# ---- block 1 ----
Figure 1. Sequential cells colored by netlist name (block 1).
Other sequential cells in the stronger gray, the rest of the logic in the fainter gray.
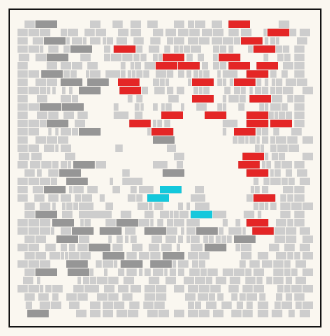

==> src/rtl/l1_mem_arbiter.sv <==
// l1_mem_arbiter: shares one memory port between an I-cache (port 0, line reads
// only) and a D-cache (port 1, line reads or single-word stores). One transaction
// is in flight at a time: a command beat, then either a read burst forwarded
// straight to the requester or a store-data beat followed by a one-cycle ack.
//
// Build option: define ARB_ROUND_ROBIN_EN to alternate grants between the ports
// when both request together; without it port 1 always wins a tie.
module l1_mem_arbiter #(
    parameter int WORDS_PER_LINE = 8,
    parameter int OFFSET_BITS    = 5
) (
    input  logic        CLK,
    input  logic        RST_N,
    input  logic        p0_req_valid,
    input  logic [31:0] p0_req_addr,
    output logic        p0_req_ready,
    output logic        p0_rsp_valid,
    input  logic        p1_req_valid,
    input  logic [31:0] p1_req_addr,
    input  logic        p1_req_write,
    input  logic [31:0] p1_req_wdata,
    output logic        p1_req_ready,
    output logic        p1_rsp_valid,
    output logic [31:0] rsp_data,
    output logic        rsp_last,
    output logic        mem_valid,
    input  logic        mem_ready,
    output logic        mem_write,
    output logic [31:0] mem_addr,
    output logic [31:0] mem_wdata,
    input  logic        mem_rvalid,
    input  logic [31:0] mem_rdata
);

    localparam int BEAT_W = (WORDS_PER_LINE > 1) ? $clog2(WORDS_PER_LINE) : 1;
    localparam logic [BEAT_W-1:0] LAST_BEAT = BEAT_W'(WORDS_PER_LINE - 1);
    localparam logic [31:0] LINE_MASK = ~((32'h1 << OFFSET_BITS) - 32'h1);

    typedef enum logic [2:0] {
        IDLE,
        CMD,
        RBURST,
        WDATA,
        WACK
    } state_e;

    state_e            state_q, state_d;
    logic [BEAT_W-1:0] beat_q, beat_d;
    logic              grant_q, grant_d;
    logic              write_q, write_d;
    logic [31:0]       addr_q, addr_d;
    logic [31:0]       wdata_q, wdata_d;
    logic              accept;
    logic              grant_sel;

`ifdef ARB_ROUND_ROBIN_EN
    logic              last_grant_q, last_grant_d;
`endif

    // Arbitration: pick the winning port in IDLE; no grant while reset is held
    always_comb begin
        accept    = 1'b0;
        grant_sel = 1'b0;
        if (RST_N && (state_q == IDLE) && (p0_req_valid || p1_req_valid)) begin
            accept = 1'b1;
            if (p0_req_valid && p1_req_valid) begin
`ifdef ARB_ROUND_ROBIN_EN
                grant_sel = ~last_grant_q;
`else
                grant_sel = 1'b1;
`endif
            end else begin
                grant_sel = p1_req_valid;
            end
        end
    end

    // Next-state logic: walk one transaction through command, data and response
    always_comb begin
        state_d = state_q;
        beat_d  = beat_q;
        grant_d = grant_q;
        write_d = write_q;
        addr_d  = addr_q;
        wdata_d = wdata_q;
`ifdef ARB_ROUND_ROBIN_EN
        last_grant_d = last_grant_q;
`endif
        case (state_q)
            IDLE: begin
                if (accept) begin
                    state_d = CMD;
                    beat_d  = '0;
                    grant_d = grant_sel;
                    write_d = grant_sel & p1_req_write;
                    addr_d  = grant_sel ? p1_req_addr : p0_req_addr;
                    wdata_d = grant_sel ? p1_req_wdata : 32'h0;
`ifdef ARB_ROUND_ROBIN_EN
                    last_grant_d = grant_sel;
`endif
                end
            end
            CMD: begin
                if (mem_ready) begin
                    state_d = write_q ? WDATA : RBURST;
                end
            end
            RBURST: begin
                if (mem_rvalid) begin
                    if (beat_q == LAST_BEAT) begin
                        beat_d  = '0;
                        state_d = IDLE;
                    end else begin
                        beat_d = beat_q + BEAT_W'(1);
                    end
                end
            end
            WDATA: begin
                if (mem_ready) begin
                    state_d = WACK;
                end
            end
            WACK: begin
                state_d = IDLE;
            end
            default: begin
                state_d = IDLE;
            end
        endcase
    end

    // Output decode: everything is a function of the current state and live inputs
    always_comb begin
        p0_req_ready = 1'b0;
        p1_req_ready = 1'b0;
        p0_rsp_valid = 1'b0;
        p1_rsp_valid = 1'b0;
        rsp_data     = 32'h0;
        rsp_last     = 1'b0;
        mem_valid    = 1'b0;
        mem_write    = 1'b0;
        mem_addr     = 32'h0;
        mem_wdata    = 32'h0;
        case (state_q)
            IDLE: begin
                p0_req_ready = accept & ~grant_sel;
                p1_req_ready = accept & grant_sel;
            end
            CMD: begin
                mem_valid = 1'b1;
                mem_write = write_q;
                mem_addr  = write_q ? addr_q : (addr_q & LINE_MASK);
            end
            RBURST: begin
                if (mem_rvalid) begin
                    rsp_data     = mem_rdata;
                    p0_rsp_valid = ~grant_q;
                    p1_rsp_valid = grant_q;
                    rsp_last     = (beat_q == LAST_BEAT);
                end
            end
            WDATA: begin
                mem_valid = 1'b1;
                mem_write = 1'b1;
                mem_addr  = addr_q;
                mem_wdata = wdata_q;
            end
            WACK: begin
                p1_rsp_valid = 1'b1;
                rsp_last     = 1'b1;
            end
            default: begin
            end
        endcase
    end

    // State and latched-request registers with synchronous active-low reset
    always_ff @(posedge CLK) begin
        if (!RST_N) begin
            state_q <= IDLE;
            beat_q  <= '0;
            grant_q <= 1'b0;
            write_q <= 1'b0;
            addr_q  <= 32'h0;
            wdata_q <= 32'h0;
`ifdef ARB_ROUND_ROBIN_EN
            last_grant_q <= 1'b1;
`endif
        end else begin
            state_q <= state_d;
            beat_q  <= beat_d;
            grant_q <= grant_d;
            write_q <= write_d;
            addr_q  <= addr_d;
            wdata_q <= wdata_d;
`ifdef ARB_ROUND_ROBIN_EN
            last_grant_q <= last_grant_d;
`endif
        end
    end

endmodule

==> config.mk <==
export PLATFORM = sky130hd
export DESIGN_NAME = l1_mem_arbiter
export DESIGN_NICKNAME = d
export VERILOG_FILES = /design/src/rtl/l1_mem_arbiter.sv
export SDC_FILE = /design/constraint.sdc
export NUM_CORES = 1
export LEC_CHECK = 0
export CORE_AREA = 2 2 100 102
export DETAILED_ROUTE_END_ITERATION = 12
export DIE_AREA = 0 0 102 104
export PLACE_DENSITY = 0.87
export SETUP_SLACK_MARGIN = 0.05
export SYNTH_ARGS = -nofsm -noshare
export SYNTH_HDL_FRONTEND = slang
export SYNTH_SLANG_ARGS = --single-unit
==> constraint.sdc <==
create_clock -name CLK -period 4.18 [get_ports CLK]
set_input_delay 0.418 -clock CLK [delete_from_list [all_inputs] [get_ports CLK]]
set_output_delay 0.418 -clock CLK [all_outputs]
set_load 0.01 [all_outputs]
# ---- block 2 ----
File: config.mk
export PLATFORM = sky130hd
export DESIGN_NAME = fwd_sel_unit_flat
export DESIGN_NICKNAME = d
export VERILOG_FILES = /design/src/rtl/fwd_sel_unit_if.sv /design/src/rtl/fwd_sel_unit.sv /design/src/flat_wrapper.sv
export SDC_FILE = /design/constraint.sdc
export NUM_CORES = 1
export LEC_CHECK = 0
export ABC_CLOCK_PERIOD_IN_PS = 4400
export CORE_ASPECT_RATIO = 2
export CORE_MARGIN = 2
export CORE_UTILIZATION = 40
export CTS_CLUSTER_SIZE = 20
export DETAILED_ROUTE_END_ITERATION = 10
export GPL_TIMING_DRIVEN = 0
export SETUP_SLACK_MARGIN = 0.2
export SYNTH_ARGS = -nofsm -noshare
export SYNTH_HDL_FRONTEND = slang
export SYNTH_SLANG_ARGS = --single-unit
File: constraint.sdc
create_clock -name clk -period 4.4 [get_ports clk]
set_input_delay 0.44 -clock clk [delete_from_list [all_inputs] [get_ports clk]]
set_output_delay 0.44 -clock clk [all_outputs]
set_load 0.05 [all_outputs]
File: src/rtl/fwd_sel_unit_if.sv
// Operand-forwarding handshake between decode and the forwarding-select unit.
// Decode (master) presents the ID instruction. The unit (slave) returns the
// registered EX operand selects and the combinational load-use stall request.
interface fwd_sel_unit_if #(
  parameter int RA_W = 4
);
  logic            id_valid;
  logic [RA_W-1:0] id_rs_a;
  logic [RA_W-1:0] id_rs_b;
  logic            id_wr_en;
  logic [RA_W-1:0] id_rd;
  logic            id_wr32;
  logic            id_is_load;
  logic            flush;
  logic [2:0]      ex_src_a;
  logic [2:0]      ex_src_b;
  logic            stall_req;

  modport master (
    output id_valid, id_rs_a, id_rs_b, id_wr_en, id_rd, id_wr32, id_is_load, flush,
    input  ex_src_a, ex_src_b, stall_req
  );

  modport slave (
    input  id_valid, id_rs_a, id_rs_b, id_wr_en, id_rd, id_wr32, id_is_load, flush,
    output ex_src_a, ex_src_b, stall_req
  );
endinterface

File: src/rtl/fwd_sel_unit.sv
// Forwarding-select generator for the EX-stage operand muxes.
// The unit tracks the destinations of the instructions in EX and MEM. It
// resolves each ID source register against them and registers a 3-bit select:
//   000 regfile, 001 MEM hi, 010 MEM lo, 011 WB hi, 100 WB lo.
// A consumer of a load still in EX or MEM raises a combinational stall request.
module fwd_sel_unit #(
  parameter int RA_W = 4
) (
  input logic          clk,
  input logic          rst_n,
  fwd_sel_unit_if.slave bus
);

  typedef struct packed {
    logic            valid;
    logic            wr_en;
    logic [RA_W-1:0] rd;
    logic            wr32;
    logic            is_load;
  } slot_t;

  localparam logic [2:0] SEL_REG    = 3'b000;
  localparam logic [2:0] SEL_MEM_HI = 3'b001;
  localparam logic [2:0] SEL_MEM_LO = 3'b010;
  localparam logic [2:0] SEL_WB_HI  = 3'b011;
  localparam logic [2:0] SEL_WB_LO  = 3'b100;

  slot_t      ex_slot_q,  ex_slot_d;
  slot_t      mem_slot_q, mem_slot_d;
  logic [2:0] ex_src_a_q, ex_src_a_d;
  logic [2:0] ex_src_b_q, ex_src_b_d;
  logic       stall_c;
  logic       advance_id;

  // Returns {hi, lo}. A 32-bit result occupies rd (hi) and rd+1 (lo, wrapping).
  // R0 always reads zero, so it is never forwarded.
  function automatic logic [1:0] slot_match(input logic [RA_W-1:0] s, input slot_t slot);
    logic [RA_W-1:0] rd_next;
    logic            hi;
    logic            lo;
    rd_next = slot.rd + RA_W'(1);
    hi      = 1'b0;
    lo      = 1'b0;
    if (slot.valid && slot.wr_en && (s != '0)) begin
      if (slot.wr32) begin
        hi = (s == slot.rd);
        lo = (s == rd_next);
      end else begin
        lo = (s == slot.rd);
      end
    end
    return {hi, lo};
  endfunction

  // The EX slot holds the newest writer, so it is checked before the MEM slot.
  function automatic logic [2:0] select_for(input logic [RA_W-1:0] s,
                                            input slot_t ex_s, input slot_t mem_s);
    logic [1:0] em;
    logic [1:0] mm;
    em = slot_match(s, ex_s);
    mm = slot_match(s, mem_s);
    if (em[1])      return SEL_MEM_HI;
    else if (em[0]) return SEL_MEM_LO;
    else if (mm[1]) return SEL_WB_HI;
    else if (mm[0]) return SEL_WB_LO;
    else            return SEL_REG;
  endfunction

  function automatic logic load_hit(input logic [RA_W-1:0] s, input slot_t slot);
    return slot.is_load && (slot_match(s, slot) != 2'b00);
  endfunction

  // Load-use detection. The regfile writes through, so only EX and MEM loads matter.
  always_comb begin
    stall_c = bus.id_valid &&
              (load_hit(bus.id_rs_a, ex_slot_q) || load_hit(bus.id_rs_a, mem_slot_q) ||
               load_hit(bus.id_rs_b, ex_slot_q) || load_hit(bus.id_rs_b, mem_slot_q));
  end

  // Next-state logic: shift the slots, and bubble EX on stall, flush or an empty ID.
  always_comb begin
    advance_id = bus.id_valid && !stall_c && !bus.flush;
    ex_slot_d  = '0;
    mem_slot_d = ex_slot_q;
    ex_src_a_d = SEL_REG;
    ex_src_b_d = SEL_REG;
    if (advance_id) begin
      ex_slot_d.valid   = 1'b1;
      ex_slot_d.wr_en   = bus.id_wr_en;
      ex_slot_d.rd      = bus.id_rd;
      ex_slot_d.wr32    = bus.id_wr32;
      ex_slot_d.is_load = bus.id_is_load;
      ex_src_a_d        = select_for(bus.id_rs_a, ex_slot_q, mem_slot_q);
      ex_src_b_d        = select_for(bus.id_rs_b, ex_slot_q, mem_slot_q);
    end
  end

  // Pipeline tracking slots and registered operand selects.
  always_ff @(posedge clk or negedge rst_n) begin
    if (!rst_n) begin
      ex_slot_q  <= '0;
      mem_slot_q <= '0;
      ex_src_a_q <= SEL_REG;
      ex_src_b_q <= SEL_REG;
    end else begin
      ex_slot_q  <= ex_slot_d;
      mem_slot_q <= mem_slot_d;
      ex_src_a_q <= ex_src_a_d;
      ex_src_b_q <= ex_src_b_d;
    end
  end

  assign bus.ex_src_a  = ex_src_a_q;
  assign bus.ex_src_b  = ex_src_b_q;
  assign bus.stall_req = stall_c;

endmodule

File: src/flat_wrapper.sv
// flat-port wrapper written by rule: the top's interface ports become plain ports
module fwd_sel_unit_flat 
#(
  parameter int RA_W = 4
)
  (clk, rst_n, bus_id_valid, bus_id_rs_a, bus_id_rs_b, bus_id_wr_en, bus_id_rd, bus_id_wr32, bus_id_is_load, bus_flush, bus_ex_src_a, bus_ex_src_b, bus_stall_req);
  fwd_sel_unit_if #(.RA_W(RA_W)) bus_i ();
  input logic clk;
  input logic rst_n;
  input wire logic [$bits(bus_i.id_valid)-1:0] bus_id_valid;
  input wire logic [$bits(bus_i.id_rs_a)-1:0] bus_id_rs_a;
  input wire logic [$bits(bus_i.id_rs_b)-1:0] bus_id_rs_b;
  input wire logic [$bits(bus_i.id_wr_en)-1:0] bus_id_wr_en;
  input wire logic [$bits(bus_i.id_rd)-1:0] bus_id_rd;
  input wire logic [$bits(bus_i.id_wr32)-1:0] bus_id_wr32;
  input wire logic [$bits(bus_i.id_is_load)-1:0] bus_id_is_load;
  input wire logic [$bits(bus_i.flush)-1:0] bus_flush;
  output wire logic [$bits(bus_i.ex_src_a)-1:0] bus_ex_src_a;
  output wire logic [$bits(bus_i.ex_src_b)-1:0] bus_ex_src_b;
  output wire logic [$bits(bus_i.stall_req)-1:0] bus_stall_req;
  assign bus_i.id_valid = bus_id_valid;
  assign bus_i.id_rs_a = bus_id_rs_a;
  assign bus_i.id_rs_b = bus_id_rs_b;
  assign bus_i.id_wr_en = bus_id_wr_en;
  assign bus_i.id_rd = bus_id_rd;
  assign bus_i.id_wr32 = bus_id_wr32;
  assign bus_i.id_is_load = bus_id_is_load;
  assign bus_i.flush = bus_flush;
  assign bus_ex_src_a = bus_i.ex_src_a;
  assign bus_ex_src_b = bus_i.ex_src_b;
  assign bus_stall_req = bus_i.stall_req;
  fwd_sel_unit #(.RA_W(RA_W)) u_core (.clk(clk), .rst_n(rst_n), .bus(bus_i));
endmodule
# ---- block 3 ----
**src/rtl/serial_add_ctrl.sv**
```systemverilog
// Bit-serial add/subtract controller: one full-adder cell,
// time-multiplexed LSB first under a three-state FSM.

module fa_cell (
    input  logic a,
    input  logic b,
    input  logic ci,
    output logic s,
    output logic co
);
    assign s  = a ^ b ^ ci;
    assign co = (a & b) | (ci & (a ^ b));
endmodule

module serial_add_ctrl #(
    parameter int WIDTH = 8
) (
    input  logic             sac_clk,
    input  logic             sac_rst_n,
    input  logic             sac_start,
    input  logic             sac_sub,
    input  logic             sac_cin,
    input  logic [WIDTH-1:0] sac_port_a,
    input  logic [WIDTH-1:0] sac_port_b,
    output logic             sac_busy,
    output logic             sac_done,
    output logic [WIDTH-1:0] sac_sum,
    output logic             sac_cout,
    output logic             sac_ovf
);
    localparam int CW = $clog2(WIDTH);
    localparam logic [CW-1:0] LAST = CW'(WIDTH - 1);

    localparam logic [1:0] IDLE = 2'd0;
    localparam logic [1:0] RUN  = 2'd1;
    localparam logic [1:0] DONE = 2'd2;

    logic [1:0]       state;
    logic [CW-1:0]    cnt;
    logic [WIDTH-1:0] a_sr;
    logic [WIDTH-1:0] b_sr;
    logic [WIDTH-1:0] res_sr;
    logic             carry;
    logic             cell_s;
    logic             cell_co;
    logic [WIDTH-1:0] res_next;

    fa_cell u_fa (
        .a  (a_sr[0]),
        .b  (b_sr[0]),
        .ci (carry),
        .s  (cell_s),
        .co (cell_co)
    );

    assign res_next = {cell_s, res_sr[WIDTH-1:1]};
    assign sac_busy = (state == RUN);
    assign sac_done = (state == DONE);

    always_ff @(posedge sac_clk or negedge sac_rst_n) begin
        if (!sac_rst_n) begin
            state    <= IDLE;
            cnt      <= '0;
            a_sr     <= '0;
            b_sr     <= '0;
            res_sr   <= '0;
            carry    <= 1'b0;
            sac_sum  <= '0;
            sac_cout <= 1'b0;
            sac_ovf  <= 1'b0;
        end else begin
            case (state)
                IDLE: begin
                    if (sac_start) begin
                        // Subtract as A + ~B + 1
                        a_sr  <= sac_port_a;
                        b_sr  <= sac_sub ? ~sac_port_b : sac_port_b;
                        carry <= sac_sub ? 1'b1 : sac_cin;
                        cnt   <= '0;
                        state <= RUN;
                    end
                end
                RUN: begin
                    a_sr   <= a_sr >> 1;
                    b_sr   <= b_sr >> 1;
                    res_sr <= res_next;
                    carry  <= cell_co;
                    cnt    <= cnt + 1'b1;
                    if (cnt == LAST) begin
                        // carry still holds the carry into the MSB here
                        sac_sum  <= res_next;
                        sac_cout <= cell_co;
                        sac_ovf  <= carry ^ cell_co;
                        state    <= DONE;
                    end
                end
                DONE: state <= IDLE;
                default: state <= IDLE;
            endcase
        end
    end
endmodule

```
**config.mk**
```make
export PLATFORM = sky130hd
export DESIGN_NAME = serial_add_ctrl
export DESIGN_NICKNAME = d
export VERILOG_FILES = /design/src/rtl/serial_add_ctrl.sv
export SDC_FILE = /design/constraint.sdc
export NUM_CORES = 1
export LEC_CHECK = 0
export CAP_MARGIN = 0
export CORE_MARGIN = 1
export CORE_UTILIZATION = 35
export DETAILED_ROUTE_END_ITERATION = 8
export GPL_TIMING_DRIVEN = 0
export PLACE_DENSITY = 0.59
export SLEW_MARGIN = 10
export SYNTH_ARGS = -nofsm -noshare
export SYNTH_HDL_FRONTEND = slang
export SYNTH_SLANG_ARGS = --single-unit
```
**constraint.sdc**
```tcl
create_clock -name sac_clk -period 3.5 [get_ports sac_clk]
set_input_delay 0.875 -clock sac_clk [delete_from_list [all_inputs] [get_ports sac_clk]]
set_output_delay 0.875 -clock sac_clk [all_outputs]
set_load 0.01 [all_outputs]
```

==> layout pictures side by side <==
The metal 2 layer.
panel A
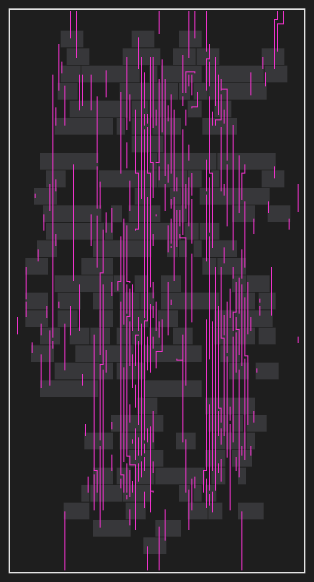
panel B
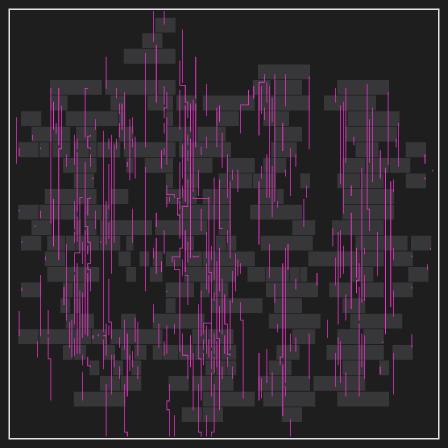
panel C
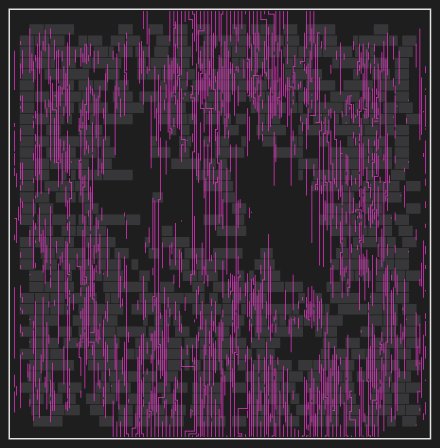
block 1: panel C
block 2: panel A
block 3: panel B

Key to panel A:
- main direction: vertical
- longest straight run: 40.8 um

Figure 2. Placement view (block 3).
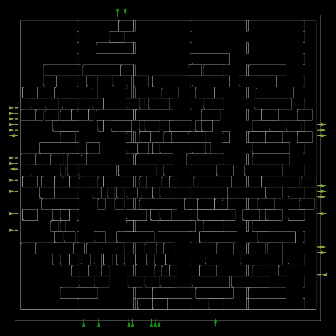
standard cell core area: 0.00511 mm^2
TAP cells: 70

==> impl_metrics.tcl, block 3 <==
# yosys + openroad results
set metrics [dict create \
    outcome "finished clean" \
    chipHeight_um 74.7 \
    dpl_worst_slack_ns 0.990 \
    regArea_um2 976 \
    io_buffer_count 31 \
    synth.cellmix.simpleShare 0.0852 \
    drv_slew 0 \
    via_count 1290 \
    netSwitchingFraction 0.324 \
    worst_hold_path_type "flop to flop" \
    most_frequent_cells_in_the_layout "sky130_fd_sc_hd__dfrtp_1 (39), sky130_fd_sc_hd__clkdlybuf4s50_1 (30), sky130_fd_sc_hd__mux2_2 (17)" \
    m1WireLength_mm 1.72 \
    mean_area_per_synthesized_cell_um2 11.9 \
    cp.required_ns 2.62 \
    utilization 0.462 \
    logic_area_um2 782 \
    worst_r2r_path_depth 5 \
    final_area_mm2 0.00236 \
    placed_cells 258 \
    vdd_ir_drop_max_mv 0.227 \
    fp.dieArea_mm2 0.00558 \
    max-cap-violations 0 \
    count_of_antenna_diodes_in_the_layout 0 \
    worst_hold_startpoint "sac_sum[1]" \
    power_report.internal_total_mw 1.21 \
    cp-end-kind "output pin" \
]
-- block 3: synthesized netlist by cell type (2+ instances only) --
master	number
sky130_fd_sc_hd__dfrtp_1	39
sky130_fd_sc_hd__mux2_2	17
sky130_fd_sc_hd__a22oi_1	11
sky130_fd_sc_hd__o21ai_0	11
sky130_fd_sc_hd__a21oi_1	10
sky130_fd_sc_hd__buf_2	8
sky130_fd_sc_hd__nand2_1	8
sky130_fd_sc_hd__nor2b_1	8
sky130_fd_sc_hd__xnor2_1	8
sky130_fd_sc_hd__and2b_1	4
sky130_fd_sc_hd__inv_1	4
sky130_fd_sc_hd__a221o_1	3
sky130_fd_sc_hd__buf_6	3
sky130_fd_sc_hd__nor2_1	3
sky130_fd_sc_hd__o211ai_1	3
sky130_fd_sc_hd__a22o_1	2
sky130_fd_sc_hd__ha_1	2
-- block 3: flip-flops by register name (all words and copies together) (netlist names) --
register	count
state	2
cnt	3
sac_cout	1
a_sr	8
sac_sum	8
sac_ovf	1
b_sr	8
carry	1
res_sr	7
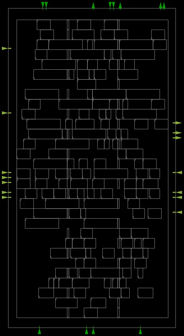
Figure 3: block 2, placement view.
TAP cells: 32
total of fill cells in the finished design: 338
Seq area share: 0.329

Figure 4. Cell area per tile (block 2).
5 x 9 tiles, from white (low) to dark blue (high), 0 to 100% covered.
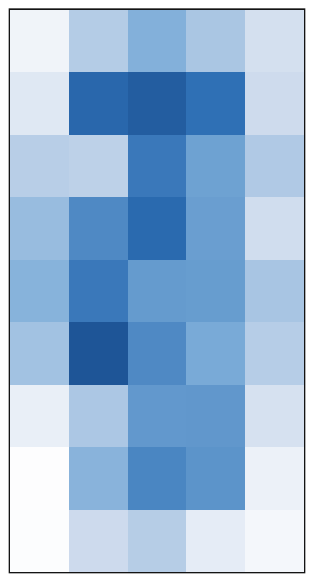
- fullest tile: 85%
- mean over tiles: 41%
- nearly empty tiles: 4.4%
- tiles over 75% full: 8.9%

==> impl_metrics.tcl, block 2 <==
# yosys + openroad results
set metrics [dict create \
    yosysChipArea_mm2 0.00139 \
    number_of_non_clock_buffers_in_the_layout 25 \
    grt.met1_usage 0.179 \
    hpwlAfterDp_mm 2.39 \
    drtPass1Iterations 4 \
    mean_area_per_synthesized_cell_um2 10.7 \
    largestClassByArea "combinational gates" \
    ys_types 42 \
    critical_path_arrival_ns 3.04 \
    grt_setup_unrepaired "false" \
    cts-root-buf "sky130_fd_sc_hd__clkbuf_8" \
    timing.critical_path.from "bus_id_rs_b[0]" \
    worst_setup_path_start_kind "primary input" \
    outcome "finished clean" \
    final_area_mm2 0.00168 \
    clock_power_share 0.294 \
    core-area_mm2 0.00338 \
    cts_h_tree_depth 1 \
    ys.warnings.count 0 \
    r2r_start "u_core.ex_slot_q[2]" \
    clock_tree_area_fraction 0.0246 \
    final_min_period_over_clock_period 0.790 \
    drv_slew 0 \
    maxSlewHeadroom 0.347 \
    via_count 1042 \
    report.power.total_uw 406 \
    final_replace_weighted_congestion 0.884 \
    netlist_instances 130 \
    seq_area_frac_synth 0.395 \
    grt_pass1_vias 1060 \
]
-- block 2: cell usage after synthesis (3+ instances only) --
library cell              count  share of area
sky130_fd_sc_hd__xor2_1       7          0.044
sky130_fd_sc_hd__nor2_1       6          0.016
sky130_fd_sc_hd__xnor2_1     19           0.12
sky130_fd_sc_hd__nor3_1       4          0.014
sky130_fd_sc_hd__nand3_1      6          0.022
sky130_fd_sc_hd__nand2_1      9          0.024
sky130_fd_sc_hd__and3_1       3          0.013
sky130_fd_sc_hd__dfrtp_1     22           0.39
sky130_fd_sc_hd__and2_4       7          0.044
sky130_fd_sc_hd__buf_6        3          0.024
-- block 2: worst max-delay path, cell delays in order --
cell and delay (ns):
sky130_fd_sc_hd__clkdlybuf4s50_1 0.61, sky130_fd_sc_hd__xnor2_1 0.18, sky130_fd_sc_hd__o41ai_1 0.10, sky130_fd_sc_hd__or4_4 0.46, sky130_fd_sc_hd__a41oi_2 0.24, sky130_fd_sc_hd__a21oi_1 0.06
sky130_fd_sc_hd__nor2b_1 0.12, sky130_fd_sc_hd__clkdlybuf4s50_1 0.81
Figure 5. Cell area per tile (block 1).
10 x 10 tiles, from white (low) to dark blue (high), 0 to 100% covered.
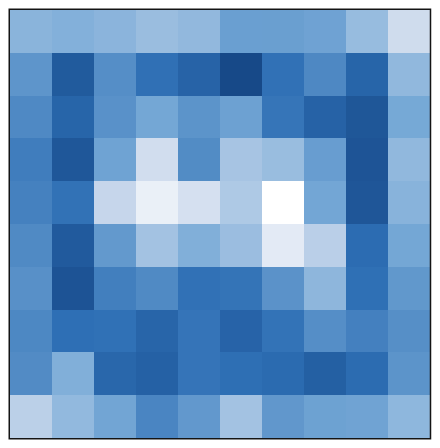
- fullest tile: 90%
- mean over tiles: 58%
- nearly empty tiles: 1.0%
- densest ninth of the die: south
standard cell core area: 0.00955 mm^2
final core utilization: 0.663

Figure 6. Placement view (block 1).
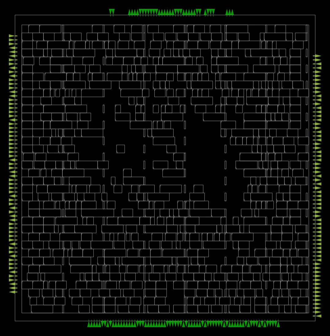
total number of placement rows: 36
total of fill cells in the finished design: 791
Seq area share: 0.228
TAP cells: 133
number of sequential cells in the layout: 72

## Picture notes: Figure 1
- `state_q`: cyan (sequential cells 3)
- `wdata_q`: red (sequential cells 32)
- not colored: 37

==> impl_metrics.tcl, block 1 <==
# yosys + openroad results
set metrics [dict create \
    outcome "finished clean" \
    worst_r2r_path_depth 4 \
    powerComb_uw 434 \
    nMultiInputCombCells 330 \
    ctsResizeCount 0 \
    synth.area.top_cells "sky130_fd_sc_hd__dfxtp_1 (38%), sky130_fd_sc_hd__mux2i_1 (17%), sky130_fd_sc_hd__and2_1 (11%)" \
    layout.non_clock_inverters 1 \
    logic_area_mm2 0.00213 \
    final_replace_weighted_congestion 0.784 \
    dpl_worst_slack_ns 1.27 \
    comb-cell-share 0.336 \
    netlist_instances 447 \
    totalWireLength_mm 12.2 \
    clock_skew_ns 0.00968 \
    io_buffer_count 237 \
    die_width_um 102 \
    finalNetCount 794 \
    hold_end "wdata_q[30]" \
    drv_slew 0 \
    crit_family "buffers and inverters" \
    power_report.internal_total_mw 1.28 \
    powerClk_uw 540 \
    clock_power_share 0.306 \
    cts.clk_slew.worst_paths_ns 0.07 \
    netlist.area_leader.share 0.384 \
    worst_setup_path_start_kind "flop" \
    grt_pass1_vias 3828 \
    leakage_nw 2.69 \
    drc_errors 0 \
    ys_types 30 \
    regToRegEndpoint "wdata_q[16]" \
    report.power.total_mw 1.77 \
    dpl-instance-area_mm2 0.00615 \
    io-pin-count 238 \
    clock_latency_ns 0.34 \
    grt_setup_unrepaired "false" \
    hold_path_cells 2 \
    seq_cell_power_uw 792 \
    grt_max_degree 75 \
    critPathKind "flop to output pin" \
    most_frequent_cells_in_the_layout "sky130_fd_sc_hd__clkdlybuf4s50_1 (235), sky130_fd_sc_hd__dfxtp_1 (72), sky130_fd_sc_hd__nand2_1 (70)" \
    netlist_area_mm2 0.00376 \
    final_layout_top_logic_cell "sky130_fd_sc_hd__clkdlybuf4s50_1" \
    fp.dieArea_mm2 0.0106 \
]
-- block 1: state kept, by name (all words and copies together), names as in the netlist --
name     count
addr_q      32
beat_q       3
grant_q      1
state_q      3
wdata_q     32
write_q      1
-- block 1: worst max-delay path by stage --
stage               startpoint       endpoint  slack, ns  depth (start not counted)
floorplan           state_q[0]   mem_addr[12]       2.46                          5
global placement    mem_rvalid   rsp_data[11]       1.39                          4
detailed placement  mem_rvalid    rsp_data[4]       1.27                          4
CTS                 state_q[0]  mem_wdata[11]       1.13                          4
global route        state_q[0]  mem_wdata[19]       0.99                          4
finish              state_q[0]  mem_wdata[26]       1.17                          4
-- block 1: cell families after synthesis --
family                     count (synthesis)  share of synthesized area
adders and majority gates                  2                    0.00666
DFF                                       72                      0.384
xor gates and xnor gates                   1                    0.00233
AOI/OAI and AO/OA                         44                     0.0636
buffers and inverters                     45                     0.0520
and+or+nand+nor                          219                      0.321
muxes                                     64                      0.171
-- block 1: metal layers --
metal  global-route usage  vias up
met5                    0        -
li1                     -     1954
met4               0.0829        0
met1                0.242     1816
met3               0.0659       16
met2                0.408      176

# ---- block 4 ----
Figure 7. Cell area per tile (block 4).
13 x 13 tiles, from white (low) to dark blue (high), 0 to 100% covered.
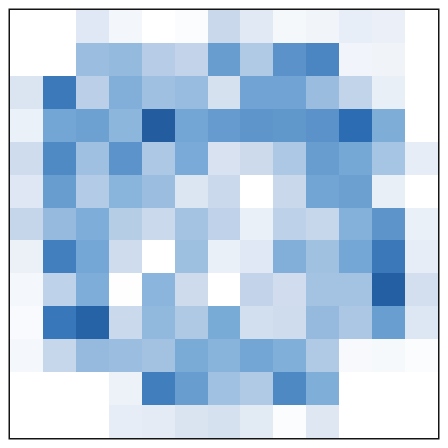

`config.mk`:
```
export PLATFORM = sky130hd
export DESIGN_NAME = add_pipe
export DESIGN_NICKNAME = d
export VERILOG_FILES = /design/src/rtl/add_pkg.sv /design/src/rtl/add_chunk.sv /design/src/rtl/add_pipe.sv
export SDC_FILE = /design/constraint.sdc
export NUM_CORES = 1
export LEC_CHECK = 0
export CAP_MARGIN = 5
export CORE_MARGIN = 5
export CORE_UTILIZATION = 30
export CTS_BUF_LIST = sky130_fd_sc_hd__clkbuf_4
export CTS_CLUSTER_SIZE = 12
export DETAILED_ROUTE_END_ITERATION = 6
export PLACE_DENSITY = 0.46
export SYNTH_ARGS = -nofsm -noshare
export SYNTH_HDL_FRONTEND = slang
export SYNTH_SLANG_ARGS = --single-unit
```
`constraint.sdc`:
```
create_clock -name clk -period 3 [get_ports clk]
set_input_delay 0.3 -clock clk [delete_from_list [all_inputs] [get_ports clk]]
set_output_delay 0.3 -clock clk [all_outputs]
set_load 0.01 [all_outputs]
```
`src/rtl/add_pkg.sv`:
```
// Shared helpers for the pipelined adder: chunk width and configuration check.
package add_pkg;

  // Width of one pipeline chunk; guards against a zero stage count.
  function automatic int chunk_w(input int width, input int stages);
    if (stages < 1) begin
      return 0;
    end
    return width / stages;
  endfunction

  // A configuration is legal when every stage gets an equal, non-empty chunk.
  function automatic bit cfg_ok(input int width, input int stages);
    if (stages < 1 || stages > width) begin
      return 1'b0;
    end
    return (width % stages) == 0;
  endfunction

endpackage

```
`src/rtl/add_chunk.sv`:
```
// Combinational CHUNK-bit ripple adder built from full-adder cells.
// Also exports the carry into its MSB so the final stage can derive signed overflow.
module add_chunk #(
  parameter int CHUNK = 4
) (
  input  logic [CHUNK-1:0] a_i,
  input  logic [CHUNK-1:0] b_i,
  input  logic             c_i,
  output logic [CHUNK-1:0] s_o,
  output logic             c_o,
  output logic             c_msb_o
);

  logic [CHUNK:0] c_w;

  // Ripple the carry through one full-adder cell per bit.
  always_comb begin
    c_w    = '0;
    s_o    = '0;
    c_w[0] = c_i;
    for (int i = 0; i < CHUNK; i++) begin
      s_o[i]   = a_i[i] ^ b_i[i] ^ c_w[i];
      c_w[i+1] = (a_i[i] & b_i[i]) | (c_w[i] & (a_i[i] ^ b_i[i]));
    end
  end

  assign c_o     = c_w[CHUNK];
  assign c_msb_o = c_w[CHUNK-1];

endmodule

```
`src/rtl/add_pipe.sv`:
```
// Pipelined WIDTH-bit adder: one CHUNK-wide slice per stage, carry registered
// between stages. Operand chunks are skewed in, sum chunks deskewed out, so a
// whole result appears STAGES enabled edges after its operands were sampled.
module add_pipe
  import add_pkg::*;
#(
  parameter int WIDTH  = 16,
  parameter int STAGES = 4
) (
  input  logic             clk,
  input  logic             rst_n,
  input  logic             en,
  input  logic             in_valid,
  input  logic [WIDTH-1:0] a,
  input  logic [WIDTH-1:0] b,
  input  logic             ci,
  output logic             out_valid,
  output logic [WIDTH-1:0] s,
  output logic             co,
  output logic             ovf
);

  localparam int CHUNK = chunk_w(WIDTH, STAGES);

  if (!cfg_ok(WIDTH, STAGES)) begin : g_bad_cfg
    $error("add_pipe: STAGES must be in 1..WIDTH and divide WIDTH");
  end

  logic [STAGES-1:0] valid_q;
  logic [STAGES-1:0] carry_d;
  logic [STAGES-1:0] carry_q;
  logic              last_cmsb;
  logic              ovf_q;

  // Valid tag rides alongside the data, one register per stage.
  always_ff @(posedge clk or negedge rst_n) begin
    if (!rst_n) begin
      valid_q <= '0;
    end else if (en) begin
      valid_q[0] <= in_valid;
      for (int i = 1; i < STAGES; i++) begin
        valid_q[i] <= valid_q[i-1];
      end
    end
  end

  // Inter-stage carries plus the overflow flag, which is formed in the last stage.
  always_ff @(posedge clk or negedge rst_n) begin
    if (!rst_n) begin
      carry_q <= '0;
      ovf_q   <= 1'b0;
    end else if (en) begin
      carry_q <= carry_d;
      ovf_q   <= last_cmsb ^ carry_d[STAGES-1];
    end
  end

  for (genvar gi = 0; gi < STAGES; gi++) begin : g_stage
    localparam int SDEPTH = STAGES - gi;

    logic [CHUNK-1:0] a_stg;
    logic [CHUNK-1:0] b_stg;
    logic             cin_stg;
    logic [CHUNK-1:0] sum_c;
    logic             cmsb_c;
    logic [CHUNK-1:0] sum_dly_q [SDEPTH];

    if (gi == 0) begin : g_head
      assign a_stg   = a[CHUNK-1:0];
      assign b_stg   = b[CHUNK-1:0];
      assign cin_stg = ci;
    end else begin : g_skew
      logic [CHUNK-1:0] a_dly_q [gi];
      logic [CHUNK-1:0] b_dly_q [gi];

      // Delay this stage's operand chunk by gi cycles so it meets its carry.
      always_ff @(posedge clk or negedge rst_n) begin
        if (!rst_n) begin
          for (int i = 0; i < gi; i++) begin
            a_dly_q[i] <= '0;
            b_dly_q[i] <= '0;
          end
        end else if (en) begin
          a_dly_q[0] <= a[gi*CHUNK +: CHUNK];
          b_dly_q[0] <= b[gi*CHUNK +: CHUNK];
          for (int i = 1; i < gi; i++) begin
            a_dly_q[i] <= a_dly_q[i-1];
            b_dly_q[i] <= b_dly_q[i-1];
          end
        end
      end

      assign a_stg   = a_dly_q[gi-1];
      assign b_stg   = b_dly_q[gi-1];
      assign cin_stg = carry_q[gi-1];
    end

    add_chunk #(
      .CHUNK (CHUNK)
    ) u_chunk (
      .a_i     (a_stg),
      .b_i     (b_stg),
      .c_i     (cin_stg),
      .s_o     (sum_c),
      .c_o     (carry_d[gi]),
      .c_msb_o (cmsb_c)
    );

    // Capture this chunk's sum, then hold it back until the later chunks catch up.
    always_ff @(posedge clk or negedge rst_n) begin
      if (!rst_n) begin
        for (int i = 0; i < SDEPTH; i++) begin
          sum_dly_q[i] <= '0;
        end
      end else if (en) begin
        sum_dly_q[0] <= sum_c;
        for (int i = 1; i < SDEPTH; i++) begin
          sum_dly_q[i] <= sum_dly_q[i-1];
        end
      end
    end

    assign s[gi*CHUNK +: CHUNK] = sum_dly_q[SDEPTH-1];

    // Only the top chunk's MSB carry-in matters; it feeds the overflow flag.
    if (gi == STAGES - 1) begin : g_tail
      assign last_cmsb = cmsb_c;
    end else begin : g_mid
      logic unused_cmsb;
      assign unused_cmsb = cmsb_c;
    end
  end

  assign out_valid = valid_q[STAGES-1];
  assign co        = carry_q[STAGES-1];
  assign ovf       = ovf_q;

endmodule

```
# ---- block 5 ----
File: src/rtl/alu_op_initiator.sv
// Command initiator for the 8-bit combinational ALU.
// Registers operands, captures the result and queues it in a response FIFO.
module alu_op_initiator #(
  parameter int WIDTH = 8,
  parameter int DEPTH = 4
) (
  input  logic                       clk,
  input  logic                       rst_n,
  input  logic                       cmd_valid,
  output logic                       cmd_ready,
  input  logic [WIDTH-1:0]           cmd_a,
  input  logic [WIDTH-1:0]           cmd_b,
  input  logic [1:0]                 cmd_op,
  input  logic                       cmd_chain,
  output logic [WIDTH-1:0]           alu_a,
  output logic [WIDTH-1:0]           alu_b,
  output logic [1:0]                 alu_op,
  input  logic [WIDTH-1:0]           alu_c,
  input  logic                       alu_overflow,
  output logic                       rsp_valid,
  input  logic                       rsp_ready,
  output logic [WIDTH-1:0]           rsp_data,
  output logic                       rsp_overflow,
  output logic [$clog2(DEPTH):0]     rsp_count,
  output logic                       sticky_overflow,
  input  logic                       ovf_clear,
  output logic                       busy
);

  localparam int AW = $clog2(DEPTH);
  localparam int CW = AW + 1;

  typedef enum logic [1:0] {
    IDLE,
    DRIVE,
    CAPTURE
  } state_t;

  state_t           state;
  logic [WIDTH-1:0] acc;
  logic [WIDTH:0]   mem [DEPTH];
  logic [WIDTH:0]   head;
  logic [AW-1:0]    wptr;
  logic [AW-1:0]    rptr;
  logic [AW-1:0]    rnext;
  logic [CW-1:0]    count;
  logic [WIDTH:0]   pdata;
  logic             accept;
  logic             push;
  logic             pop;

  assign cmd_ready = rst_n && (state == IDLE)
                   && (count < CW'(DEPTH));
  assign accept    = cmd_valid && cmd_ready;
  assign push      = (state == CAPTURE);
  assign rsp_valid = (count != '0);
  assign pop       = rsp_valid && rsp_ready;
  assign busy      = (state != IDLE);
  assign rnext     = rptr + 1'b1;
  assign pdata     = {alu_overflow, alu_c};
  assign rsp_count = count;
  assign {rsp_overflow, rsp_data} = head;

  always_ff @(posedge clk or negedge rst_n) begin
    if (!rst_n) begin
      state  <= IDLE;
      alu_a  <= '0;
      alu_b  <= '0;
      alu_op <= 2'b00;
      acc    <= '0;
    end else begin
      unique case (state)
        IDLE: begin
          if (accept) begin
            alu_a  <= cmd_chain ? acc : cmd_a;
            alu_b  <= cmd_b;
            alu_op <= cmd_op;
            state  <= DRIVE;
          end
        end
        DRIVE: state <= CAPTURE;
        CAPTURE: begin
          acc   <= alu_c;
          state <= IDLE;
        end
        default: state <= IDLE;
      endcase
    end
  end

  always_ff @(posedge clk or negedge rst_n) begin
    if (!rst_n) begin
      sticky_overflow <= 1'b0;
    end else if (push && alu_overflow) begin
      sticky_overflow <= 1'b1;
    end else if (ovf_clear) begin
      sticky_overflow <= 1'b0;
    end
  end

  always_ff @(posedge clk) begin
    if (push) mem[wptr] <= pdata;
  end

  always_ff @(posedge clk or negedge rst_n) begin
    if (!rst_n) begin
      wptr  <= '0;
      rptr  <= '0;
      count <= '0;
    end else begin
      if (push) wptr <= wptr + 1'b1;
      if (pop)  rptr <= rnext;
      unique case ({push, pop})
        2'b10:   count <= count + 1'b1;
        2'b01:   count <= count - 1'b1;
        default: count <= count;
      endcase
    end
  end

  // Head is registered so it holds the last value once the FIFO drains.
  always_ff @(posedge clk or negedge rst_n) begin
    if (!rst_n) begin
      head <= '0;
    end else if (pop && count > CW'(1)) begin
      head <= mem[rnext];
    end else if (push && (count == '0
                 || (pop && count == CW'(1)))) begin
      head <= pdata;
    end
  end

endmodule

File: config.mk
export PLATFORM = sky130hd
export DESIGN_NAME = alu_op_initiator
export DESIGN_NICKNAME = d
export VERILOG_FILES = /design/src/rtl/alu_op_initiator.sv
export SDC_FILE = /design/constraint.sdc
export NUM_CORES = 1
export LEC_CHECK = 0
export CAP_MARGIN = 20
export CORE_MARGIN = 8
export CORE_UTILIZATION = 51
export CTS_CLUSTER_SIZE = 10
export DETAILED_ROUTE_END_ITERATION = 8
export GPL_TIMING_DRIVEN = 0
export MAX_ROUTING_LAYER = met4
export PLACE_DENSITY = 0.79
export SYNTH_ARGS = -nofsm -noshare
export SYNTH_HDL_FRONTEND = slang
export SYNTH_SLANG_ARGS = --single-unit
File: constraint.sdc
create_clock -name clk -period 1.95 [get_ports clk]
set_input_delay 0.585 -clock clk [delete_from_list [all_inputs] [get_ports clk]]
set_output_delay 0.585 -clock clk [all_outputs]
set_load 0.02 [all_outputs]
# ---- block 6 ----
==> src/rtl/serial_sub_n.sv <==
// Bit-serial subtractor: WIDTH-bit x - y - sub_in, BITS_PER_CYC bits per clock, LSB first.
// Optional signed-overflow output enabled by defining SERIAL_SUB_OVF_EN.
module serial_sub_n #(
    parameter int WIDTH        = 8,
    parameter int BITS_PER_CYC = 1
) (
    input  logic             clk,
    input  logic             rst,
    input  logic             start,
    input  logic [WIDTH-1:0] x,
    input  logic [WIDTH-1:0] y,
    input  logic             sub_in,
    output logic             busy,
    output logic             done,
    output logic [WIDTH-1:0] diff,
    output logic             sub_out
`ifdef SERIAL_SUB_OVF_EN
    ,
    output logic             ovf
`endif
);

    localparam int N     = WIDTH / BITS_PER_CYC;
    localparam int CNT_W = (N > 1) ? $clog2(N) : 1;

    generate
        if (WIDTH < 2 || BITS_PER_CYC < 1 || (WIDTH % BITS_PER_CYC) != 0) begin : g_bad_param
            $error("serial_sub_n: WIDTH must be >= 2 and a multiple of BITS_PER_CYC");
        end
    endgenerate

    typedef enum logic [1:0] {
        IDLE = 2'd0,
        RUN  = 2'd1,
        DONE = 2'd2
    } state_t;

    state_t             state_q, state_d;
    logic [WIDTH-1:0]   x_q, x_d;
    logic [WIDTH-1:0]   y_q, y_d;
    logic               borrow_q, borrow_d;
    logic [CNT_W-1:0]   cnt_q, cnt_d;
    logic [WIDTH-1:0]   diff_q, diff_d;
    logic               sub_out_q, sub_out_d;
    logic               busy_q, busy_d;
    logic               done_q, done_d;
`ifdef SERIAL_SUB_OVF_EN
    logic               ovf_q, ovf_d;
`endif

    logic               a_bit;
    logic               b_bit;
    logic               bw;
    int                 base;

    always_comb begin
        state_d   = state_q;
        x_d       = x_q;
        y_d       = y_q;
        borrow_d  = borrow_q;
        cnt_d     = cnt_q;
        diff_d    = diff_q;
        sub_out_d = sub_out_q;
`ifdef SERIAL_SUB_OVF_EN
        ovf_d     = ovf_q;
`endif
        a_bit     = 1'b0;
        b_bit     = 1'b0;
        bw        = borrow_q;
        base      = 0;

        case (state_q)
            IDLE, DONE: begin
                if (start) begin
                    state_d  = RUN;
                    x_d      = x;
                    y_d      = y;
                    borrow_d = sub_in;
                    cnt_d    = '0;
                end else begin
                    state_d  = IDLE;
                end
            end
            RUN: begin
                // Ripple the borrow through this cycle's chunk of full-subtractor stages.
                base = int'(cnt_q) * BITS_PER_CYC;
                for (int i = 0; i < BITS_PER_CYC; i++) begin
                    a_bit            = x_q[base + i];
                    b_bit            = y_q[base + i];
                    diff_d[base + i] = a_bit ^ b_bit ^ bw;
                    bw               = (~a_bit & b_bit) | (~(a_bit ^ b_bit) & bw);
                end
                borrow_d  = bw;
                sub_out_d = bw;
                cnt_d     = cnt_q + CNT_W'(1);
                if (cnt_q == CNT_W'(N - 1)) begin
                    state_d = DONE;
`ifdef SERIAL_SUB_OVF_EN
                    ovf_d   = (x_q[WIDTH-1] != y_q[WIDTH-1]) &&
                              (diff_d[WIDTH-1] != x_q[WIDTH-1]);
`endif
                end
            end
            default: state_d = IDLE;
        endcase

        busy_d = (state_d == RUN);
        done_d = (state_d == DONE);
    end

    always_ff @(posedge clk) begin
        if (rst) begin
            state_q   <= IDLE;
            x_q       <= '0;
            y_q       <= '0;
            borrow_q  <= 1'b0;
            cnt_q     <= '0;
            diff_q    <= '0;
            sub_out_q <= 1'b0;
            busy_q    <= 1'b0;
            done_q    <= 1'b0;
`ifdef SERIAL_SUB_OVF_EN
            ovf_q     <= 1'b0;
`endif
        end else begin
            state_q   <= state_d;
            x_q       <= x_d;
            y_q       <= y_d;
            borrow_q  <= borrow_d;
            cnt_q     <= cnt_d;
            diff_q    <= diff_d;
            sub_out_q <= sub_out_d;
            busy_q    <= busy_d;
            done_q    <= done_d;
`ifdef SERIAL_SUB_OVF_EN
            ovf_q     <= ovf_d;
`endif
        end
    end

    assign busy    = busy_q;
    assign done    = done_q;
    assign diff    = diff_q;
    assign sub_out = sub_out_q;
`ifdef SERIAL_SUB_OVF_EN
    assign ovf     = ovf_q;
`endif

endmodule

==> config.mk <==
export PLATFORM = sky130hd
export DESIGN_NAME = serial_sub_n
export DESIGN_NICKNAME = d
export VERILOG_FILES = /design/src/rtl/serial_sub_n.sv
export SDC_FILE = /design/constraint.sdc
export NUM_CORES = 1
export LEC_CHECK = 0
export ABC_AREA = 0
export CAP_MARGIN = 30
export CELL_PAD_IN_SITES_DETAIL_PLACEMENT = 0
export CELL_PAD_IN_SITES_GLOBAL_PLACEMENT = 2
export CORE_ASPECT_RATIO = 0.9
export CORE_MARGIN = 2
export CORE_UTILIZATION = 28
export CTS_BUF_LIST = sky130_fd_sc_hd__clkbuf_8
export DETAILED_ROUTE_END_ITERATION = 8
export GPL_TIMING_DRIVEN = 0
export HOLD_SLACK_MARGIN = 0.02
export PLACE_DENSITY = 0.78
export SYNTH_ARGS = -nofsm -noshare
export SYNTH_HDL_FRONTEND = slang
export SYNTH_SLANG_ARGS = --single-unit
==> constraint.sdc <==
create_clock -name clk -period 1.9 [get_ports clk]
set_input_delay 0.285 -clock clk [delete_from_list [all_inputs] [get_ports clk]]
set_output_delay 0.285 -clock clk [all_outputs]
set_load 0.02 [all_outputs]
Figure 8. Sequential cells colored by netlist name (block 5).
Other sequential cells in the stronger gray, the rest of the logic in the fainter gray.
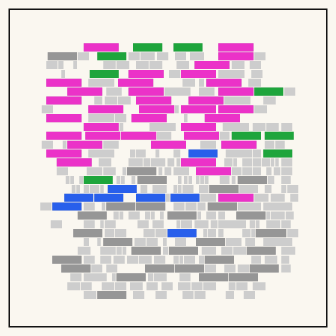
- `acc`: blue (sequential cells 8)
- `mem`: magenta (sequential cells 36)
- `head`: green (sequential cells 9)
final core utilization: 0.699
power drawn by the sequential cells: 2.55 mW
Seq area share: 0.498
total area of sequential cells: 0.00221 mm^2

==> impl_metrics.tcl, block 5 <==
# yosys + openroad results
set metrics [dict create \
    cts_h_tree_depth 3 \
    via_count 2039 \
    maxSlewHeadroom 0.599 \
    crit_family "flip-flops" \
    cts_buffer_depth 2 \
    powerClk_mw 1.10 \
    worst_hold_path_type "primary input to asynchronous set/reset pin" \
    power_report.internal_total_mw 4.23 \
    cts-root-buf "sky130_fd_sc_hd__clkbuf_8" \
    synth_adder_area_share 0.0335 \
    pwr_density_cell_mw_per_mm2 1470 \
    initialDrtViolationCount 84 \
    avgRoutedWirePerCell_um 18.1 \
    count_of_antenna_diodes_in_the_layout 0 \
    drt-vias-per-instance 5.23 \
    vdd_ir_drop_max_mv 1.12 \
    syn_nets 265 \
    biggestRegsByFlops "mem x36, head x9" \
    outcome "finished clean" \
]
==> block 5: placed cells by master, fill, tap and decap left out, drive strengths merged, types with 2 or more instances in the layout <==
| cell | n |
|---|---|
| dfrtp | 45 |
| clkinvlp | 2 |
| mux4 | 9 |
| xnor2 | 4 |
| dlygate4sd2 | 3 |
| o21ai | 12 |
| nand2 | 38 |
| xor2 | 2 |
| clkdlybuf4s50 | 53 |
| ha | 9 |
| buf | 18 |
| clkinv | 3 |
| mux2i | 9 |
| mux2 | 26 |
| nor2b | 2 |
| dlymetal6s2s | 5 |
| clkbuf | 12 |
| inv | 10 |
| and2 | 5 |
| edfxtp | 36 |
==> block 5: cell type report <==
type | count | area [um^2] | area share
Timing Repair Buffer | 74 | 741 | 0.167
Buffer | 8 | 43.8 | 0.00987
Multi-Input combinational cell | 126 | 1130 | 0.255
Sequential cell | 81 | 2210 | 0.498
Clock buffer | 9 | 124 | 0.0279
Clock inverter | 7 | 55.1 | 0.0124
Inverter | 8 | 35.0 | 0.00790
Tap cell | 77 | 96.3 | 0.0217
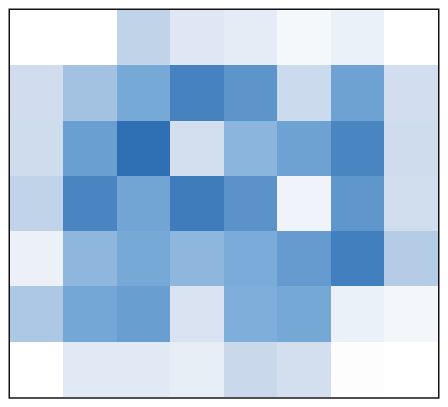
Figure 9: block 6, cell area per tile.
8 x 7 tiles, from white (low) to dark blue (high), 0 to 100% covered.
- emptiest ninth of the die: south-east
- nearly empty tiles: 11%
- mean over tiles: 32%
- fullest tile: 74%
- densest ninth of the die: center
standard cell core area: 0.00486 mm^2
floorplan-stage core utilization: 0.292

Figure 10. The metal 2 layer (block 6).
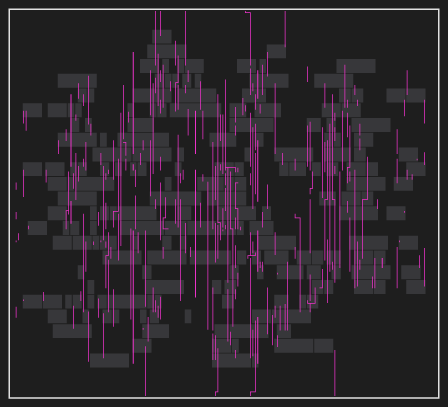
- main direction: vertical
- longest straight run: 27.2 um
- nets with wire on the layer: 162

==> impl_metrics.tcl, block 6 <==
# yosys + openroad results
set metrics [dict create \
    grt_use_total 0.127 \
    synth.cellmix.simpleShare 0.225 \
    ys_types 24 \
    outcome "finished, violations left" \
    fp.dieArea_mm2 0.00566 \
    synth_adder_area_share 0.0317 \
    worst_hold_startpoint "y_q[4]" \
    grt_setup_unrepaired "true" \
    violations "negative setup slack" \
    netlist.area_leader.share 0.465 \
    maxSlewHeadroom 0.653 \
    power.share.combinational 0.150 \
    netlist_instances 155 \
    total_setup_violations_reported_at_the_end_of_the_flow 9 \
    critical_path_arrival_ns 2.35 \
    finalWorstSetupSlack_ns -0.231 \
    die_width_um 79.1 \
]
## block 6: flip-flops by register name, summed over array words and instances (netlist names)
name and count:
y_q 8, busy 1, diff 8, done 1, cnt_q 3, sub_out 1
borrow_q 1, x_q 8, state_q 2
## block 6: per-layer routing
layer | wire length, um | GRT usage | vias to the layer above
met5 | 0 | 0 | -
met4 | 19 | 0.0402 | 0
met3 | 160 | 0.0453 | 4
met2 | 1480 | 0.204 | 35
met1 | 1560 | 0.161 | 525
li1 | - | - | 600
## block 6: placed cells by master (no fill, tap or decap), drive strengths merged
cell / Yosys / routed
a211oi: 1 / 1
a21oi: 21 / 21
a2bb2oi: 1 / 1
and2b: 1 / 1
buf: 5 / 6
clkbuf: 7 / 12
clkdlybuf4s50: 0 / 30
clkinv: 0 / 2
dfxtp: 33 / 33
fa: 1 / 1
ha: 2 / 2
inv: 1 / 2
mux2: 1 / 1
mux2i: 8 / 8
mux4: 4 / 4
nand2: 36 / 36
nand2b: 11 / 11
nand3: 9 / 9
nand4: 1 / 1
nor2: 4 / 4
nor2b: 3 / 3
nor3b: 3 / 3
o21a: 1 / 1
o41ai: 1 / 1
Figure 11. The metal 1 layer (block 4).
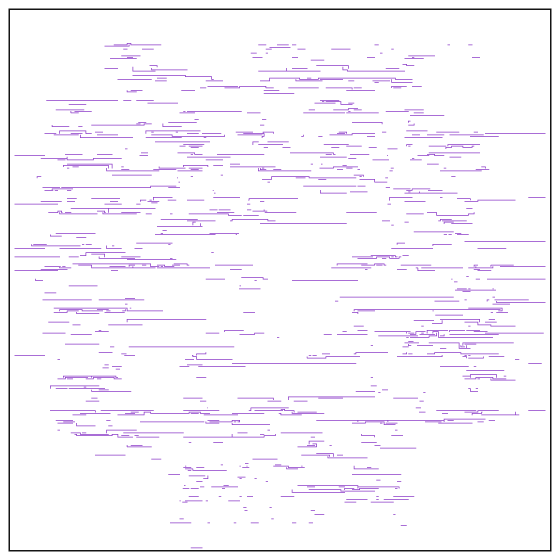
- share of all routed wire: 49%
- main direction: horizontal
- longest straight run: 35.9 um
- nets with wire on the layer: 364
- wire length on this layer: 3540 um
met1 Usage GRT: 0.119
total vias in the final route: 2163
detailed-route wire length: 7.26 mm

Notes on Figure 7 above:
- nearly empty tiles: 17%
- mean over tiles: 29%
- fullest tile: 82%
floorplan-stage core utilization: 0.307
standard cell core area: 0.0146 mm^2

==> impl_metrics.tcl, block 4 <==
# yosys + openroad results
set metrics [dict create \
    crit_chain "fa_1 > inv_1 > fa_1 > inv_1 > fa_1 > inv_1 > fa_1 > xnor2_1 > mux2_4" \
    avgRoutedWirePerCell_um 13.9 \
    io-pin-count 56 \
    netlist_instances 287 \
    critPathKind "flop to flop" \
    count_of_antenna_diodes_in_the_layout 0 \
    outcome "finished clean" \
    path_max_fanout 2 \
    drv_slew 0 \
    drive_above_1_share 0.324 \
    hold_path_cells 3 \
    logic_area_mm2 0.00170 \
    max_freq_ghz 0.438 \
    final_min_period_over_clock_period 0.760 \
    worst_r2r_path_depth 9 \
    critPathBufInv 3 \
    yosys_register_bits 97 \
    final_area_mm2 0.00530 \
    final_replace_weighted_congestion 0.667 \
    timing_hold_violations_final 0 \
    cpMostUsedCell "sky130_fd_sc_hd__fa_1" \
    synth.area.top_cells "sky130_fd_sc_hd__dfrtp_1 (54%), sky130_fd_sc_hd__mux2_4 (24%), sky130_fd_sc_hd__fa_1 (7.1%)" \
    max-cap-violations 0 \
    grt_antenna_before_repair 0 \
    utilization 0.362 \
    worst_setup_path_start_kind "flop" \
    timing.critical_path.from "g_stage[3].a_stg[0]" \
    io_buffer_count 55 \
    cts_h_tree_depth 3 \
    filler_cell_count 1424 \
    cts-root-buf "sky130_fd_sc_hd__clkbuf_4" \
    synth-async-reset-ratio 1.00 \
    grt_pass1_vias 2388 \
    finalWorstSetupSlack_ns 0.719 \
    worst_path_largest_cell_delay_ns 0.43 \
    synth.most_common_cell "sky130_fd_sc_hd__dfrtp_1" \
]
## block 4: per-layer routing
metal,up-vias,global-route usage
met3,7,0.0410
met1,1113,0.119
met4,0,0.0329
li1,1004,-
met2,39,0.132
met5,-,0
## block 4: repair_timing
action	4_1_cts	5_1_grt
endpoints found under the hold margin	43	0
gates resized	0	0
hold buffers	1	0
## block 4: flip-flops by register name, summed over array words and instances (netlist names)
register	flops
g_stage.a_stg	12
g_stage.b_stg	12
valid_q	4
s	12
carry_q	4
g_stage.g_skew.a_dly_q	12
g_stage.sum_dly_q	28
ovf	1
g_stage.g_skew.b_dly_q	12
## block 4: final cells by class
cell class              count  share of cell area
repair buffers             60               0.116
clock buffers              10              0.0142
well taps                 184              0.0434
flip-flops and latches     97               0.458
inverters                  40              0.0283
multi-input cells         126               0.321
clock inverters             6              0.0201
## block 4: stage by stage
step                      power, mW  hold slack, ns
after floorplan                2.59         0.00441
after global placement         2.94           0.361
after detailed placement       2.95           0.355
after CTS                      3.85           0.182
after global routing           4.02           0.174
final                          3.76           0.239
## block 4: power breakdown
part           internal, mW  total (mW)  switching (mW)
sequential             1.64        1.83           0.192
combinational         0.703        1.06           0.362
clock                 0.427       0.867           0.440

# ---- block 7 ----
Figure 12. Placement view (block 7).
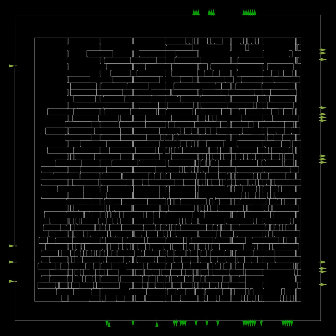

===== config.mk =====
export PLATFORM = sky130hd
export DESIGN_NAME = spi_cmd_byte_rx
export DESIGN_NICKNAME = d
export VERILOG_FILES = /design/src/rtl/spi_cmd_byte_rx_pkg.sv /design/src/rtl/spi_cmd_byte_rx_byte_fifo.sv /design/src/rtl/spi_cmd_byte_rx.sv
export SDC_FILE = /design/constraint.sdc
export NUM_CORES = 1
export LEC_CHECK = 0
export CORE_MARGIN = 8
export CORE_UTILIZATION = 58
export CTS_BUF_LIST = sky130_fd_sc_hd__clkbuf_8 sky130_fd_sc_hd__clkbuf_16
export DETAILED_ROUTE_END_ITERATION = 7
export PLACE_DENSITY = 0.79
export SYNTH_ARGS = -nofsm -noshare
export SYNTH_HDL_FRONTEND = slang
export SYNTH_SLANG_ARGS = --single-unit

===== constraint.sdc =====
create_clock -name clk -period 3.65 [get_ports clk]
set_clock_uncertainty 0.1 [all_clocks]
set_input_delay 0.73 -clock clk [delete_from_list [all_inputs] [get_ports clk]]
set_output_delay 0.73 -clock clk [all_outputs]
set_load 0.01 [all_outputs]

===== src/rtl/spi_cmd_byte_rx_pkg.sv =====
// ---------------------------------------------------------------------------
// spi_cmd_byte_rx_pkg : RX state encodings, stats width and helpers
// Rev 1.0
// ---------------------------------------------------------------------------
`default_nettype none

package spi_cmd_byte_rx_pkg;

  localparam int SPI_RX_CNT_WIDTH = 16;

  typedef enum logic [0:0] {
    SPI_RX_STATE_IDLE  = 1'b0,
    SPI_RX_STATE_SHIFT = 1'b1
  } spi_rx_state_t;

  function automatic logic [SPI_RX_CNT_WIDTH-1:0] sat_inc(
    input logic [SPI_RX_CNT_WIDTH-1:0] v
  );
    return (&v) ? v : v + 1'b1;
  endfunction

endpackage

`default_nettype wire


===== src/rtl/spi_cmd_byte_rx_byte_fifo.sv =====
// ---------------------------------------------------------------------------
// spi_cmd_byte_rx_byte_fifo : byte FIFO with registered head and drop flag
// Rev 1.0
// ---------------------------------------------------------------------------
`default_nettype none

module spi_cmd_byte_rx_byte_fifo #(
  parameter int DEPTH = 16,
  parameter int WIDTH = 8
) (
  input  logic                       clk,
  input  logic                       reset,
  input  logic                       push,
  input  logic [WIDTH-1:0]           push_data,
  input  logic                       pop,
  output logic [WIDTH-1:0]           head,
  output logic                       head_valid,
  output logic [$clog2(DEPTH):0]     level,
  output logic                       drop
);

  localparam int PW = $clog2(DEPTH);

  logic [WIDTH-1:0] mem [DEPTH];
  logic [PW:0]      wr_ptr;
  logic [PW:0]      rd_ptr;
  logic [PW:0]      wr_next;
  logic [PW:0]      rd_next;
  logic             full;
  logic             empty;
  logic             do_push;
  logic             do_pop;

  // Extra MSB on each pointer separates the full and empty cases.
  assign empty   = (wr_ptr == rd_ptr);
  assign full    = (wr_ptr[PW] != rd_ptr[PW]) && (wr_ptr[PW-1:0] == rd_ptr[PW-1:0]);
  assign do_pop  = pop & ~empty;
  assign do_push = push & (~full | do_pop);
  assign drop    = push & full & ~do_pop;
  assign wr_next = wr_ptr + {{PW{1'b0}}, do_push};
  assign rd_next = rd_ptr + {{PW{1'b0}}, do_pop};
  assign level   = wr_ptr - rd_ptr;

  always_ff @(posedge clk) begin
    if (do_push) begin
      mem[wr_ptr[PW-1:0]] <= push_data;
    end
  end

  always_ff @(posedge clk) begin
    if (reset) begin
      wr_ptr     <= '0;
      rd_ptr     <= '0;
      head       <= '0;
      head_valid <= 1'b0;
    end else begin
      wr_ptr <= wr_next;
      rd_ptr <= rd_next;
      if (do_push || do_pop) begin
        // The new head may be the very entry being written this cycle.
        head       <= (do_push && (rd_next == wr_ptr)) ? push_data : mem[rd_next[PW-1:0]];
        head_valid <= (wr_next != rd_next);
      end
    end
  end

endmodule

`default_nettype wire


===== src/rtl/spi_cmd_byte_rx.sv =====
// ---------------------------------------------------------------------------
// spi_cmd_byte_rx : SPI-slave (mode 0) byte receiver feeding a byte FIFO.
// Optional stats counters: define SPI_CMD_RX_STATS_EN.   Rev 1.0
// ---------------------------------------------------------------------------
`default_nettype none

module spi_cmd_byte_rx
  import spi_cmd_byte_rx_pkg::*;
#(
  parameter int FIFO_DEPTH  = 16,
  parameter int SYNC_STAGES = 2
) (
  input  logic                          clk,
  input  logic                          reset,
  input  logic                          spi_sclk,
  input  logic                          spi_cs_n,
  input  logic                          spi_mosi,
  output logic [7:0]                    out_byte,
  output logic                          out_ready,
  input  logic                          next,
  output logic [$clog2(FIFO_DEPTH):0]   fill_level,
  output logic                          overflow,
  output logic                          frame_error,
  output logic [SPI_RX_CNT_WIDTH-1:0]   ovf_count,
  output logic [SPI_RX_CNT_WIDTH-1:0]   ferr_count
);

  logic [SYNC_STAGES-1:0] sclk_sync;
  logic [SYNC_STAGES-1:0] cs_sync;
  logic [SYNC_STAGES-1:0] mosi_sync;
  logic                   sclk_prev;
  logic                   cs_prev;
  logic                   sclk_s;
  logic                   cs_s;
  logic                   mosi_s;
  logic                   sclk_rise;
  logic                   cs_fall;
  logic                   cs_rise;

  spi_rx_state_t          state;
  logic [2:0]             bit_cnt;
  logic [6:0]             shreg;
  logic [7:0]             byte_next;
  logic                   push;
  logic [7:0]             push_data;
  logic                   drop;

  // Synchronisers deliberately ignore reset so edges stay clean across it.
  always_ff @(posedge clk) begin
    sclk_sync <= {sclk_sync[SYNC_STAGES-2:0], spi_sclk};
    cs_sync   <= {cs_sync[SYNC_STAGES-2:0], spi_cs_n};
    mosi_sync <= {mosi_sync[SYNC_STAGES-2:0], spi_mosi};
    sclk_prev <= sclk_s;
    cs_prev   <= cs_s;
  end

  assign sclk_s    = sclk_sync[SYNC_STAGES-1];
  assign cs_s      = cs_sync[SYNC_STAGES-1];
  assign mosi_s    = mosi_sync[SYNC_STAGES-1];
  assign sclk_rise = sclk_s & ~sclk_prev;
  assign cs_fall   = ~cs_s & cs_prev;
  assign cs_rise   = cs_s & ~cs_prev;
  assign byte_next = {shreg, mosi_s};

  always_ff @(posedge clk) begin
    if (reset) begin
      state       <= SPI_RX_STATE_IDLE;
      bit_cnt     <= 3'd0;
      shreg       <= 7'd0;
      push        <= 1'b0;
      push_data   <= 8'd0;
      frame_error <= 1'b0;
    end else begin
      push        <= 1'b0;
      frame_error <= 1'b0;
      unique case (state)
        SPI_RX_STATE_IDLE: begin
          bit_cnt <= 3'd0;
          if (cs_fall) begin
            state <= SPI_RX_STATE_SHIFT;
          end
        end
        SPI_RX_STATE_SHIFT: begin
          if (cs_rise) begin
            state   <= SPI_RX_STATE_IDLE;
            bit_cnt <= 3'd0;
            if (bit_cnt != 3'd0) begin
              frame_error <= 1'b1;
            end
          end else if (sclk_rise) begin
            shreg <= byte_next[6:0];
            if (bit_cnt == 3'd7) begin
              push      <= 1'b1;
              push_data <= byte_next;
              bit_cnt   <= 3'd0;
            end else begin
              bit_cnt <= bit_cnt + 3'd1;
            end
          end
        end
        default: state <= SPI_RX_STATE_IDLE;
      endcase
    end
  end

  spi_cmd_byte_rx_byte_fifo #(
    .DEPTH (FIFO_DEPTH),
    .WIDTH (8)
  ) u_fifo (
    .clk        (clk),
    .reset      (reset),
    .push       (push),
    .push_data  (push_data),
    .pop        (next),
    .head       (out_byte),
    .head_valid (out_ready),
    .level      (fill_level),
    .drop       (drop)
  );

  always_ff @(posedge clk) begin
    if (reset) begin
      overflow <= 1'b0;
    end else begin
      overflow <= drop;
    end
  end

`ifdef SPI_CMD_RX_STATS_EN
  always_ff @(posedge clk) begin
    if (reset) begin
      ovf_count  <= '0;
      ferr_count <= '0;
    end else begin
      if (overflow) begin
        ovf_count <= sat_inc(ovf_count);
      end
      if (frame_error) begin
        ferr_count <= sat_inc(ferr_count);
      end
    end
  end
`else
  assign ovf_count  = '0;
  assign ferr_count = '0;
`endif

endmodule

`default_nettype wire


# ---- block 8 ----
[src/rtl/motor_pkg.sv]
// Shared definitions for the motor soft-drive block: FSM state encoding and default sizing.
package motor_pkg;

   typedef enum logic [1:0] {
      ST_STOPPED   = 2'd0,
      ST_RAMP_UP   = 2'd1,
      ST_RUNNING   = 2'd2,
      ST_RAMP_DOWN = 2'd3
   } motor_state_e;

   localparam int unsigned DUTY_W_DEF   = 8;
   localparam int unsigned PWM_DIV_DEF  = 10;
   localparam int unsigned RAMP_DIV_DEF = 50000;

   // Counter width for a modulo-n prescaler; never below one bit.
   function automatic int unsigned cnt_w(input int unsigned n);
      return (n > 1) ? $clog2(n) : 1;
   endfunction

endpackage

[src/rtl/motor_soft_drive_if.sv]
// Control-side bundle of motor_soft_drive: run request in, PWM gate and status out.
// MOTOR_SOFT_ESTOP_EN adds the estop request line.
interface motor_soft_drive_if
   import motor_pkg::*;
#(
   parameter int unsigned DUTY_W = DUTY_W_DEF
) ();

   logic              motor_on;
`ifdef MOTOR_SOFT_ESTOP_EN
   logic              estop;
`endif
   logic              pwm_out;
   logic [DUTY_W-1:0] duty;
   logic              ramping;
   logic              at_speed;

   modport master (
`ifdef MOTOR_SOFT_ESTOP_EN
      output estop,
`endif
      output motor_on,
      input  pwm_out,
      input  duty,
      input  ramping,
      input  at_speed
   );

   modport slave (
`ifdef MOTOR_SOFT_ESTOP_EN
      input  estop,
`endif
      input  motor_on,
      output pwm_out,
      output duty,
      output ramping,
      output at_speed
   );

endinterface

[src/rtl/pwm_gen.sv]
// PWM generator: prescaled period counter, period-boundary shadow of the duty, registered compare.
module pwm_gen
   import motor_pkg::*;
#(
   parameter int unsigned DUTY_W  = DUTY_W_DEF,
   parameter int unsigned PWM_DIV = PWM_DIV_DEF
) (
   input  logic              clk,
   input  logic              reset,
   input  logic [DUTY_W-1:0] duty_i,
   input  logic              clear_i,
   output logic              pwm_o
);

   localparam int unsigned DUTY_MAX = (1 << DUTY_W) - 1;
   localparam int unsigned PDIV_W   = cnt_w(PWM_DIV);
   localparam logic [DUTY_W-1:0] PCNT_LAST = DUTY_W'(DUTY_MAX - 1);
   localparam logic [PDIV_W-1:0] PDIV_LAST = PDIV_W'(PWM_DIV - 1);

   logic [PDIV_W-1:0] pdiv_q;
   logic [DUTY_W-1:0] pcnt_q;
   logic [DUTY_W-1:0] shadow_q;
   logic              pwm_q;
   logic              step_c;
   logic              wrap_c;

   assign step_c = (pdiv_q == PDIV_LAST);
   assign wrap_c = step_c && (pcnt_q == PCNT_LAST);

   // Counter runs 0..DUTY_MAX-1 so a shadow of DUTY_MAX keeps the compare true all period.
   always_ff @(posedge clk or posedge reset) begin
      if (reset) begin
         pdiv_q   <= '0;
         pcnt_q   <= '0;
         shadow_q <= '0;
         pwm_q    <= 1'b0;
      end else begin
         pdiv_q <= step_c ? '0 : pdiv_q + PDIV_W'(1);
         if (step_c) begin
            pcnt_q <= wrap_c ? '0 : pcnt_q + DUTY_W'(1);
         end
         if (clear_i) begin
            shadow_q <= '0;
         end else if (wrap_c) begin
            shadow_q <= duty_i;
         end
         pwm_q <= clear_i ? 1'b0 : (pcnt_q < shadow_q);
      end
   end

   assign pwm_o = pwm_q;

endmodule

[src/rtl/motor_soft_drive.sv]
// Soft-start/soft-stop motor drive: ramps duty linearly on motor_on and feeds pwm_gen.
// MOTOR_SOFT_ESTOP_EN adds a latched emergency stop that bypasses the ramps.
module motor_soft_drive
   import motor_pkg::*;
#(
   parameter int unsigned DUTY_W   = DUTY_W_DEF,
   parameter int unsigned PWM_DIV  = PWM_DIV_DEF,
   parameter int unsigned RAMP_DIV = RAMP_DIV_DEF
) (
   input  logic               clk,
   input  logic               reset,
   motor_soft_drive_if.slave  bus
);

   localparam int unsigned DUTY_MAX = (1 << DUTY_W) - 1;
   localparam int unsigned RDIV_W   = cnt_w(RAMP_DIV);
   localparam logic [DUTY_W-1:0] DMAX_V    = DUTY_W'(DUTY_MAX);
   localparam logic [DUTY_W-1:0] DONE_UP_V = DUTY_W'(DUTY_MAX - 1);
   localparam logic [DUTY_W-1:0] ONE_V     = DUTY_W'(1);
   localparam logic [RDIV_W-1:0] RDIV_LAST = RDIV_W'(RAMP_DIV - 1);

   motor_state_e      state_q;
   logic [DUTY_W-1:0] duty_q;
   logic [RDIV_W-1:0] rcnt_q;
   logic              ramping_q;
   logic              at_speed_q;
   logic              tick_c;
   logic              kill_c;
   logic              start_ok_c;

`ifdef MOTOR_SOFT_ESTOP_EN
   logic latched_q;

   // Latch holds until estop and motor_on are both low in the same cycle.
   always_ff @(posedge clk or posedge reset) begin
      if (reset) begin
         latched_q <= 1'b0;
      end else if (bus.estop) begin
         latched_q <= 1'b1;
      end else if (!bus.motor_on) begin
         latched_q <= 1'b0;
      end
   end

   assign kill_c     = bus.estop;
   assign start_ok_c = !latched_q;
`else
   assign kill_c     = 1'b0;
   assign start_ok_c = 1'b1;
`endif

   assign tick_c = (rcnt_q == RDIV_LAST);

   // Every transition clears the ramp prescaler; a motor_on change beats a same-cycle tick.
   always_ff @(posedge clk or posedge reset) begin
      if (reset) begin
         state_q    <= ST_STOPPED;
         duty_q     <= '0;
         rcnt_q     <= '0;
         ramping_q  <= 1'b0;
         at_speed_q <= 1'b0;
      end else if (kill_c) begin
         state_q    <= ST_STOPPED;
         duty_q     <= '0;
         rcnt_q     <= '0;
         ramping_q  <= 1'b0;
         at_speed_q <= 1'b0;
      end else begin
         case (state_q)
            ST_STOPPED: begin
               duty_q <= '0;
               rcnt_q <= '0;
               if (bus.motor_on && start_ok_c) begin
                  state_q   <= ST_RAMP_UP;
                  ramping_q <= 1'b1;
               end
            end
            ST_RAMP_UP: begin
               if (!bus.motor_on) begin
                  state_q <= ST_RAMP_DOWN;
                  rcnt_q  <= '0;
               end else if (tick_c) begin
                  rcnt_q <= '0;
                  if (duty_q != DMAX_V) begin
                     duty_q <= duty_q + ONE_V;
                  end
                  if (duty_q >= DONE_UP_V) begin
                     state_q    <= ST_RUNNING;
                     ramping_q  <= 1'b0;
                     at_speed_q <= 1'b1;
                  end
               end else begin
                  rcnt_q <= rcnt_q + RDIV_W'(1);
               end
            end
            ST_RUNNING: begin
               duty_q <= DMAX_V;
               rcnt_q <= '0;
               if (!bus.motor_on) begin
                  state_q    <= ST_RAMP_DOWN;
                  ramping_q  <= 1'b1;
                  at_speed_q <= 1'b0;
               end
            end
            ST_RAMP_DOWN: begin
               if (bus.motor_on) begin
                  state_q <= ST_RAMP_UP;
                  rcnt_q  <= '0;
               end else if (tick_c) begin
                  rcnt_q <= '0;
                  if (duty_q != '0) begin
                     duty_q <= duty_q - ONE_V;
                  end
                  if (duty_q <= ONE_V) begin
                     state_q   <= ST_STOPPED;
                     ramping_q <= 1'b0;
                  end
               end else begin
                  rcnt_q <= rcnt_q + RDIV_W'(1);
               end
            end
            default: begin
               state_q    <= ST_STOPPED;
               duty_q     <= '0;
               rcnt_q     <= '0;
               ramping_q  <= 1'b0;
               at_speed_q <= 1'b0;
            end
         endcase
      end
   end

   pwm_gen #(
      .DUTY_W  (DUTY_W),
      .PWM_DIV (PWM_DIV)
   ) u_pwm (
      .clk     (clk),
      .reset   (reset),
      .duty_i  (duty_q),
      .clear_i (kill_c),
      .pwm_o   (bus.pwm_out)
   );

   assign bus.duty     = duty_q;
   assign bus.ramping  = ramping_q;
   assign bus.at_speed = at_speed_q;

endmodule

[src/flat_wrapper.sv]
// flat-port wrapper written by rule: the top's interface ports become plain ports
module motor_soft_drive_flat import motor_pkg::*;
#(
   parameter int unsigned DUTY_W   = DUTY_W_DEF,
   parameter int unsigned PWM_DIV  = PWM_DIV_DEF,
   parameter int unsigned RAMP_DIV = RAMP_DIV_DEF
)
  (clk, reset, bus_motor_on, bus_pwm_out, bus_duty, bus_ramping, bus_at_speed);
  motor_soft_drive_if #(.DUTY_W(DUTY_W)) bus_i ();
  input  logic clk;
  input  logic reset;
  input wire logic [$bits(bus_i.motor_on)-1:0] bus_motor_on;
  output wire logic [$bits(bus_i.pwm_out)-1:0] bus_pwm_out;
  output wire logic [$bits(bus_i.duty)-1:0] bus_duty;
  output wire logic [$bits(bus_i.ramping)-1:0] bus_ramping;
  output wire logic [$bits(bus_i.at_speed)-1:0] bus_at_speed;
  assign bus_i.motor_on = bus_motor_on;
  assign bus_pwm_out = bus_i.pwm_out;
  assign bus_duty = bus_i.duty;
  assign bus_ramping = bus_i.ramping;
  assign bus_at_speed = bus_i.at_speed;
  motor_soft_drive #(.DUTY_W(DUTY_W), .PWM_DIV(PWM_DIV), .RAMP_DIV(RAMP_DIV)) u_core (.clk(clk), .reset(reset), .bus(bus_i));
endmodule
[config.mk]
export PLATFORM = sky130hd
export DESIGN_NAME = motor_soft_drive_flat
export DESIGN_NICKNAME = d
export VERILOG_FILES = /design/src/rtl/motor_pkg.sv /design/src/rtl/motor_soft_drive_if.sv /design/src/rtl/pwm_gen.sv /design/src/rtl/motor_soft_drive.sv /design/src/flat_wrapper.sv
export SDC_FILE = /design/constraint.sdc
export NUM_CORES = 1
export LEC_CHECK = 0
export CORE_MARGIN = 4
export CORE_UTILIZATION = 65
export DETAILED_ROUTE_END_ITERATION = 6
export PLACE_DENSITY = 0.91
export SLEW_MARGIN = 20
export SYNTH_ARGS = -nofsm -noshare
export SYNTH_HDL_FRONTEND = slang
export SYNTH_SLANG_ARGS = --single-unit
[constraint.sdc]
create_clock -name clk -period 4.65 [get_ports clk]
set_input_delay 0.93 -clock clk [delete_from_list [all_inputs] [get_ports clk]]
set_output_delay 0.93 -clock clk [all_outputs]
set_load 0.005 [all_outputs]
# ---- block 9 ----
<file path="src/rtl/npu_fp_pkg.sv">
// Shared definitions for the floating-point dot-product sequencer.
package npu_fp_pkg;

   localparam int FP_W = 32;
   localparam logic [FP_W-1:0] FP_ZERO = 32'h0000_0000;

   // Default MAC pipeline depth; the drain counter is sized for depths up to 31.
   localparam int MAC_LAT_DEF = 8;
   localparam int DRAIN_W     = 5;

   typedef enum logic [1:0] {
      IDLE  = 2'd0,
      ISSUE = 2'd1,
      DRAIN = 2'd2,
      DONE  = 2'd3
   } state_t;

endpackage

</file>
<file path="src/rtl/seq_down_cnt.sv">
// Loadable down-counter that saturates at zero and flags the zero state.
module seq_down_cnt #(
   parameter int W = 8
) (
   input  logic         clk,
   input  logic         areset,
   input  logic         load,
   input  logic [W-1:0] load_val,
   input  logic         dec,
   output logic [W-1:0] count,
   output logic         zero
);

   // Load takes priority over decrement; decrementing stops at zero.
   always_ff @(posedge clk or posedge areset) begin
      if (areset) begin
         count <= '0;
      end else if (load) begin
         count <= load_val;
      end else if (dec && (count != '0)) begin
         count <= count - W'(1);
      end
   end

   // Zero flag is purely combinational so the FSM can leave a state on the last count.
   assign zero = (count == '0);

endmodule

</file>
<file path="src/rtl/fp_mac_seq.sv">
// Dot-product sequencer: streams N operand pairs from a buffer into an external
// floating-point MAC, waits out the MAC pipeline and captures the final sum.
module fp_mac_seq
   import npu_fp_pkg::*;
#(
   parameter int LEN_W   = 8,
   parameter int ADDR_W  = 8,
   parameter int MAC_LAT = MAC_LAT_DEF
) (
   input  logic              clk,
   input  logic              areset,
   input  logic              start,
   input  logic [LEN_W-1:0]  len,
   input  logic [ADDR_W-1:0] base_addr,
   output logic              rd_en,
   output logic [ADDR_W-1:0] rd_addr,
   input  logic [FP_W-1:0]   rd_a,
   input  logic [FP_W-1:0]   rd_b,
   output logic [FP_W-1:0]   mac_a,
   output logic [FP_W-1:0]   mac_b,
   output logic              mac_en,
   output logic              mac_acc,
   input  logic [FP_W-1:0]   mac_q,
   output logic [FP_W-1:0]   result,
   output logic              result_valid,
   output logic              busy
);

   // DRAIN lasts MAC_LAT cycles starting with the cycle that carries the last element.
   localparam logic [DRAIN_W-1:0] DRAIN_INIT = DRAIN_W'(MAC_LAT - 1);

   state_t state_reg;
   state_t state_next;

   logic [ADDR_W-1:0] addr_reg;
   logic              first_pend_reg;
   logic              carry_reg;
   logic              first_reg;
   logic              zero_len_reg;
   logic [FP_W-1:0]   result_reg;
   logic              result_valid_reg;

   logic              accept;
   logic              drain_load;
   logic              drain_dec;
   logic              capture;
   logic [LEN_W-1:0]  elem_init;
   logic [LEN_W-1:0]  elem_cnt;
   logic              elem_zero;
   logic [DRAIN_W-1:0] drain_cnt;
   logic              drain_zero;
   logic              unused_cnt;

   // Element counter holds N-1 so it never needs a value wider than len itself.
   assign elem_init = (len == '0) ? '0 : len - LEN_W'(1);

   seq_down_cnt #(.W(LEN_W)) u_elem_cnt (
      .clk      (clk),
      .areset   (areset),
      .load     (accept),
      .load_val (elem_init),
      .dec      (rd_en),
      .count    (elem_cnt),
      .zero     (elem_zero)
   );

   seq_down_cnt #(.W(DRAIN_W)) u_drain_cnt (
      .clk      (clk),
      .areset   (areset),
      .load     (drain_load),
      .load_val (DRAIN_INIT),
      .dec      (drain_dec),
      .count    (drain_cnt),
      .zero     (drain_zero)
   );

   // Only the zero flags steer the FSM; the raw counts are observation-only.
   assign unused_cnt = ^{elem_cnt, drain_cnt};

   // State register.
   always_ff @(posedge clk or posedge areset) begin
      if (areset) begin
         state_reg <= IDLE;
      end else begin
         state_reg <= state_next;
      end
   end

   // Next-state logic: a zero-length request skips straight to DONE.
   always_comb begin
      state_next = state_reg;
      case (state_reg)
         IDLE:    if (start) state_next = (len == '0) ? DONE : ISSUE;
         ISSUE:   if (elem_zero) state_next = DRAIN;
         DRAIN:   if (drain_zero) state_next = DONE;
         DONE:    state_next = IDLE;
         default: state_next = IDLE;
      endcase
   end

   // Output and control decode; idle MAC slots feed 0*0 with accumulate set.
   always_comb begin
      busy       = (state_reg != IDLE);
      rd_en      = (state_reg == ISSUE);
      mac_en     = busy;
      accept     = (state_reg == IDLE) && start;
      drain_load = rd_en && elem_zero;
      drain_dec  = (state_reg == DRAIN);
      capture    = (state_reg == DONE);
      mac_acc    = busy && !(carry_reg && first_reg);
      mac_a      = carry_reg ? rd_a : FP_ZERO;
      mac_b      = carry_reg ? rd_b : FP_ZERO;
   end

   // Datapath: address walk, element tracking one cycle behind the read, result capture.
   always_ff @(posedge clk or posedge areset) begin
      if (areset) begin
         addr_reg         <= '0;
         first_pend_reg   <= 1'b0;
         carry_reg        <= 1'b0;
         first_reg        <= 1'b0;
         zero_len_reg     <= 1'b0;
         result_reg       <= FP_ZERO;
         result_valid_reg <= 1'b0;
      end else begin
         carry_reg        <= rd_en;
         first_reg        <= rd_en && first_pend_reg;
         result_valid_reg <= capture;
         if (accept) begin
            addr_reg       <= base_addr;
            first_pend_reg <= 1'b1;
            zero_len_reg   <= (len == '0);
         end else if (rd_en) begin
            addr_reg       <= addr_reg + ADDR_W'(1);
            first_pend_reg <= 1'b0;
         end
         if (capture) begin
            result_reg <= zero_len_reg ? FP_ZERO : mac_q;
         end
      end
   end

   assign rd_addr      = addr_reg;
   assign result       = result_reg;
   assign result_valid = result_valid_reg;

endmodule

</file>
<file path="config.mk">
export PLATFORM = sky130hd
export DESIGN_NAME = fp_mac_seq
export DESIGN_NICKNAME = d
export VERILOG_FILES = /design/src/rtl/npu_fp_pkg.sv /design/src/rtl/seq_down_cnt.sv /design/src/rtl/fp_mac_seq.sv
export SDC_FILE = /design/constraint.sdc
export NUM_CORES = 1
export LEC_CHECK = 0
export CAP_MARGIN = 20
export CORE_MARGIN = 4
export CORE_UTILIZATION = 37
export CTS_CLUSTER_SIZE = 12
export DETAILED_ROUTE_END_ITERATION = 8
export GPL_TIMING_DRIVEN = 1
export PLACE_DENSITY_LB_ADDON = 0.25
export SLEW_MARGIN = 5
export SYNTH_ARGS = -nofsm -noshare
export SYNTH_HDL_FRONTEND = slang
export SYNTH_HIERARCHICAL = 1
export SYNTH_SLANG_ARGS = --single-unit
</file>
<file path="constraint.sdc">
create_clock -name clk -period 2.2 [get_ports clk]
set_input_delay 0.44 -clock clk [delete_from_list [all_inputs] [get_ports clk]]
set_output_delay 0.44 -clock clk [all_outputs]
set_load 0.01 [all_outputs]
</file>
Figure 13. Sequential cells colored by netlist name (block 9).
Other sequential cells in the stronger gray, the rest of the logic in the fainter gray.
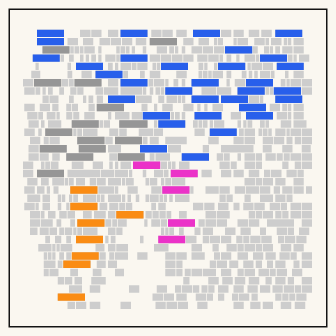
- `u_drain_cnt/count`: magenta (sequential cells 5; where center)
- `u_elem_cnt/count`: orange (sequential cells 8)
- `result`: blue (sequential cells 32)
- not colored: 15
total area of sequential cells: 0.00150 mm^2
final core utilization: 0.702

==> impl_metrics.tcl, block 9 <==
# yosys + openroad results
set metrics [dict create \
    dpl_worst_slack_ns -0.0480 \
    top_usage_layer "met2" \
    grt_max_degree 65 \
    grt_pass1_wl_mm 21.4 \
    ys.warnings.count 6 \
    count_of_antenna_diodes_in_the_layout 2 \
    cts.clk_slew.worst_paths_ns 0.07 \
    clock_skew_ns 0.0132 \
    post-cts-setup-buffer-count 0 \
    largestClassByArea "non-clock buffers" \
    tritoncts_num_sinks 60 \
    clock_tree_area_fraction 0.0358 \
    initialDrtViolationCount 140 \
    n_clock_buffer 9 \
    drt-vias-per-instance 4.85 \
    final_layout_top_logic_cell "sky130_fd_sc_hd__clkdlybuf4s50_1" \
    layout.buffer.nonclock.area_share 0.398 \
    path_max_fanout 32 \
    initial_core_util 0.388 \
    floorplan.rows 34 \
    met2_length_mm 7.52 \
    outcome "finished clean" \
    die_width_um 104 \
    ys_top_cells_by_count "sky130_fd_sc_hd__and2_1 (66), sky130_fd_sc_hd__dfrtp_1 (60), sky130_fd_sc_hd__inv_1 (51)" \
    seq_area_frac_synth 0.438 \
    cts-root-buf "sky130_fd_sc_hd__clkbuf_8" \
    core-area_mm2 0.00885 \
    post_synthesis_cell_count_from_yosys 400 \
    antenna_violating_nets_post_route 0 \
    cp-end-kind "output pin" \
]
[block 9: logic make-up after synthesis]
logic type | Yosys count | share of synthesized area
and+or+nand+nor | 165 | 0.270
AOI/OAI and AO/OA | 78 | 0.131
buffers and inverters | 69 | 0.0770
DFF | 60 | 0.438
adders and majority gates | 10 | 0.0365
xor gates and xnor gates | 8 | 0.0204
muxes | 8 | 0.0252
other | 2 | 0.00219
[block 9: final timing paths]
| check | startpoint | endpoint | slack, ns | cells after the start |
|---|---|---|---|---|
| min in group clk | first_pend_reg | first_reg | 0.50 | 1 |
| max in group asynchronous | areset | result[17] | 1.18 | 3 |
| max reg2reg | u_elem_cnt/count[0] | state_reg[1] | 0.18 | 8 |
| min | areset | u_drain_cnt/count[1] | 0.42 | 2 |
| min reg2reg | first_pend_reg | first_reg | 0.50 | 1 |
| max | carry_reg | mac_b[27] | 0.07 | 3 |
[block 9: repair_timing]
| action | 4_1_cts | 5_1_grt |
|---|---|---|
| cloned | 0 | 1 |
| hold buffers | 0 | 0 |
| resized | 4 | 10 |
| setup endpoints to repair | 4 | 27 |
[block 9: where the power goes]
group	internal (mW)	switching, mW
sequential	1.10	0
combinational	0.327	0.163
clock	0.643	0.474
Figure 14. Sequential cells colored by netlist name (block 7).
Other sequential cells in the stronger gray, the rest of the logic in the fainter gray.
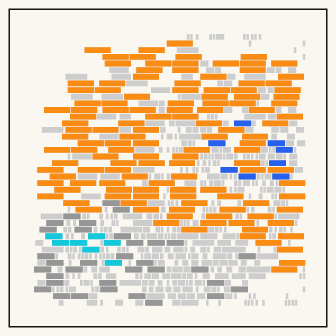
- `u_fifo.mem`: orange (sequential cells 128)
- `u_fifo.head`: blue (sequential cells 8; where east)
- `shreg`: cyan (sequential cells 7; where south-west)
- not colored: 34

## Picture notes: Figure 12
final core utilization: 0.669
TAP cells: 172
standard cell core area: 0.0126 mm^2
number of sequential cells in the layout: 177

==> impl_metrics.tcl, block 7 <==
# yosys + openroad results
set metrics [dict create \
    globalRouteOverflowTotal 0 \
    yosysChipArea_mm2 0.00745 \
    floorplan.rows 41 \
    grt.met1_usage 0.241 \
    power.share.combinational 0.010 \
    power_switching_uw 722 \
    netlist_area_mm2 0.00745 \
    hpwlAfterDp_mm 10.1 \
    enable_flop_cells 128 \
    synth_adder_area_share 0.0212 \
    outcome "finished clean" \
    drive_above_1_share 0.136 \
    ctsResizeCount 0 \
    grt_antenna_before_repair 0 \
    yosys-dominant-comb-family "simple AND/OR/NAND/NOR gates" \
    count_of_antenna_diodes_in_the_layout 0 \
    ys_types 47 \
    initialDrtViolationCount 516 \
    drc_errors 0 \
    finalNetCount 618 \
    highest_layer "met4" \
    synthToLayoutAreaGrowth_pct 12.9 \
    cts_h_tree_depth 4 \
    critical_path_arrival_ns 3.65 \
    ys_sh_xor 0.0275 \
]
==> block 7: state kept, by name, indices dropped and copies added (netlist names), 2 cells and up <==
name / flops
bit_cnt: 3
shreg: 7
cs_sync: 2
u_fifo.mem: 128
sclk_sync: 2
u_fifo.wr_ptr: 5
push_data: 8
u_fifo.rd_ptr: 5
mosi_sync: 2
u_fifo.head: 8
==> block 7: power by group through the flow <==
stage	Combinational (mW)	Clock (mW)	Sequential (mW)
finish	0.0393	1.65	2.14
global route	0.0437	1.76	2.14
CTS	0.0378	1.69	2.14
detailed placement	0.0376	0	2.18
global placement	0.0371	0	2.18
floorplan	0.0540	0	2.18
==> block 7: cells by family (layout without fill, tap and decap cells) <==
kind of cell    count (synthesis)  count (layout)
flops                         177             177
simple gates                  174             174
buf+inv                        82             101
compound gates                 64              64
mux                            32              32
xor+xnor                       20              20
fa+ha+maj                      12              12
other cells                     1              32
==> block 7: stage by stage <==
stage	hold WS (ns)	cells
finish	0.225	784
global route	0.230	784
detailed placement	0.214	753
global placement	0.213	753
CTS	0.228	784
floorplan	0.210	593
Figure 15. Sequential cells colored by netlist name (block 8).
Other sequential cells in the stronger gray, the rest of the logic in the fainter gray.
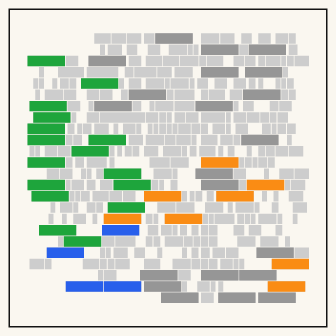
- `u_core.u_pwm.shadow_q`: orange (sequential cells 8)
- `u_core.rcnt_q`: green (sequential cells 16; where west)
- `u_core.u_pwm.pdiv_q`: blue (sequential cells 4)
- not colored: 21
total area of sequential cells: 0.00123 mm^2
power drawn by the sequential cells: 595 uW
Seq area share: 0.374
final core utilization: 0.737

==> impl_metrics.tcl, block 8 <==
# yosys + openroad results
set metrics [dict create \
    yosys.area_share.aoi 0.178 \
    worst_setup_path_endpoint "u_core.bus.duty[2]" \
    drc_errors 0 \
    yosysChipArea_mm2 0.00303 \
    ys_sh_xor 0.0608 \
    cts-root-buf "sky130_fd_sc_hd__clkbuf_8" \
    synth.area.top_cells "sky130_fd_sc_hd__dfrtp_1 (41%), sky130_fd_sc_hd__ha_1 (8.3%), sky130_fd_sc_hd__nor2_1 (4.2%)" \
    drt-vias-per-instance 6.50 \
    worst_setup_path_start_kind "primary input" \
    tritoncts_clock_tree "yes" \
    vdd_ir_drop_max_mv 0.358 \
    cts_buffer_depth 2 \
    largestClassByArea "combinational gates" \
    fin_tns_setup_ns 0 \
    core-area_mm2 0.00444 \
    grt_antenna_before_repair 0 \
    hpwlAfterDp_mm 4.40 \
    clock_tree_area_fraction 0.0355 \
    outcome "finished clean" \
    io-pin-count 14 \
    logic_area_mm2 0.00163 \
    grt_max_degree 50 \
    worst_r2r_path_depth 6 \
    clock_skew_ns 0.0140 \
    hold_end "u_core.rcnt_q[0]" \
    path_max_fanout 9 \
    initialDrtViolationCount 329 \
    ys.warnings.count 0 \
    globalRouteOverflowTotal 0 \
    avgRoutedWirePerCell_um 16.3 \
    synth.cellmix.simpleShare 0.182 \
    report.power.total_mw 1.65 \
    antenna_violating_nets_post_route 0 \
    holdWs_ns 0.491 \
    post-cts-setup-buffer-count 0 \
    totalWireLength_mm 6.22 \
    grt_use_total 0.226 \
    total_setup_violations_reported_at_the_end_of_the_flow 0 \
    openroad.warnings 35 \
    synthMuxAreaShare 0.0360 \
    cts_h_tree_depth 2 \
]
## block 8: where the power goes
group          total, mW  internal (mW)  leakage, nW  switching, mW
logic              0.736          0.319        0.713          0.416
clock network      0.315          0.175       0.0585          0.139
registers          0.595          0.484        0.647          0.111
total               1.65          0.979         1.42          0.666
## block 8: worst max-delay path, cell delays in order
cell	delay, ns
sky130_fd_sc_hd__clkdlybuf4s50_1	0.66
sky130_fd_sc_hd__mux2_2	0.39
sky130_fd_sc_hd__o21bai_1	0.35
sky130_fd_sc_hd__a21oi_4	0.30
sky130_fd_sc_hd__mux2_1	0.35
## block 8: cell usage in the layout (no fill, tap or decap), drive strengths merged, types with 4 or more instances in the layout
cell type	Yosys	routed
clkdlybuf4s50	0	13
clkbuf	9	7
a221oi	5	5
nor2	34	34
nand3	14	14
o21ai	21	21
nand2	23	23
dfrtp	49	49
ha	20	20
inv	26	25
nand4	9	9
a21oi	11	11
a31oi	5	5
xnor2	7	7
mux2	7	7
xor2	14	14
a21o	4	4
nor3	7	7
and3	8	8
## block 8: layer usage
metal  part of all wire  routed length [um]
met5                  0                   0
met4              0.015                  94
met1               0.43                2650
met3              0.060                 375
met2               0.50                3100

==> notes/layouts.md <==
Pictures saved along the way, in no particular order.

Cell area per tile.
shot_01.png
8 x 8 tiles, from white (low) to dark blue (high), 0 to 100% covered.
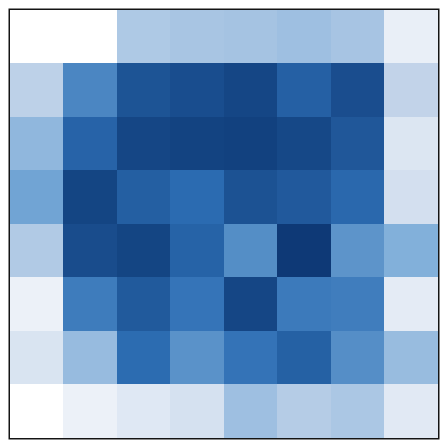
shot_02.png
10 x 10 tiles, from white (low) to dark blue (high), 0 to 100% covered.
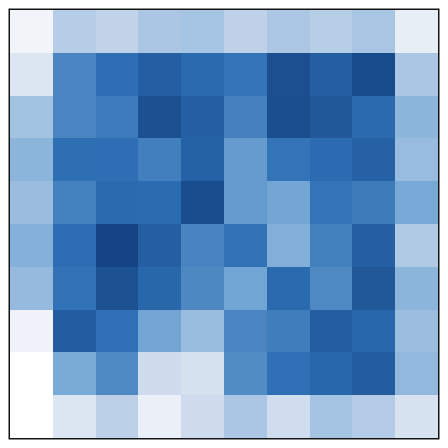
shot_03.png
13 x 13 tiles, from white (low) to dark blue (high), 0 to 100% covered.
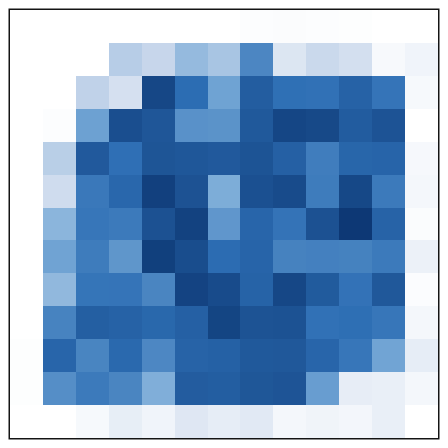
shot_01.png is block 8.
shot_03.png is block 7.
shot_02.png is block 9.

Key to shot_02.png:
- fullest tile: 92%
- tiles over 75% full: 30%
- mean over tiles: 56%
- nearly empty tiles: 2.0%
- emptiest ninth of the die: south-west


# ---- block 10 ----
Figure 16. The metal 1 layer (block 10).
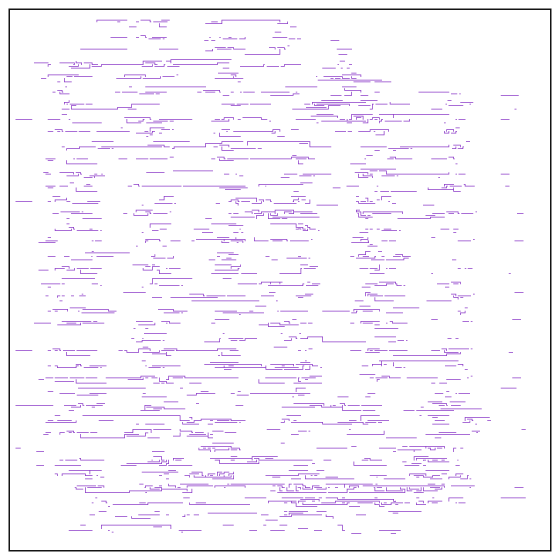

File: config.mk
export PLATFORM = sky130hd
export DESIGN_NAME = pipelined_rca_flat
export DESIGN_NICKNAME = d
export VERILOG_FILES = /design/src/rtl/pipelined_rca_if.sv /design/src/rtl/pipelined_rca.sv /design/src/flat_wrapper.sv
export SDC_FILE = /design/constraint.sdc
export NUM_CORES = 1
export LEC_CHECK = 0
export ABC_AREA = 1
export CAP_MARGIN = 20
export CORE_UTILIZATION = 55
export DETAILED_ROUTE_END_ITERATION = 16
export PLACE_DENSITY_LB_ADDON = 0.2
export SLEW_MARGIN = 20
export SYNTH_ARGS = -nofsm -noshare
export SYNTH_HDL_FRONTEND = slang
export SYNTH_SLANG_ARGS = --single-unit
export TNS_END_PERCENT = 30
File: constraint.sdc
create_clock -name clk -period 7.6 [get_ports clk]
set_input_delay 1.9 -clock clk [delete_from_list [all_inputs] [get_ports clk]]
set_output_delay 1.9 -clock clk [all_outputs]
set_load 0.005 [all_outputs]
File: src/rtl/pipelined_rca_if.sv
// Operand/result handshake bundle for the pipelined ripple-carry adder.
// The master side offers operands and consumes results; the slave side is the adder.
interface pipelined_rca_if #(
    parameter int WIDTH = 16
);
    logic [WIDTH-1:0] in0;
    logic [WIDTH-1:0] in1;
    logic             cin;
    logic             sub;
    logic             in_valid;
    logic             in_ready;
    logic [WIDTH-1:0] out;
    logic             cout;
    logic             ovf;
    logic             out_valid;
    logic             out_ready;

    modport master (
        output in0, in1, cin, sub, in_valid, out_ready,
        input  in_ready, out, cout, ovf, out_valid
    );

    modport slave (
        input  in0, in1, cin, sub, in_valid, out_ready,
        output in_ready, out, cout, ovf, out_valid
    );
endinterface

File: src/rtl/pipelined_rca.sv
// Ripple-carry adder/subtractor split into STAGES carry-pipelined chunks, with
// operand skew and result deskew so each operand set leaves as one aligned result.
module pipelined_rca #(
    parameter int WIDTH  = 16,
    parameter int STAGES = 4
) (
    input logic             clk,
    input logic             rst,
    pipelined_rca_if.slave  bus
);
    localparam int C = WIDTH / STAGES;

    if (WIDTH < 2 || STAGES < 1 || (WIDTH % STAGES) != 0) begin : g_bad_params
        $error("pipelined_rca: WIDTH must be >= 2 and a multiple of STAGES");
    end

    // Level 0 holds the captured operands with the subtract inversion already
    // applied; level k+1 holds the operands after chunk k has been summed in place.
    logic [STAGES:0]  valid_q;
    logic [STAGES:0]  carry_q;
    logic [WIDTH-1:0] acc_q [STAGES+1];
    logic [WIDTH-1:0] opb_q [STAGES+1];
    logic             ovf_q;

    logic [C:0]       chunk_sum [STAGES];
    logic [WIDTH-1:0] acc_d     [STAGES];
    logic             msb_carry;
    logic             stall;

    always_comb begin
        stall = valid_q[STAGES] && !bus.out_ready;
    end

    assign bus.in_ready  = !stall;
    assign bus.out       = acc_q[STAGES];
    assign bus.cout      = carry_q[STAGES];
    assign bus.ovf       = ovf_q;
    assign bus.out_valid = valid_q[STAGES];

    always_comb begin
        for (int k = 0; k < STAGES; k++) begin
            chunk_sum[k] = {1'b0, acc_q[k][k*C +: C]} + {1'b0, opb_q[k][k*C +: C]}
                         + {{C{1'b0}}, carry_q[k]};
            acc_d[k] = acc_q[k];
            acc_d[k][k*C +: C] = chunk_sum[k][C-1:0];
        end
        // Sum bit equals a ^ b ^ carry-in, so the carry into the MSB falls out directly.
        msb_carry = acc_q[STAGES-1][WIDTH-1] ^ opb_q[STAGES-1][WIDTH-1]
                  ^ chunk_sum[STAGES-1][C-1];
    end

    always_ff @(posedge clk) begin
        if (rst) begin
            valid_q <= '0;
            carry_q <= '0;
            ovf_q   <= 1'b0;
            for (int k = 0; k <= STAGES; k++) begin
                acc_q[k] <= '0;
                opb_q[k] <= '0;
            end
        end else if (!stall) begin
            valid_q <= {valid_q[STAGES-1:0], bus.in_valid};
            if (bus.in_valid) begin
                acc_q[0]   <= bus.in0;
                opb_q[0]   <= bus.sub ? ~bus.in1 : bus.in1;
                carry_q[0] <= bus.cin ^ bus.sub;
            end
            // Data only moves with a valid set, so bubbles never disturb held values.
            for (int k = 0; k < STAGES; k++) begin
                if (valid_q[k]) begin
                    acc_q[k+1]   <= acc_d[k];
                    opb_q[k+1]   <= opb_q[k];
                    carry_q[k+1] <= chunk_sum[k][C];
                end
            end
            if (valid_q[STAGES-1]) begin
                ovf_q <= msb_carry ^ chunk_sum[STAGES-1][C];
            end
        end
    end
endmodule
File: src/flat_wrapper.sv
// flat-port wrapper written by rule: the top's interface ports become plain ports
module pipelined_rca_flat 
#(
    parameter int WIDTH  = 16,
    parameter int STAGES = 4
)
  (clk, rst, bus_in0, bus_in1, bus_cin, bus_sub, bus_in_valid, bus_out_ready, bus_in_ready, bus_out, bus_cout, bus_ovf, bus_out_valid);
  pipelined_rca_if #(.WIDTH(WIDTH)) bus_i ();
  input logic clk;
  input logic rst;
  input wire logic [$bits(bus_i.in0)-1:0] bus_in0;
  input wire logic [$bits(bus_i.in1)-1:0] bus_in1;
  input wire logic [$bits(bus_i.cin)-1:0] bus_cin;
  input wire logic [$bits(bus_i.sub)-1:0] bus_sub;
  input wire logic [$bits(bus_i.in_valid)-1:0] bus_in_valid;
  input wire logic [$bits(bus_i.out_ready)-1:0] bus_out_ready;
  output wire logic [$bits(bus_i.in_ready)-1:0] bus_in_ready;
  output wire logic [$bits(bus_i.out)-1:0] bus_out;
  output wire logic [$bits(bus_i.cout)-1:0] bus_cout;
  output wire logic [$bits(bus_i.ovf)-1:0] bus_ovf;
  output wire logic [$bits(bus_i.out_valid)-1:0] bus_out_valid;
  assign bus_i.in0 = bus_in0;
  assign bus_i.in1 = bus_in1;
  assign bus_i.cin = bus_cin;
  assign bus_i.sub = bus_sub;
  assign bus_i.in_valid = bus_in_valid;
  assign bus_i.out_ready = bus_out_ready;
  assign bus_in_ready = bus_i.in_ready;
  assign bus_out = bus_i.out;
  assign bus_cout = bus_i.cout;
  assign bus_ovf = bus_i.ovf;
  assign bus_out_valid = bus_i.out_valid;
  pipelined_rca #(.WIDTH(WIDTH), .STAGES(STAGES)) u_core (.clk(clk), .rst(rst), .bus(bus_i));
endmodule
# ---- block 11 ----
<file path="src/rtl/seg7_scan_ctrl.sv">
// ============================================================================
// seg7_scan_ctrl
// ----------------------------------------------------------------------------
// Time-multiplexed scan controller for a 4-digit common-anode 7-segment
// display. Each scan slot selects one BCD nibble for the downstream
// BCD-to-7-segment decoder and drives the matching active-low anode. Every
// slot opens with a blanking gap (all anodes off) so the previous digit's
// segment pattern cannot ghost onto the next digit.
//
// Slot timing (cnt counts within a slot):
//   BLANK : cnt = 0 .. BLANK_CYC-1         an = 4'hF, bcd_out = BLANK_CODE
//   DRIVE : cnt = BLANK_CYC .. SLOT_CYC-1  selected digit lit (or dark)
// A frame is four slots (digit 0 first), exactly 4*SLOT_CYC cycles long.
//
// Display inputs are captured into shadow registers once per frame, at the
// end of the frame-boundary cycle, so a frame never shows a torn value.
// blink_phase is sampled live on each BLANK->DRIVE edge; because the outputs
// are registered and only updated on state entry, it is constant per slot.
//
// Parameters:
//   SLOT_CYC    clk cycles per digit slot; must be > BLANK_CYC
//   BLANK_CYC   clk cycles of blanking at the start of each slot; >= 1
//   BLANK_CODE  decoder code that lights no segments
//
// Ports:
//   clk          in   1   system clock, rising edge
//   rst          in   1   asynchronous, active-high reset
//   digits_in    in   16  digit3..digit0 nibbles ([15:12] = digit3, MSD)
//                         0-9 digits, 14 = A+DP, 15 = P+DP
//   dig_en       in   4   per-digit enable; 0 = digit dark
//   lz_suppress  in   1   1 = blank leading zeros on digits 3..1
//   blink_mask   in   4   per-digit blink select
//   blink_phase  in   1   1 = hide digits whose blink_mask bit is set
//   bcd_out      out  4   nibble to the decoder
//   an           out  4   anode drive, active low, one-hot-low or 4'hF
//   slot_idx     out  2   digit currently scanned (0..3)
//   frame_start  out  1   one-cycle pulse, first cycle of slot 0
// ============================================================================
module seg7_scan_ctrl #(
    parameter int unsigned SLOT_CYC   = 100000,
    parameter int unsigned BLANK_CYC  = 1000,
    parameter logic [3:0]  BLANK_CODE = 4'hB
) (
    input  logic        clk,
    input  logic        rst,
    input  logic [15:0] digits_in,
    input  logic [3:0]  dig_en,
    input  logic        lz_suppress,
    input  logic [3:0]  blink_mask,
    input  logic        blink_phase,
    output logic [3:0]  bcd_out,
    output logic [3:0]  an,
    output logic [1:0]  slot_idx,
    output logic        frame_start
);

    localparam int unsigned CNT_W = (SLOT_CYC > 1) ? $clog2(SLOT_CYC) : 1;
    localparam logic [CNT_W-1:0] BLANK_LAST = CNT_W'(BLANK_CYC - 1);
    localparam logic [CNT_W-1:0] SLOT_LAST  = CNT_W'(SLOT_CYC - 1);

    typedef enum logic {
        ST_BLANK = 1'b0,
        ST_DRIVE = 1'b1
    } state_t;

    // ------------------------------------------------------------------------
    // State
    // ------------------------------------------------------------------------
    state_t           state, state_next;
    logic [CNT_W-1:0] cnt, cnt_next;
    logic [1:0]       slot_next;
    logic [3:0]       an_next;
    logic [3:0]       bcd_next;

    // Per-frame snapshot of the display inputs.
    logic [15:0]      sh_digits;
    logic [3:0]       sh_en;
    logic             sh_lz;
    logic [3:0]       sh_bmask;

    // ------------------------------------------------------------------------
    // Frame boundary
    // ------------------------------------------------------------------------
    logic frame_edge;
    assign frame_edge  = (state == ST_BLANK) && (slot_idx == 2'd0) && (cnt == '0);
    // Gated so the pulse marks the first live cycle, not the whole reset.
    assign frame_start = frame_edge & ~rst;

    // ------------------------------------------------------------------------
    // Leading-zero suppression chain, MSD downwards. Digit 0 is never
    // suppressed so an all-zero value still shows a single 0.
    // ------------------------------------------------------------------------
    logic       lzb3, lzb2, lzb1;
    logic [3:0] lzb;
    assign lzb3 = sh_lz & (sh_digits[15:12] == 4'd0);
    assign lzb2 = lzb3  & (sh_digits[11:8]  == 4'd0);
    assign lzb1 = lzb2  & (sh_digits[7:4]   == 4'd0);
    assign lzb  = {lzb3, lzb2, lzb1, 1'b0};

    // ------------------------------------------------------------------------
    // Digit selected by the current slot and its display decision
    // ------------------------------------------------------------------------
    logic [3:0] cur_digit;
    logic       cur_shown;
    logic [3:0] cur_mapped;
    logic [3:0] cur_an;

    assign cur_digit = sh_digits[{slot_idx, 2'b00} +: 4];
    assign cur_shown = sh_en[slot_idx] & ~lzb[slot_idx]
                     & ~(sh_bmask[slot_idx] & blink_phase);
    // Codes 10-13 have no glyph; they stay dark but keep their anode slot.
    assign cur_mapped = ((cur_digit >= 4'd10) && (cur_digit <= 4'd13))
                      ? BLANK_CODE : cur_digit;
    assign cur_an     = ~(4'b0001 << slot_idx);

    // ------------------------------------------------------------------------
    // Next-state and registered-output logic
    // ------------------------------------------------------------------------
    // NOTE: every signal gets a default before the case so no path leaves
    // one unassigned, which would otherwise infer a latch.
    always_comb begin
        state_next = state;
        cnt_next   = cnt + 1'b1;
        slot_next  = slot_idx;
        an_next    = an;
        bcd_next   = bcd_out;

        unique case (state)
            ST_BLANK: begin
                an_next  = 4'hF;
                bcd_next = BLANK_CODE;
                if (cnt == BLANK_LAST) begin
                    state_next = ST_DRIVE;
                    if (cur_shown) begin
                        an_next  = cur_an;
                        bcd_next = cur_mapped;
                    end
                end
            end

            ST_DRIVE: begin
                // an/bcd_out hold for the whole DRIVE phase, so the decoder
                // input never moves while an anode is low.
                if (cnt == SLOT_LAST) begin
                    state_next = ST_BLANK;
                    cnt_next   = '0;
                    slot_next  = slot_idx + 2'd1;
                    an_next    = 4'hF;
                    bcd_next   = BLANK_CODE;
                end
            end

            default: begin
                state_next = ST_BLANK;
                cnt_next   = '0;
                an_next    = 4'hF;
                bcd_next   = BLANK_CODE;
            end
        endcase
    end

    // NOTE: sequential state uses non-blocking assignments so every register
    // samples the pre-edge values regardless of statement order.
    always_ff @(posedge clk or posedge rst) begin
        if (rst) begin
            state    <= ST_BLANK;
            cnt      <= '0;
            slot_idx <= 2'd0;
            an       <= 4'hF;
            bcd_out  <= BLANK_CODE;
        end else begin
            state    <= state_next;
            cnt      <= cnt_next;
            slot_idx <= slot_next;
            an       <= an_next;
            bcd_out  <= bcd_next;
        end
    end

    // NOTE: the shadows are plain registers, not a memory, so they are reset
    // to a known (all-zero) value like any other flop.
    always_ff @(posedge clk or posedge rst) begin
        if (rst) begin
            sh_digits <= 16'h0000;
            sh_en     <= 4'h0;
            sh_lz     <= 1'b0;
            sh_bmask  <= 4'h0;
        end else if (frame_edge) begin
            sh_digits <= digits_in;
            sh_en     <= dig_en;
            sh_lz     <= lz_suppress;
            sh_bmask  <= blink_mask;
        end
    end

    // At most one anode may ever be driven.
    a_one_anode : assert property (@(posedge clk) disable iff (rst) $onehot0(~an));

endmodule

</file>
<file path="config.mk">
export PLATFORM = sky130hd
export DESIGN_NAME = seg7_scan_ctrl
export DESIGN_NICKNAME = d
export VERILOG_FILES = /design/src/rtl/seg7_scan_ctrl.sv
export SDC_FILE = /design/constraint.sdc
export NUM_CORES = 1
export LEC_CHECK = 0
export ABC_AREA = 1
export CORE_ASPECT_RATIO = 1.1
export CORE_MARGIN = 3
export CORE_UTILIZATION = 55
export DETAILED_ROUTE_END_ITERATION = 10
export HOLD_SLACK_MARGIN = 0.08
export PLACE_DENSITY = 0.87
export SLEW_MARGIN = 20
export SYNTH_ARGS = -nofsm -noshare
export SYNTH_HDL_FRONTEND = slang
export SYNTH_SLANG_ARGS = --single-unit
</file>
<file path="constraint.sdc">
create_clock -name clk -period 2.6 [get_ports clk]
set_input_delay 0.39 -clock clk [delete_from_list [all_inputs] [get_ports clk]]
set_output_delay 0.39 -clock clk [all_outputs]
set_load 0.05 [all_outputs]
</file>
Figure 17. The metal 2 layer (block 10).
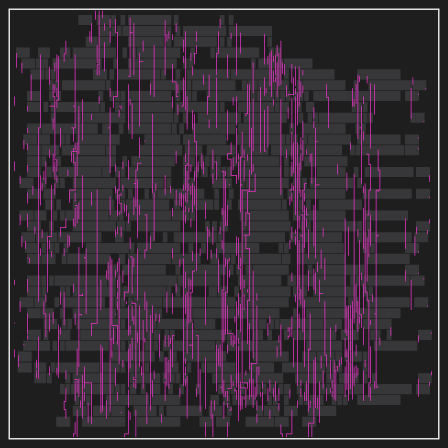
- nets with wire on the layer: 436
- main direction: vertical
- longest straight run: 60.9 um

## Picture notes: Figure 16
- longest straight run: 19.3 um
- main direction: horizontal

==> impl_metrics.tcl, block 10 <==
# yosys + openroad results
set metrics [dict create \
    outcome "finished clean" \
    n_sequential_cell 131 \
    worst_setup_path_endpoint "bus_in_ready" \
    worst_hold_startpoint "u_core.valid_q[1]" \
    netlist_instances 565 \
    largestClassByArea "registers" \
    clock_skew_ns 0.00537 \
    drtPass1Iterations 4 \
    ctsResizeCount 0 \
    fp.dieArea_mm2 0.0115 \
    drv_slew 0 \
    yosysChipArea_mm2 0.00609 \
    layout.non_clock_inverters 157 \
    total_setup_violations_reported_at_the_end_of_the_flow 0 \
    max-cap-violations 0 \
    final_layout_top_logic_cell "sky130_fd_sc_hd__nand2_1" \
    cpMostUsedCell "sky130_fd_sc_hd__clkdlybuf4s50_1" \
    critical_path.slowest_cell "sky130_fd_sc_hd__clkdlybuf4s50_1" \
    fin_tns_setup_ns 0 \
    filler_cell_count 806 \
    dpl-instance-area_mm2 0.00660 \
    grt_pass1_vias 3104 \
    yosys_register_bits 131 \
    max_freq_ghz 0.203 \
    yosys.area_share.aoi 0.0173 \
    crit_chain "clkdlybuf4s50_1 > inv_1 > nand2_4 > clkdlybuf4s50_1" \
    most_frequent_cells_in_the_layout "sky130_fd_sc_hd__nand2_1 (125), sky130_fd_sc_hd__edfxtp_1 (120), sky130_fd_sc_hd__inv_1 (115)" \
    synth-async-reset-ratio 0 \
    totalWireLength_mm 7.58 \
    ys.warnings.count 0 \
    initialDrtViolationCount 116 \
    seq_area_frac_synth 0.628 \
    globalRouteOverflowTotal 0 \
]
block 10: state kept, by name, summed over array words and instances, names as in the netlist:
| signal | cells |
|---|---|
| u_core.carry_q | 5 |
| u_core.acc_q | 80 |
| u_core.bus.ovf | 1 |
| u_core.valid_q | 5 |
| u_core.opb_q | 40 |
block 10: through the flow:
stage	hold slack (ns)	setup slack, ns	utilization
finish	0.490	2.68	0.669
CTS	0.491	2.67	0.668
global route	0.514	2.63	0.669
detailed placement	0.475	2.68	0.611
global placement	0.462	2.67	0.611
floorplan	0.447	3.66	-
block 10: layer usage:
| layer | GRT usage | vias up |
|---|---|---|
| met5 | 0 | - |
| met4 | 0.0832 | 0 |
| met3 | 0.0578 | 19 |
| met2 | 0.267 | 73 |
| met1 | 0.162 | 1409 |
| li1 | - | 1786 |
block 10: where the power goes:
| part | internal [mW] | switching, mW |
|---|---|---|
| Combinational | 0.0854 | 0.111 |
| Clock | 0.557 | 0.277 |
| Sequential | 0.866 | 0.0201 |
block 10: critical path, delay by kind of cell:
family / cells / cell delay, ns
and+or+nand+nor: 1 / 0.10
buffers and inverters: 3 / 1.02
Figure 18. The metal 2 layer (block 11).
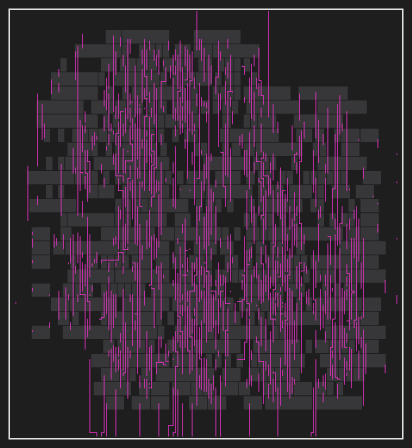
- wire length on this layer: 3140 um
- longest straight run: 36.7 um
- main direction: vertical
GR met2 Demand/Resource: 0.366
detailed-route wire length: 6.45 mm
total vias in the final route: 2629

Figure 19. Cell area per tile (block 11).
8 x 8 tiles, from white (low) to dark blue (high), 0 to 100% covered.
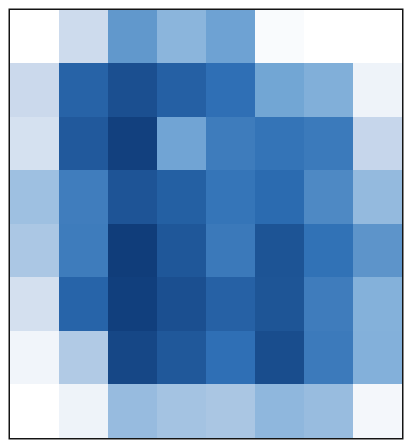
- tiles over 75% full: 30%
- nearly empty tiles: 6.2%
- mean over tiles: 54%
- densest ninth of the die: center

==> impl_metrics.tcl, block 11 <==
# yosys + openroad results
set metrics [dict create \
    outcome "finished clean" \
    top_area_cell "sky130_fd_sc_hd__dfrtp_1" \
    yosys.area_share.aoi 0.0340 \
    io-pin-count 39 \
    wl_met3_um 300 \
    ys_types 29 \
    pwr_density_cell_mw_per_mm2 402 \
    power_report.internal_total_mw 1.08 \
    max_freq_ghz 0.463 \
    grt_use_total 0.221 \
    avgRoutedWirePerCell_um 12.8 \
    synth.cellmix.simpleShare 0.377 \
    cpMostUsedCell "sky130_fd_sc_hd__inv_1" \
    power.largest_group "registers" \
    count_of_antenna_diodes_in_the_layout 0 \
    seq_cell_power_uw 860 \
    netSwitchingFraction 0.226 \
    power.share.combinational 0.072 \
    floorplan.rows 27 \
    ys_top_cells_by_count "sky130_fd_sc_hd__nand2_1 (122), sky130_fd_sc_hd__nor2_1 (53), sky130_fd_sc_hd__dfrtp_1 (46)" \
    netlist.area_leader.share 0.391 \
    grt_pass1_wl_mm 10.7 \
    holdWs_ns 0.478 \
    crit_family "flip-flops" \
    synth.most_common_cell "sky130_fd_sc_hd__nand2_1" \
    fin_tns_setup_ns 0 \
]
-- block 11: per-stage QoR --
stage          instances  setup WS (ns)  cell area, um^2
3_5_place_dp         494          0.768             3410
2_1_floorplan        389         0.0277             2950
5_1_grt              502          0.330             3490
6_report             502          0.441             3490
4_1_cts              502          0.418             3490
3_3_place_gp         494          0.791             3410
-- block 11: layout make-up --
class,instances,area (um^2)
Clock buffer,6,72.6
Clock inverter,2,10.0
Fill cell,420,1610
Inverter,46,173
Multi-Input combinational cell,276,1350
Sequential cell,53,1340
Tap cell,72,90.1
Timing Repair Buffer,47,458
-- block 11: flip-flops by register name, summed over array words and instances, names as in the netlist --
signal / flops
an: 4
bcd_out: 4
sh_lz: 1
slot_idx: 2
sh_en: 4
state: 1
cnt: 17
sh_bmask: 4
sh_digits: 16
-- block 11: path summary, 6_finish.rpt --
path                                 to  slack (ns)  depth (start not counted)    startpoint
max                         frame_start        0.44                          7   slot_idx[1]
min                        sh_digits[2]        0.48                          2           rst
max reg2reg                  bcd_out[1]        0.74                         10   slot_idx[1]
min reg2reg                sh_digits[1]        0.49                          2  sh_digits[1]
max in group asynchronous    bcd_out[1]        1.48                          3           rst
min in group clk           sh_digits[1]        0.49                          2  sh_digits[1]


==> screenshots <==
Cell area per tile.
Plate I
11 x 11 tiles, from white (low) to dark blue (high), 0 to 100% covered.
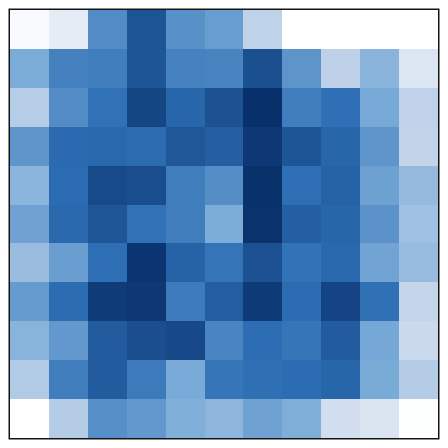
Plate II
7 x 7 tiles, from white (low) to dark blue (high), 0 to 100% covered.
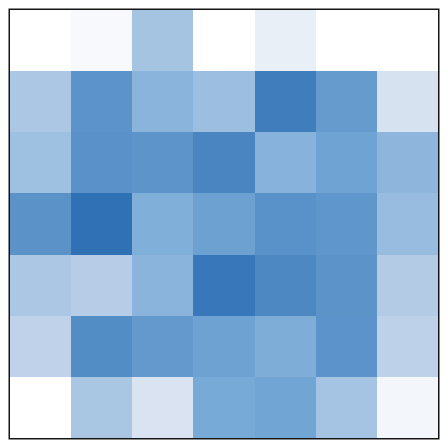
Plate III
10 x 10 tiles, from white (low) to dark blue (high), 0 to 100% covered.
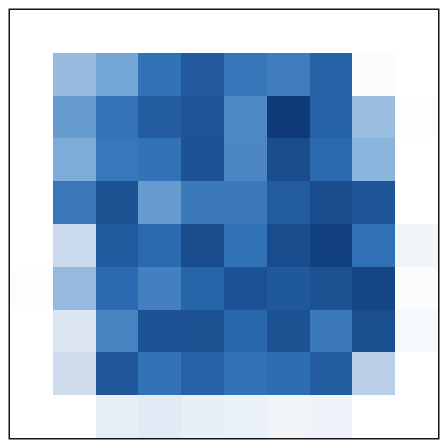
Of these, lowest utilization: Plate II
Plate II -> block 3
Plate III -> block 5
Plate I -> block 10


==> screenshots <==
The metal 2 layer.
(a)
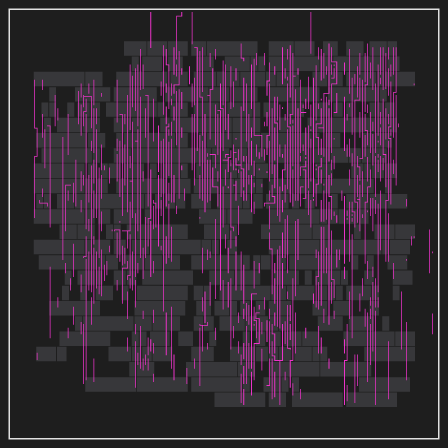
(b)
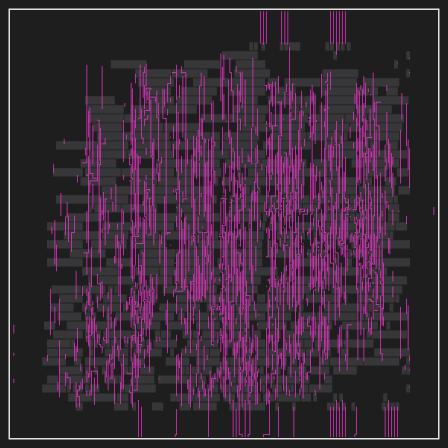
(c)
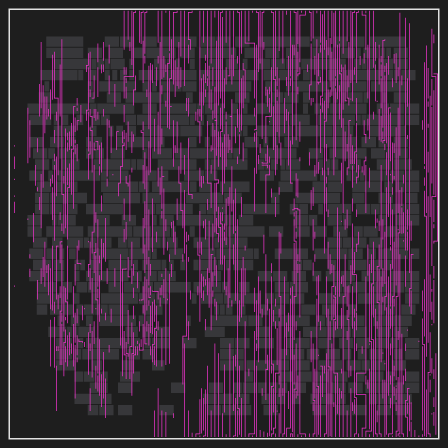
(d)
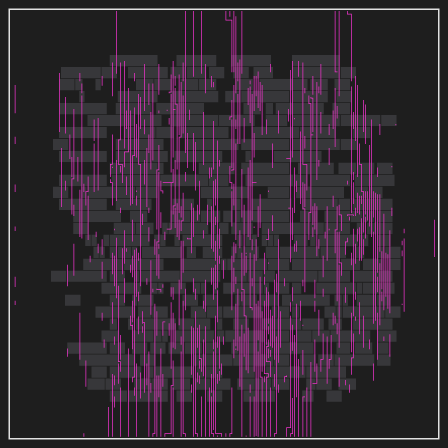
(e)
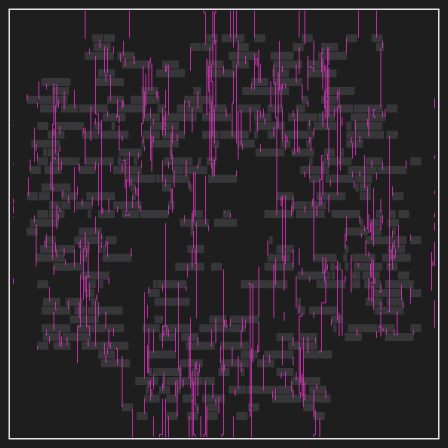
(c) is block 9.
(a) is block 8.
(b) is block 7.
(e) is block 4.
(d) is block 5.

Power is estimated from default activity; no workload was simulated.
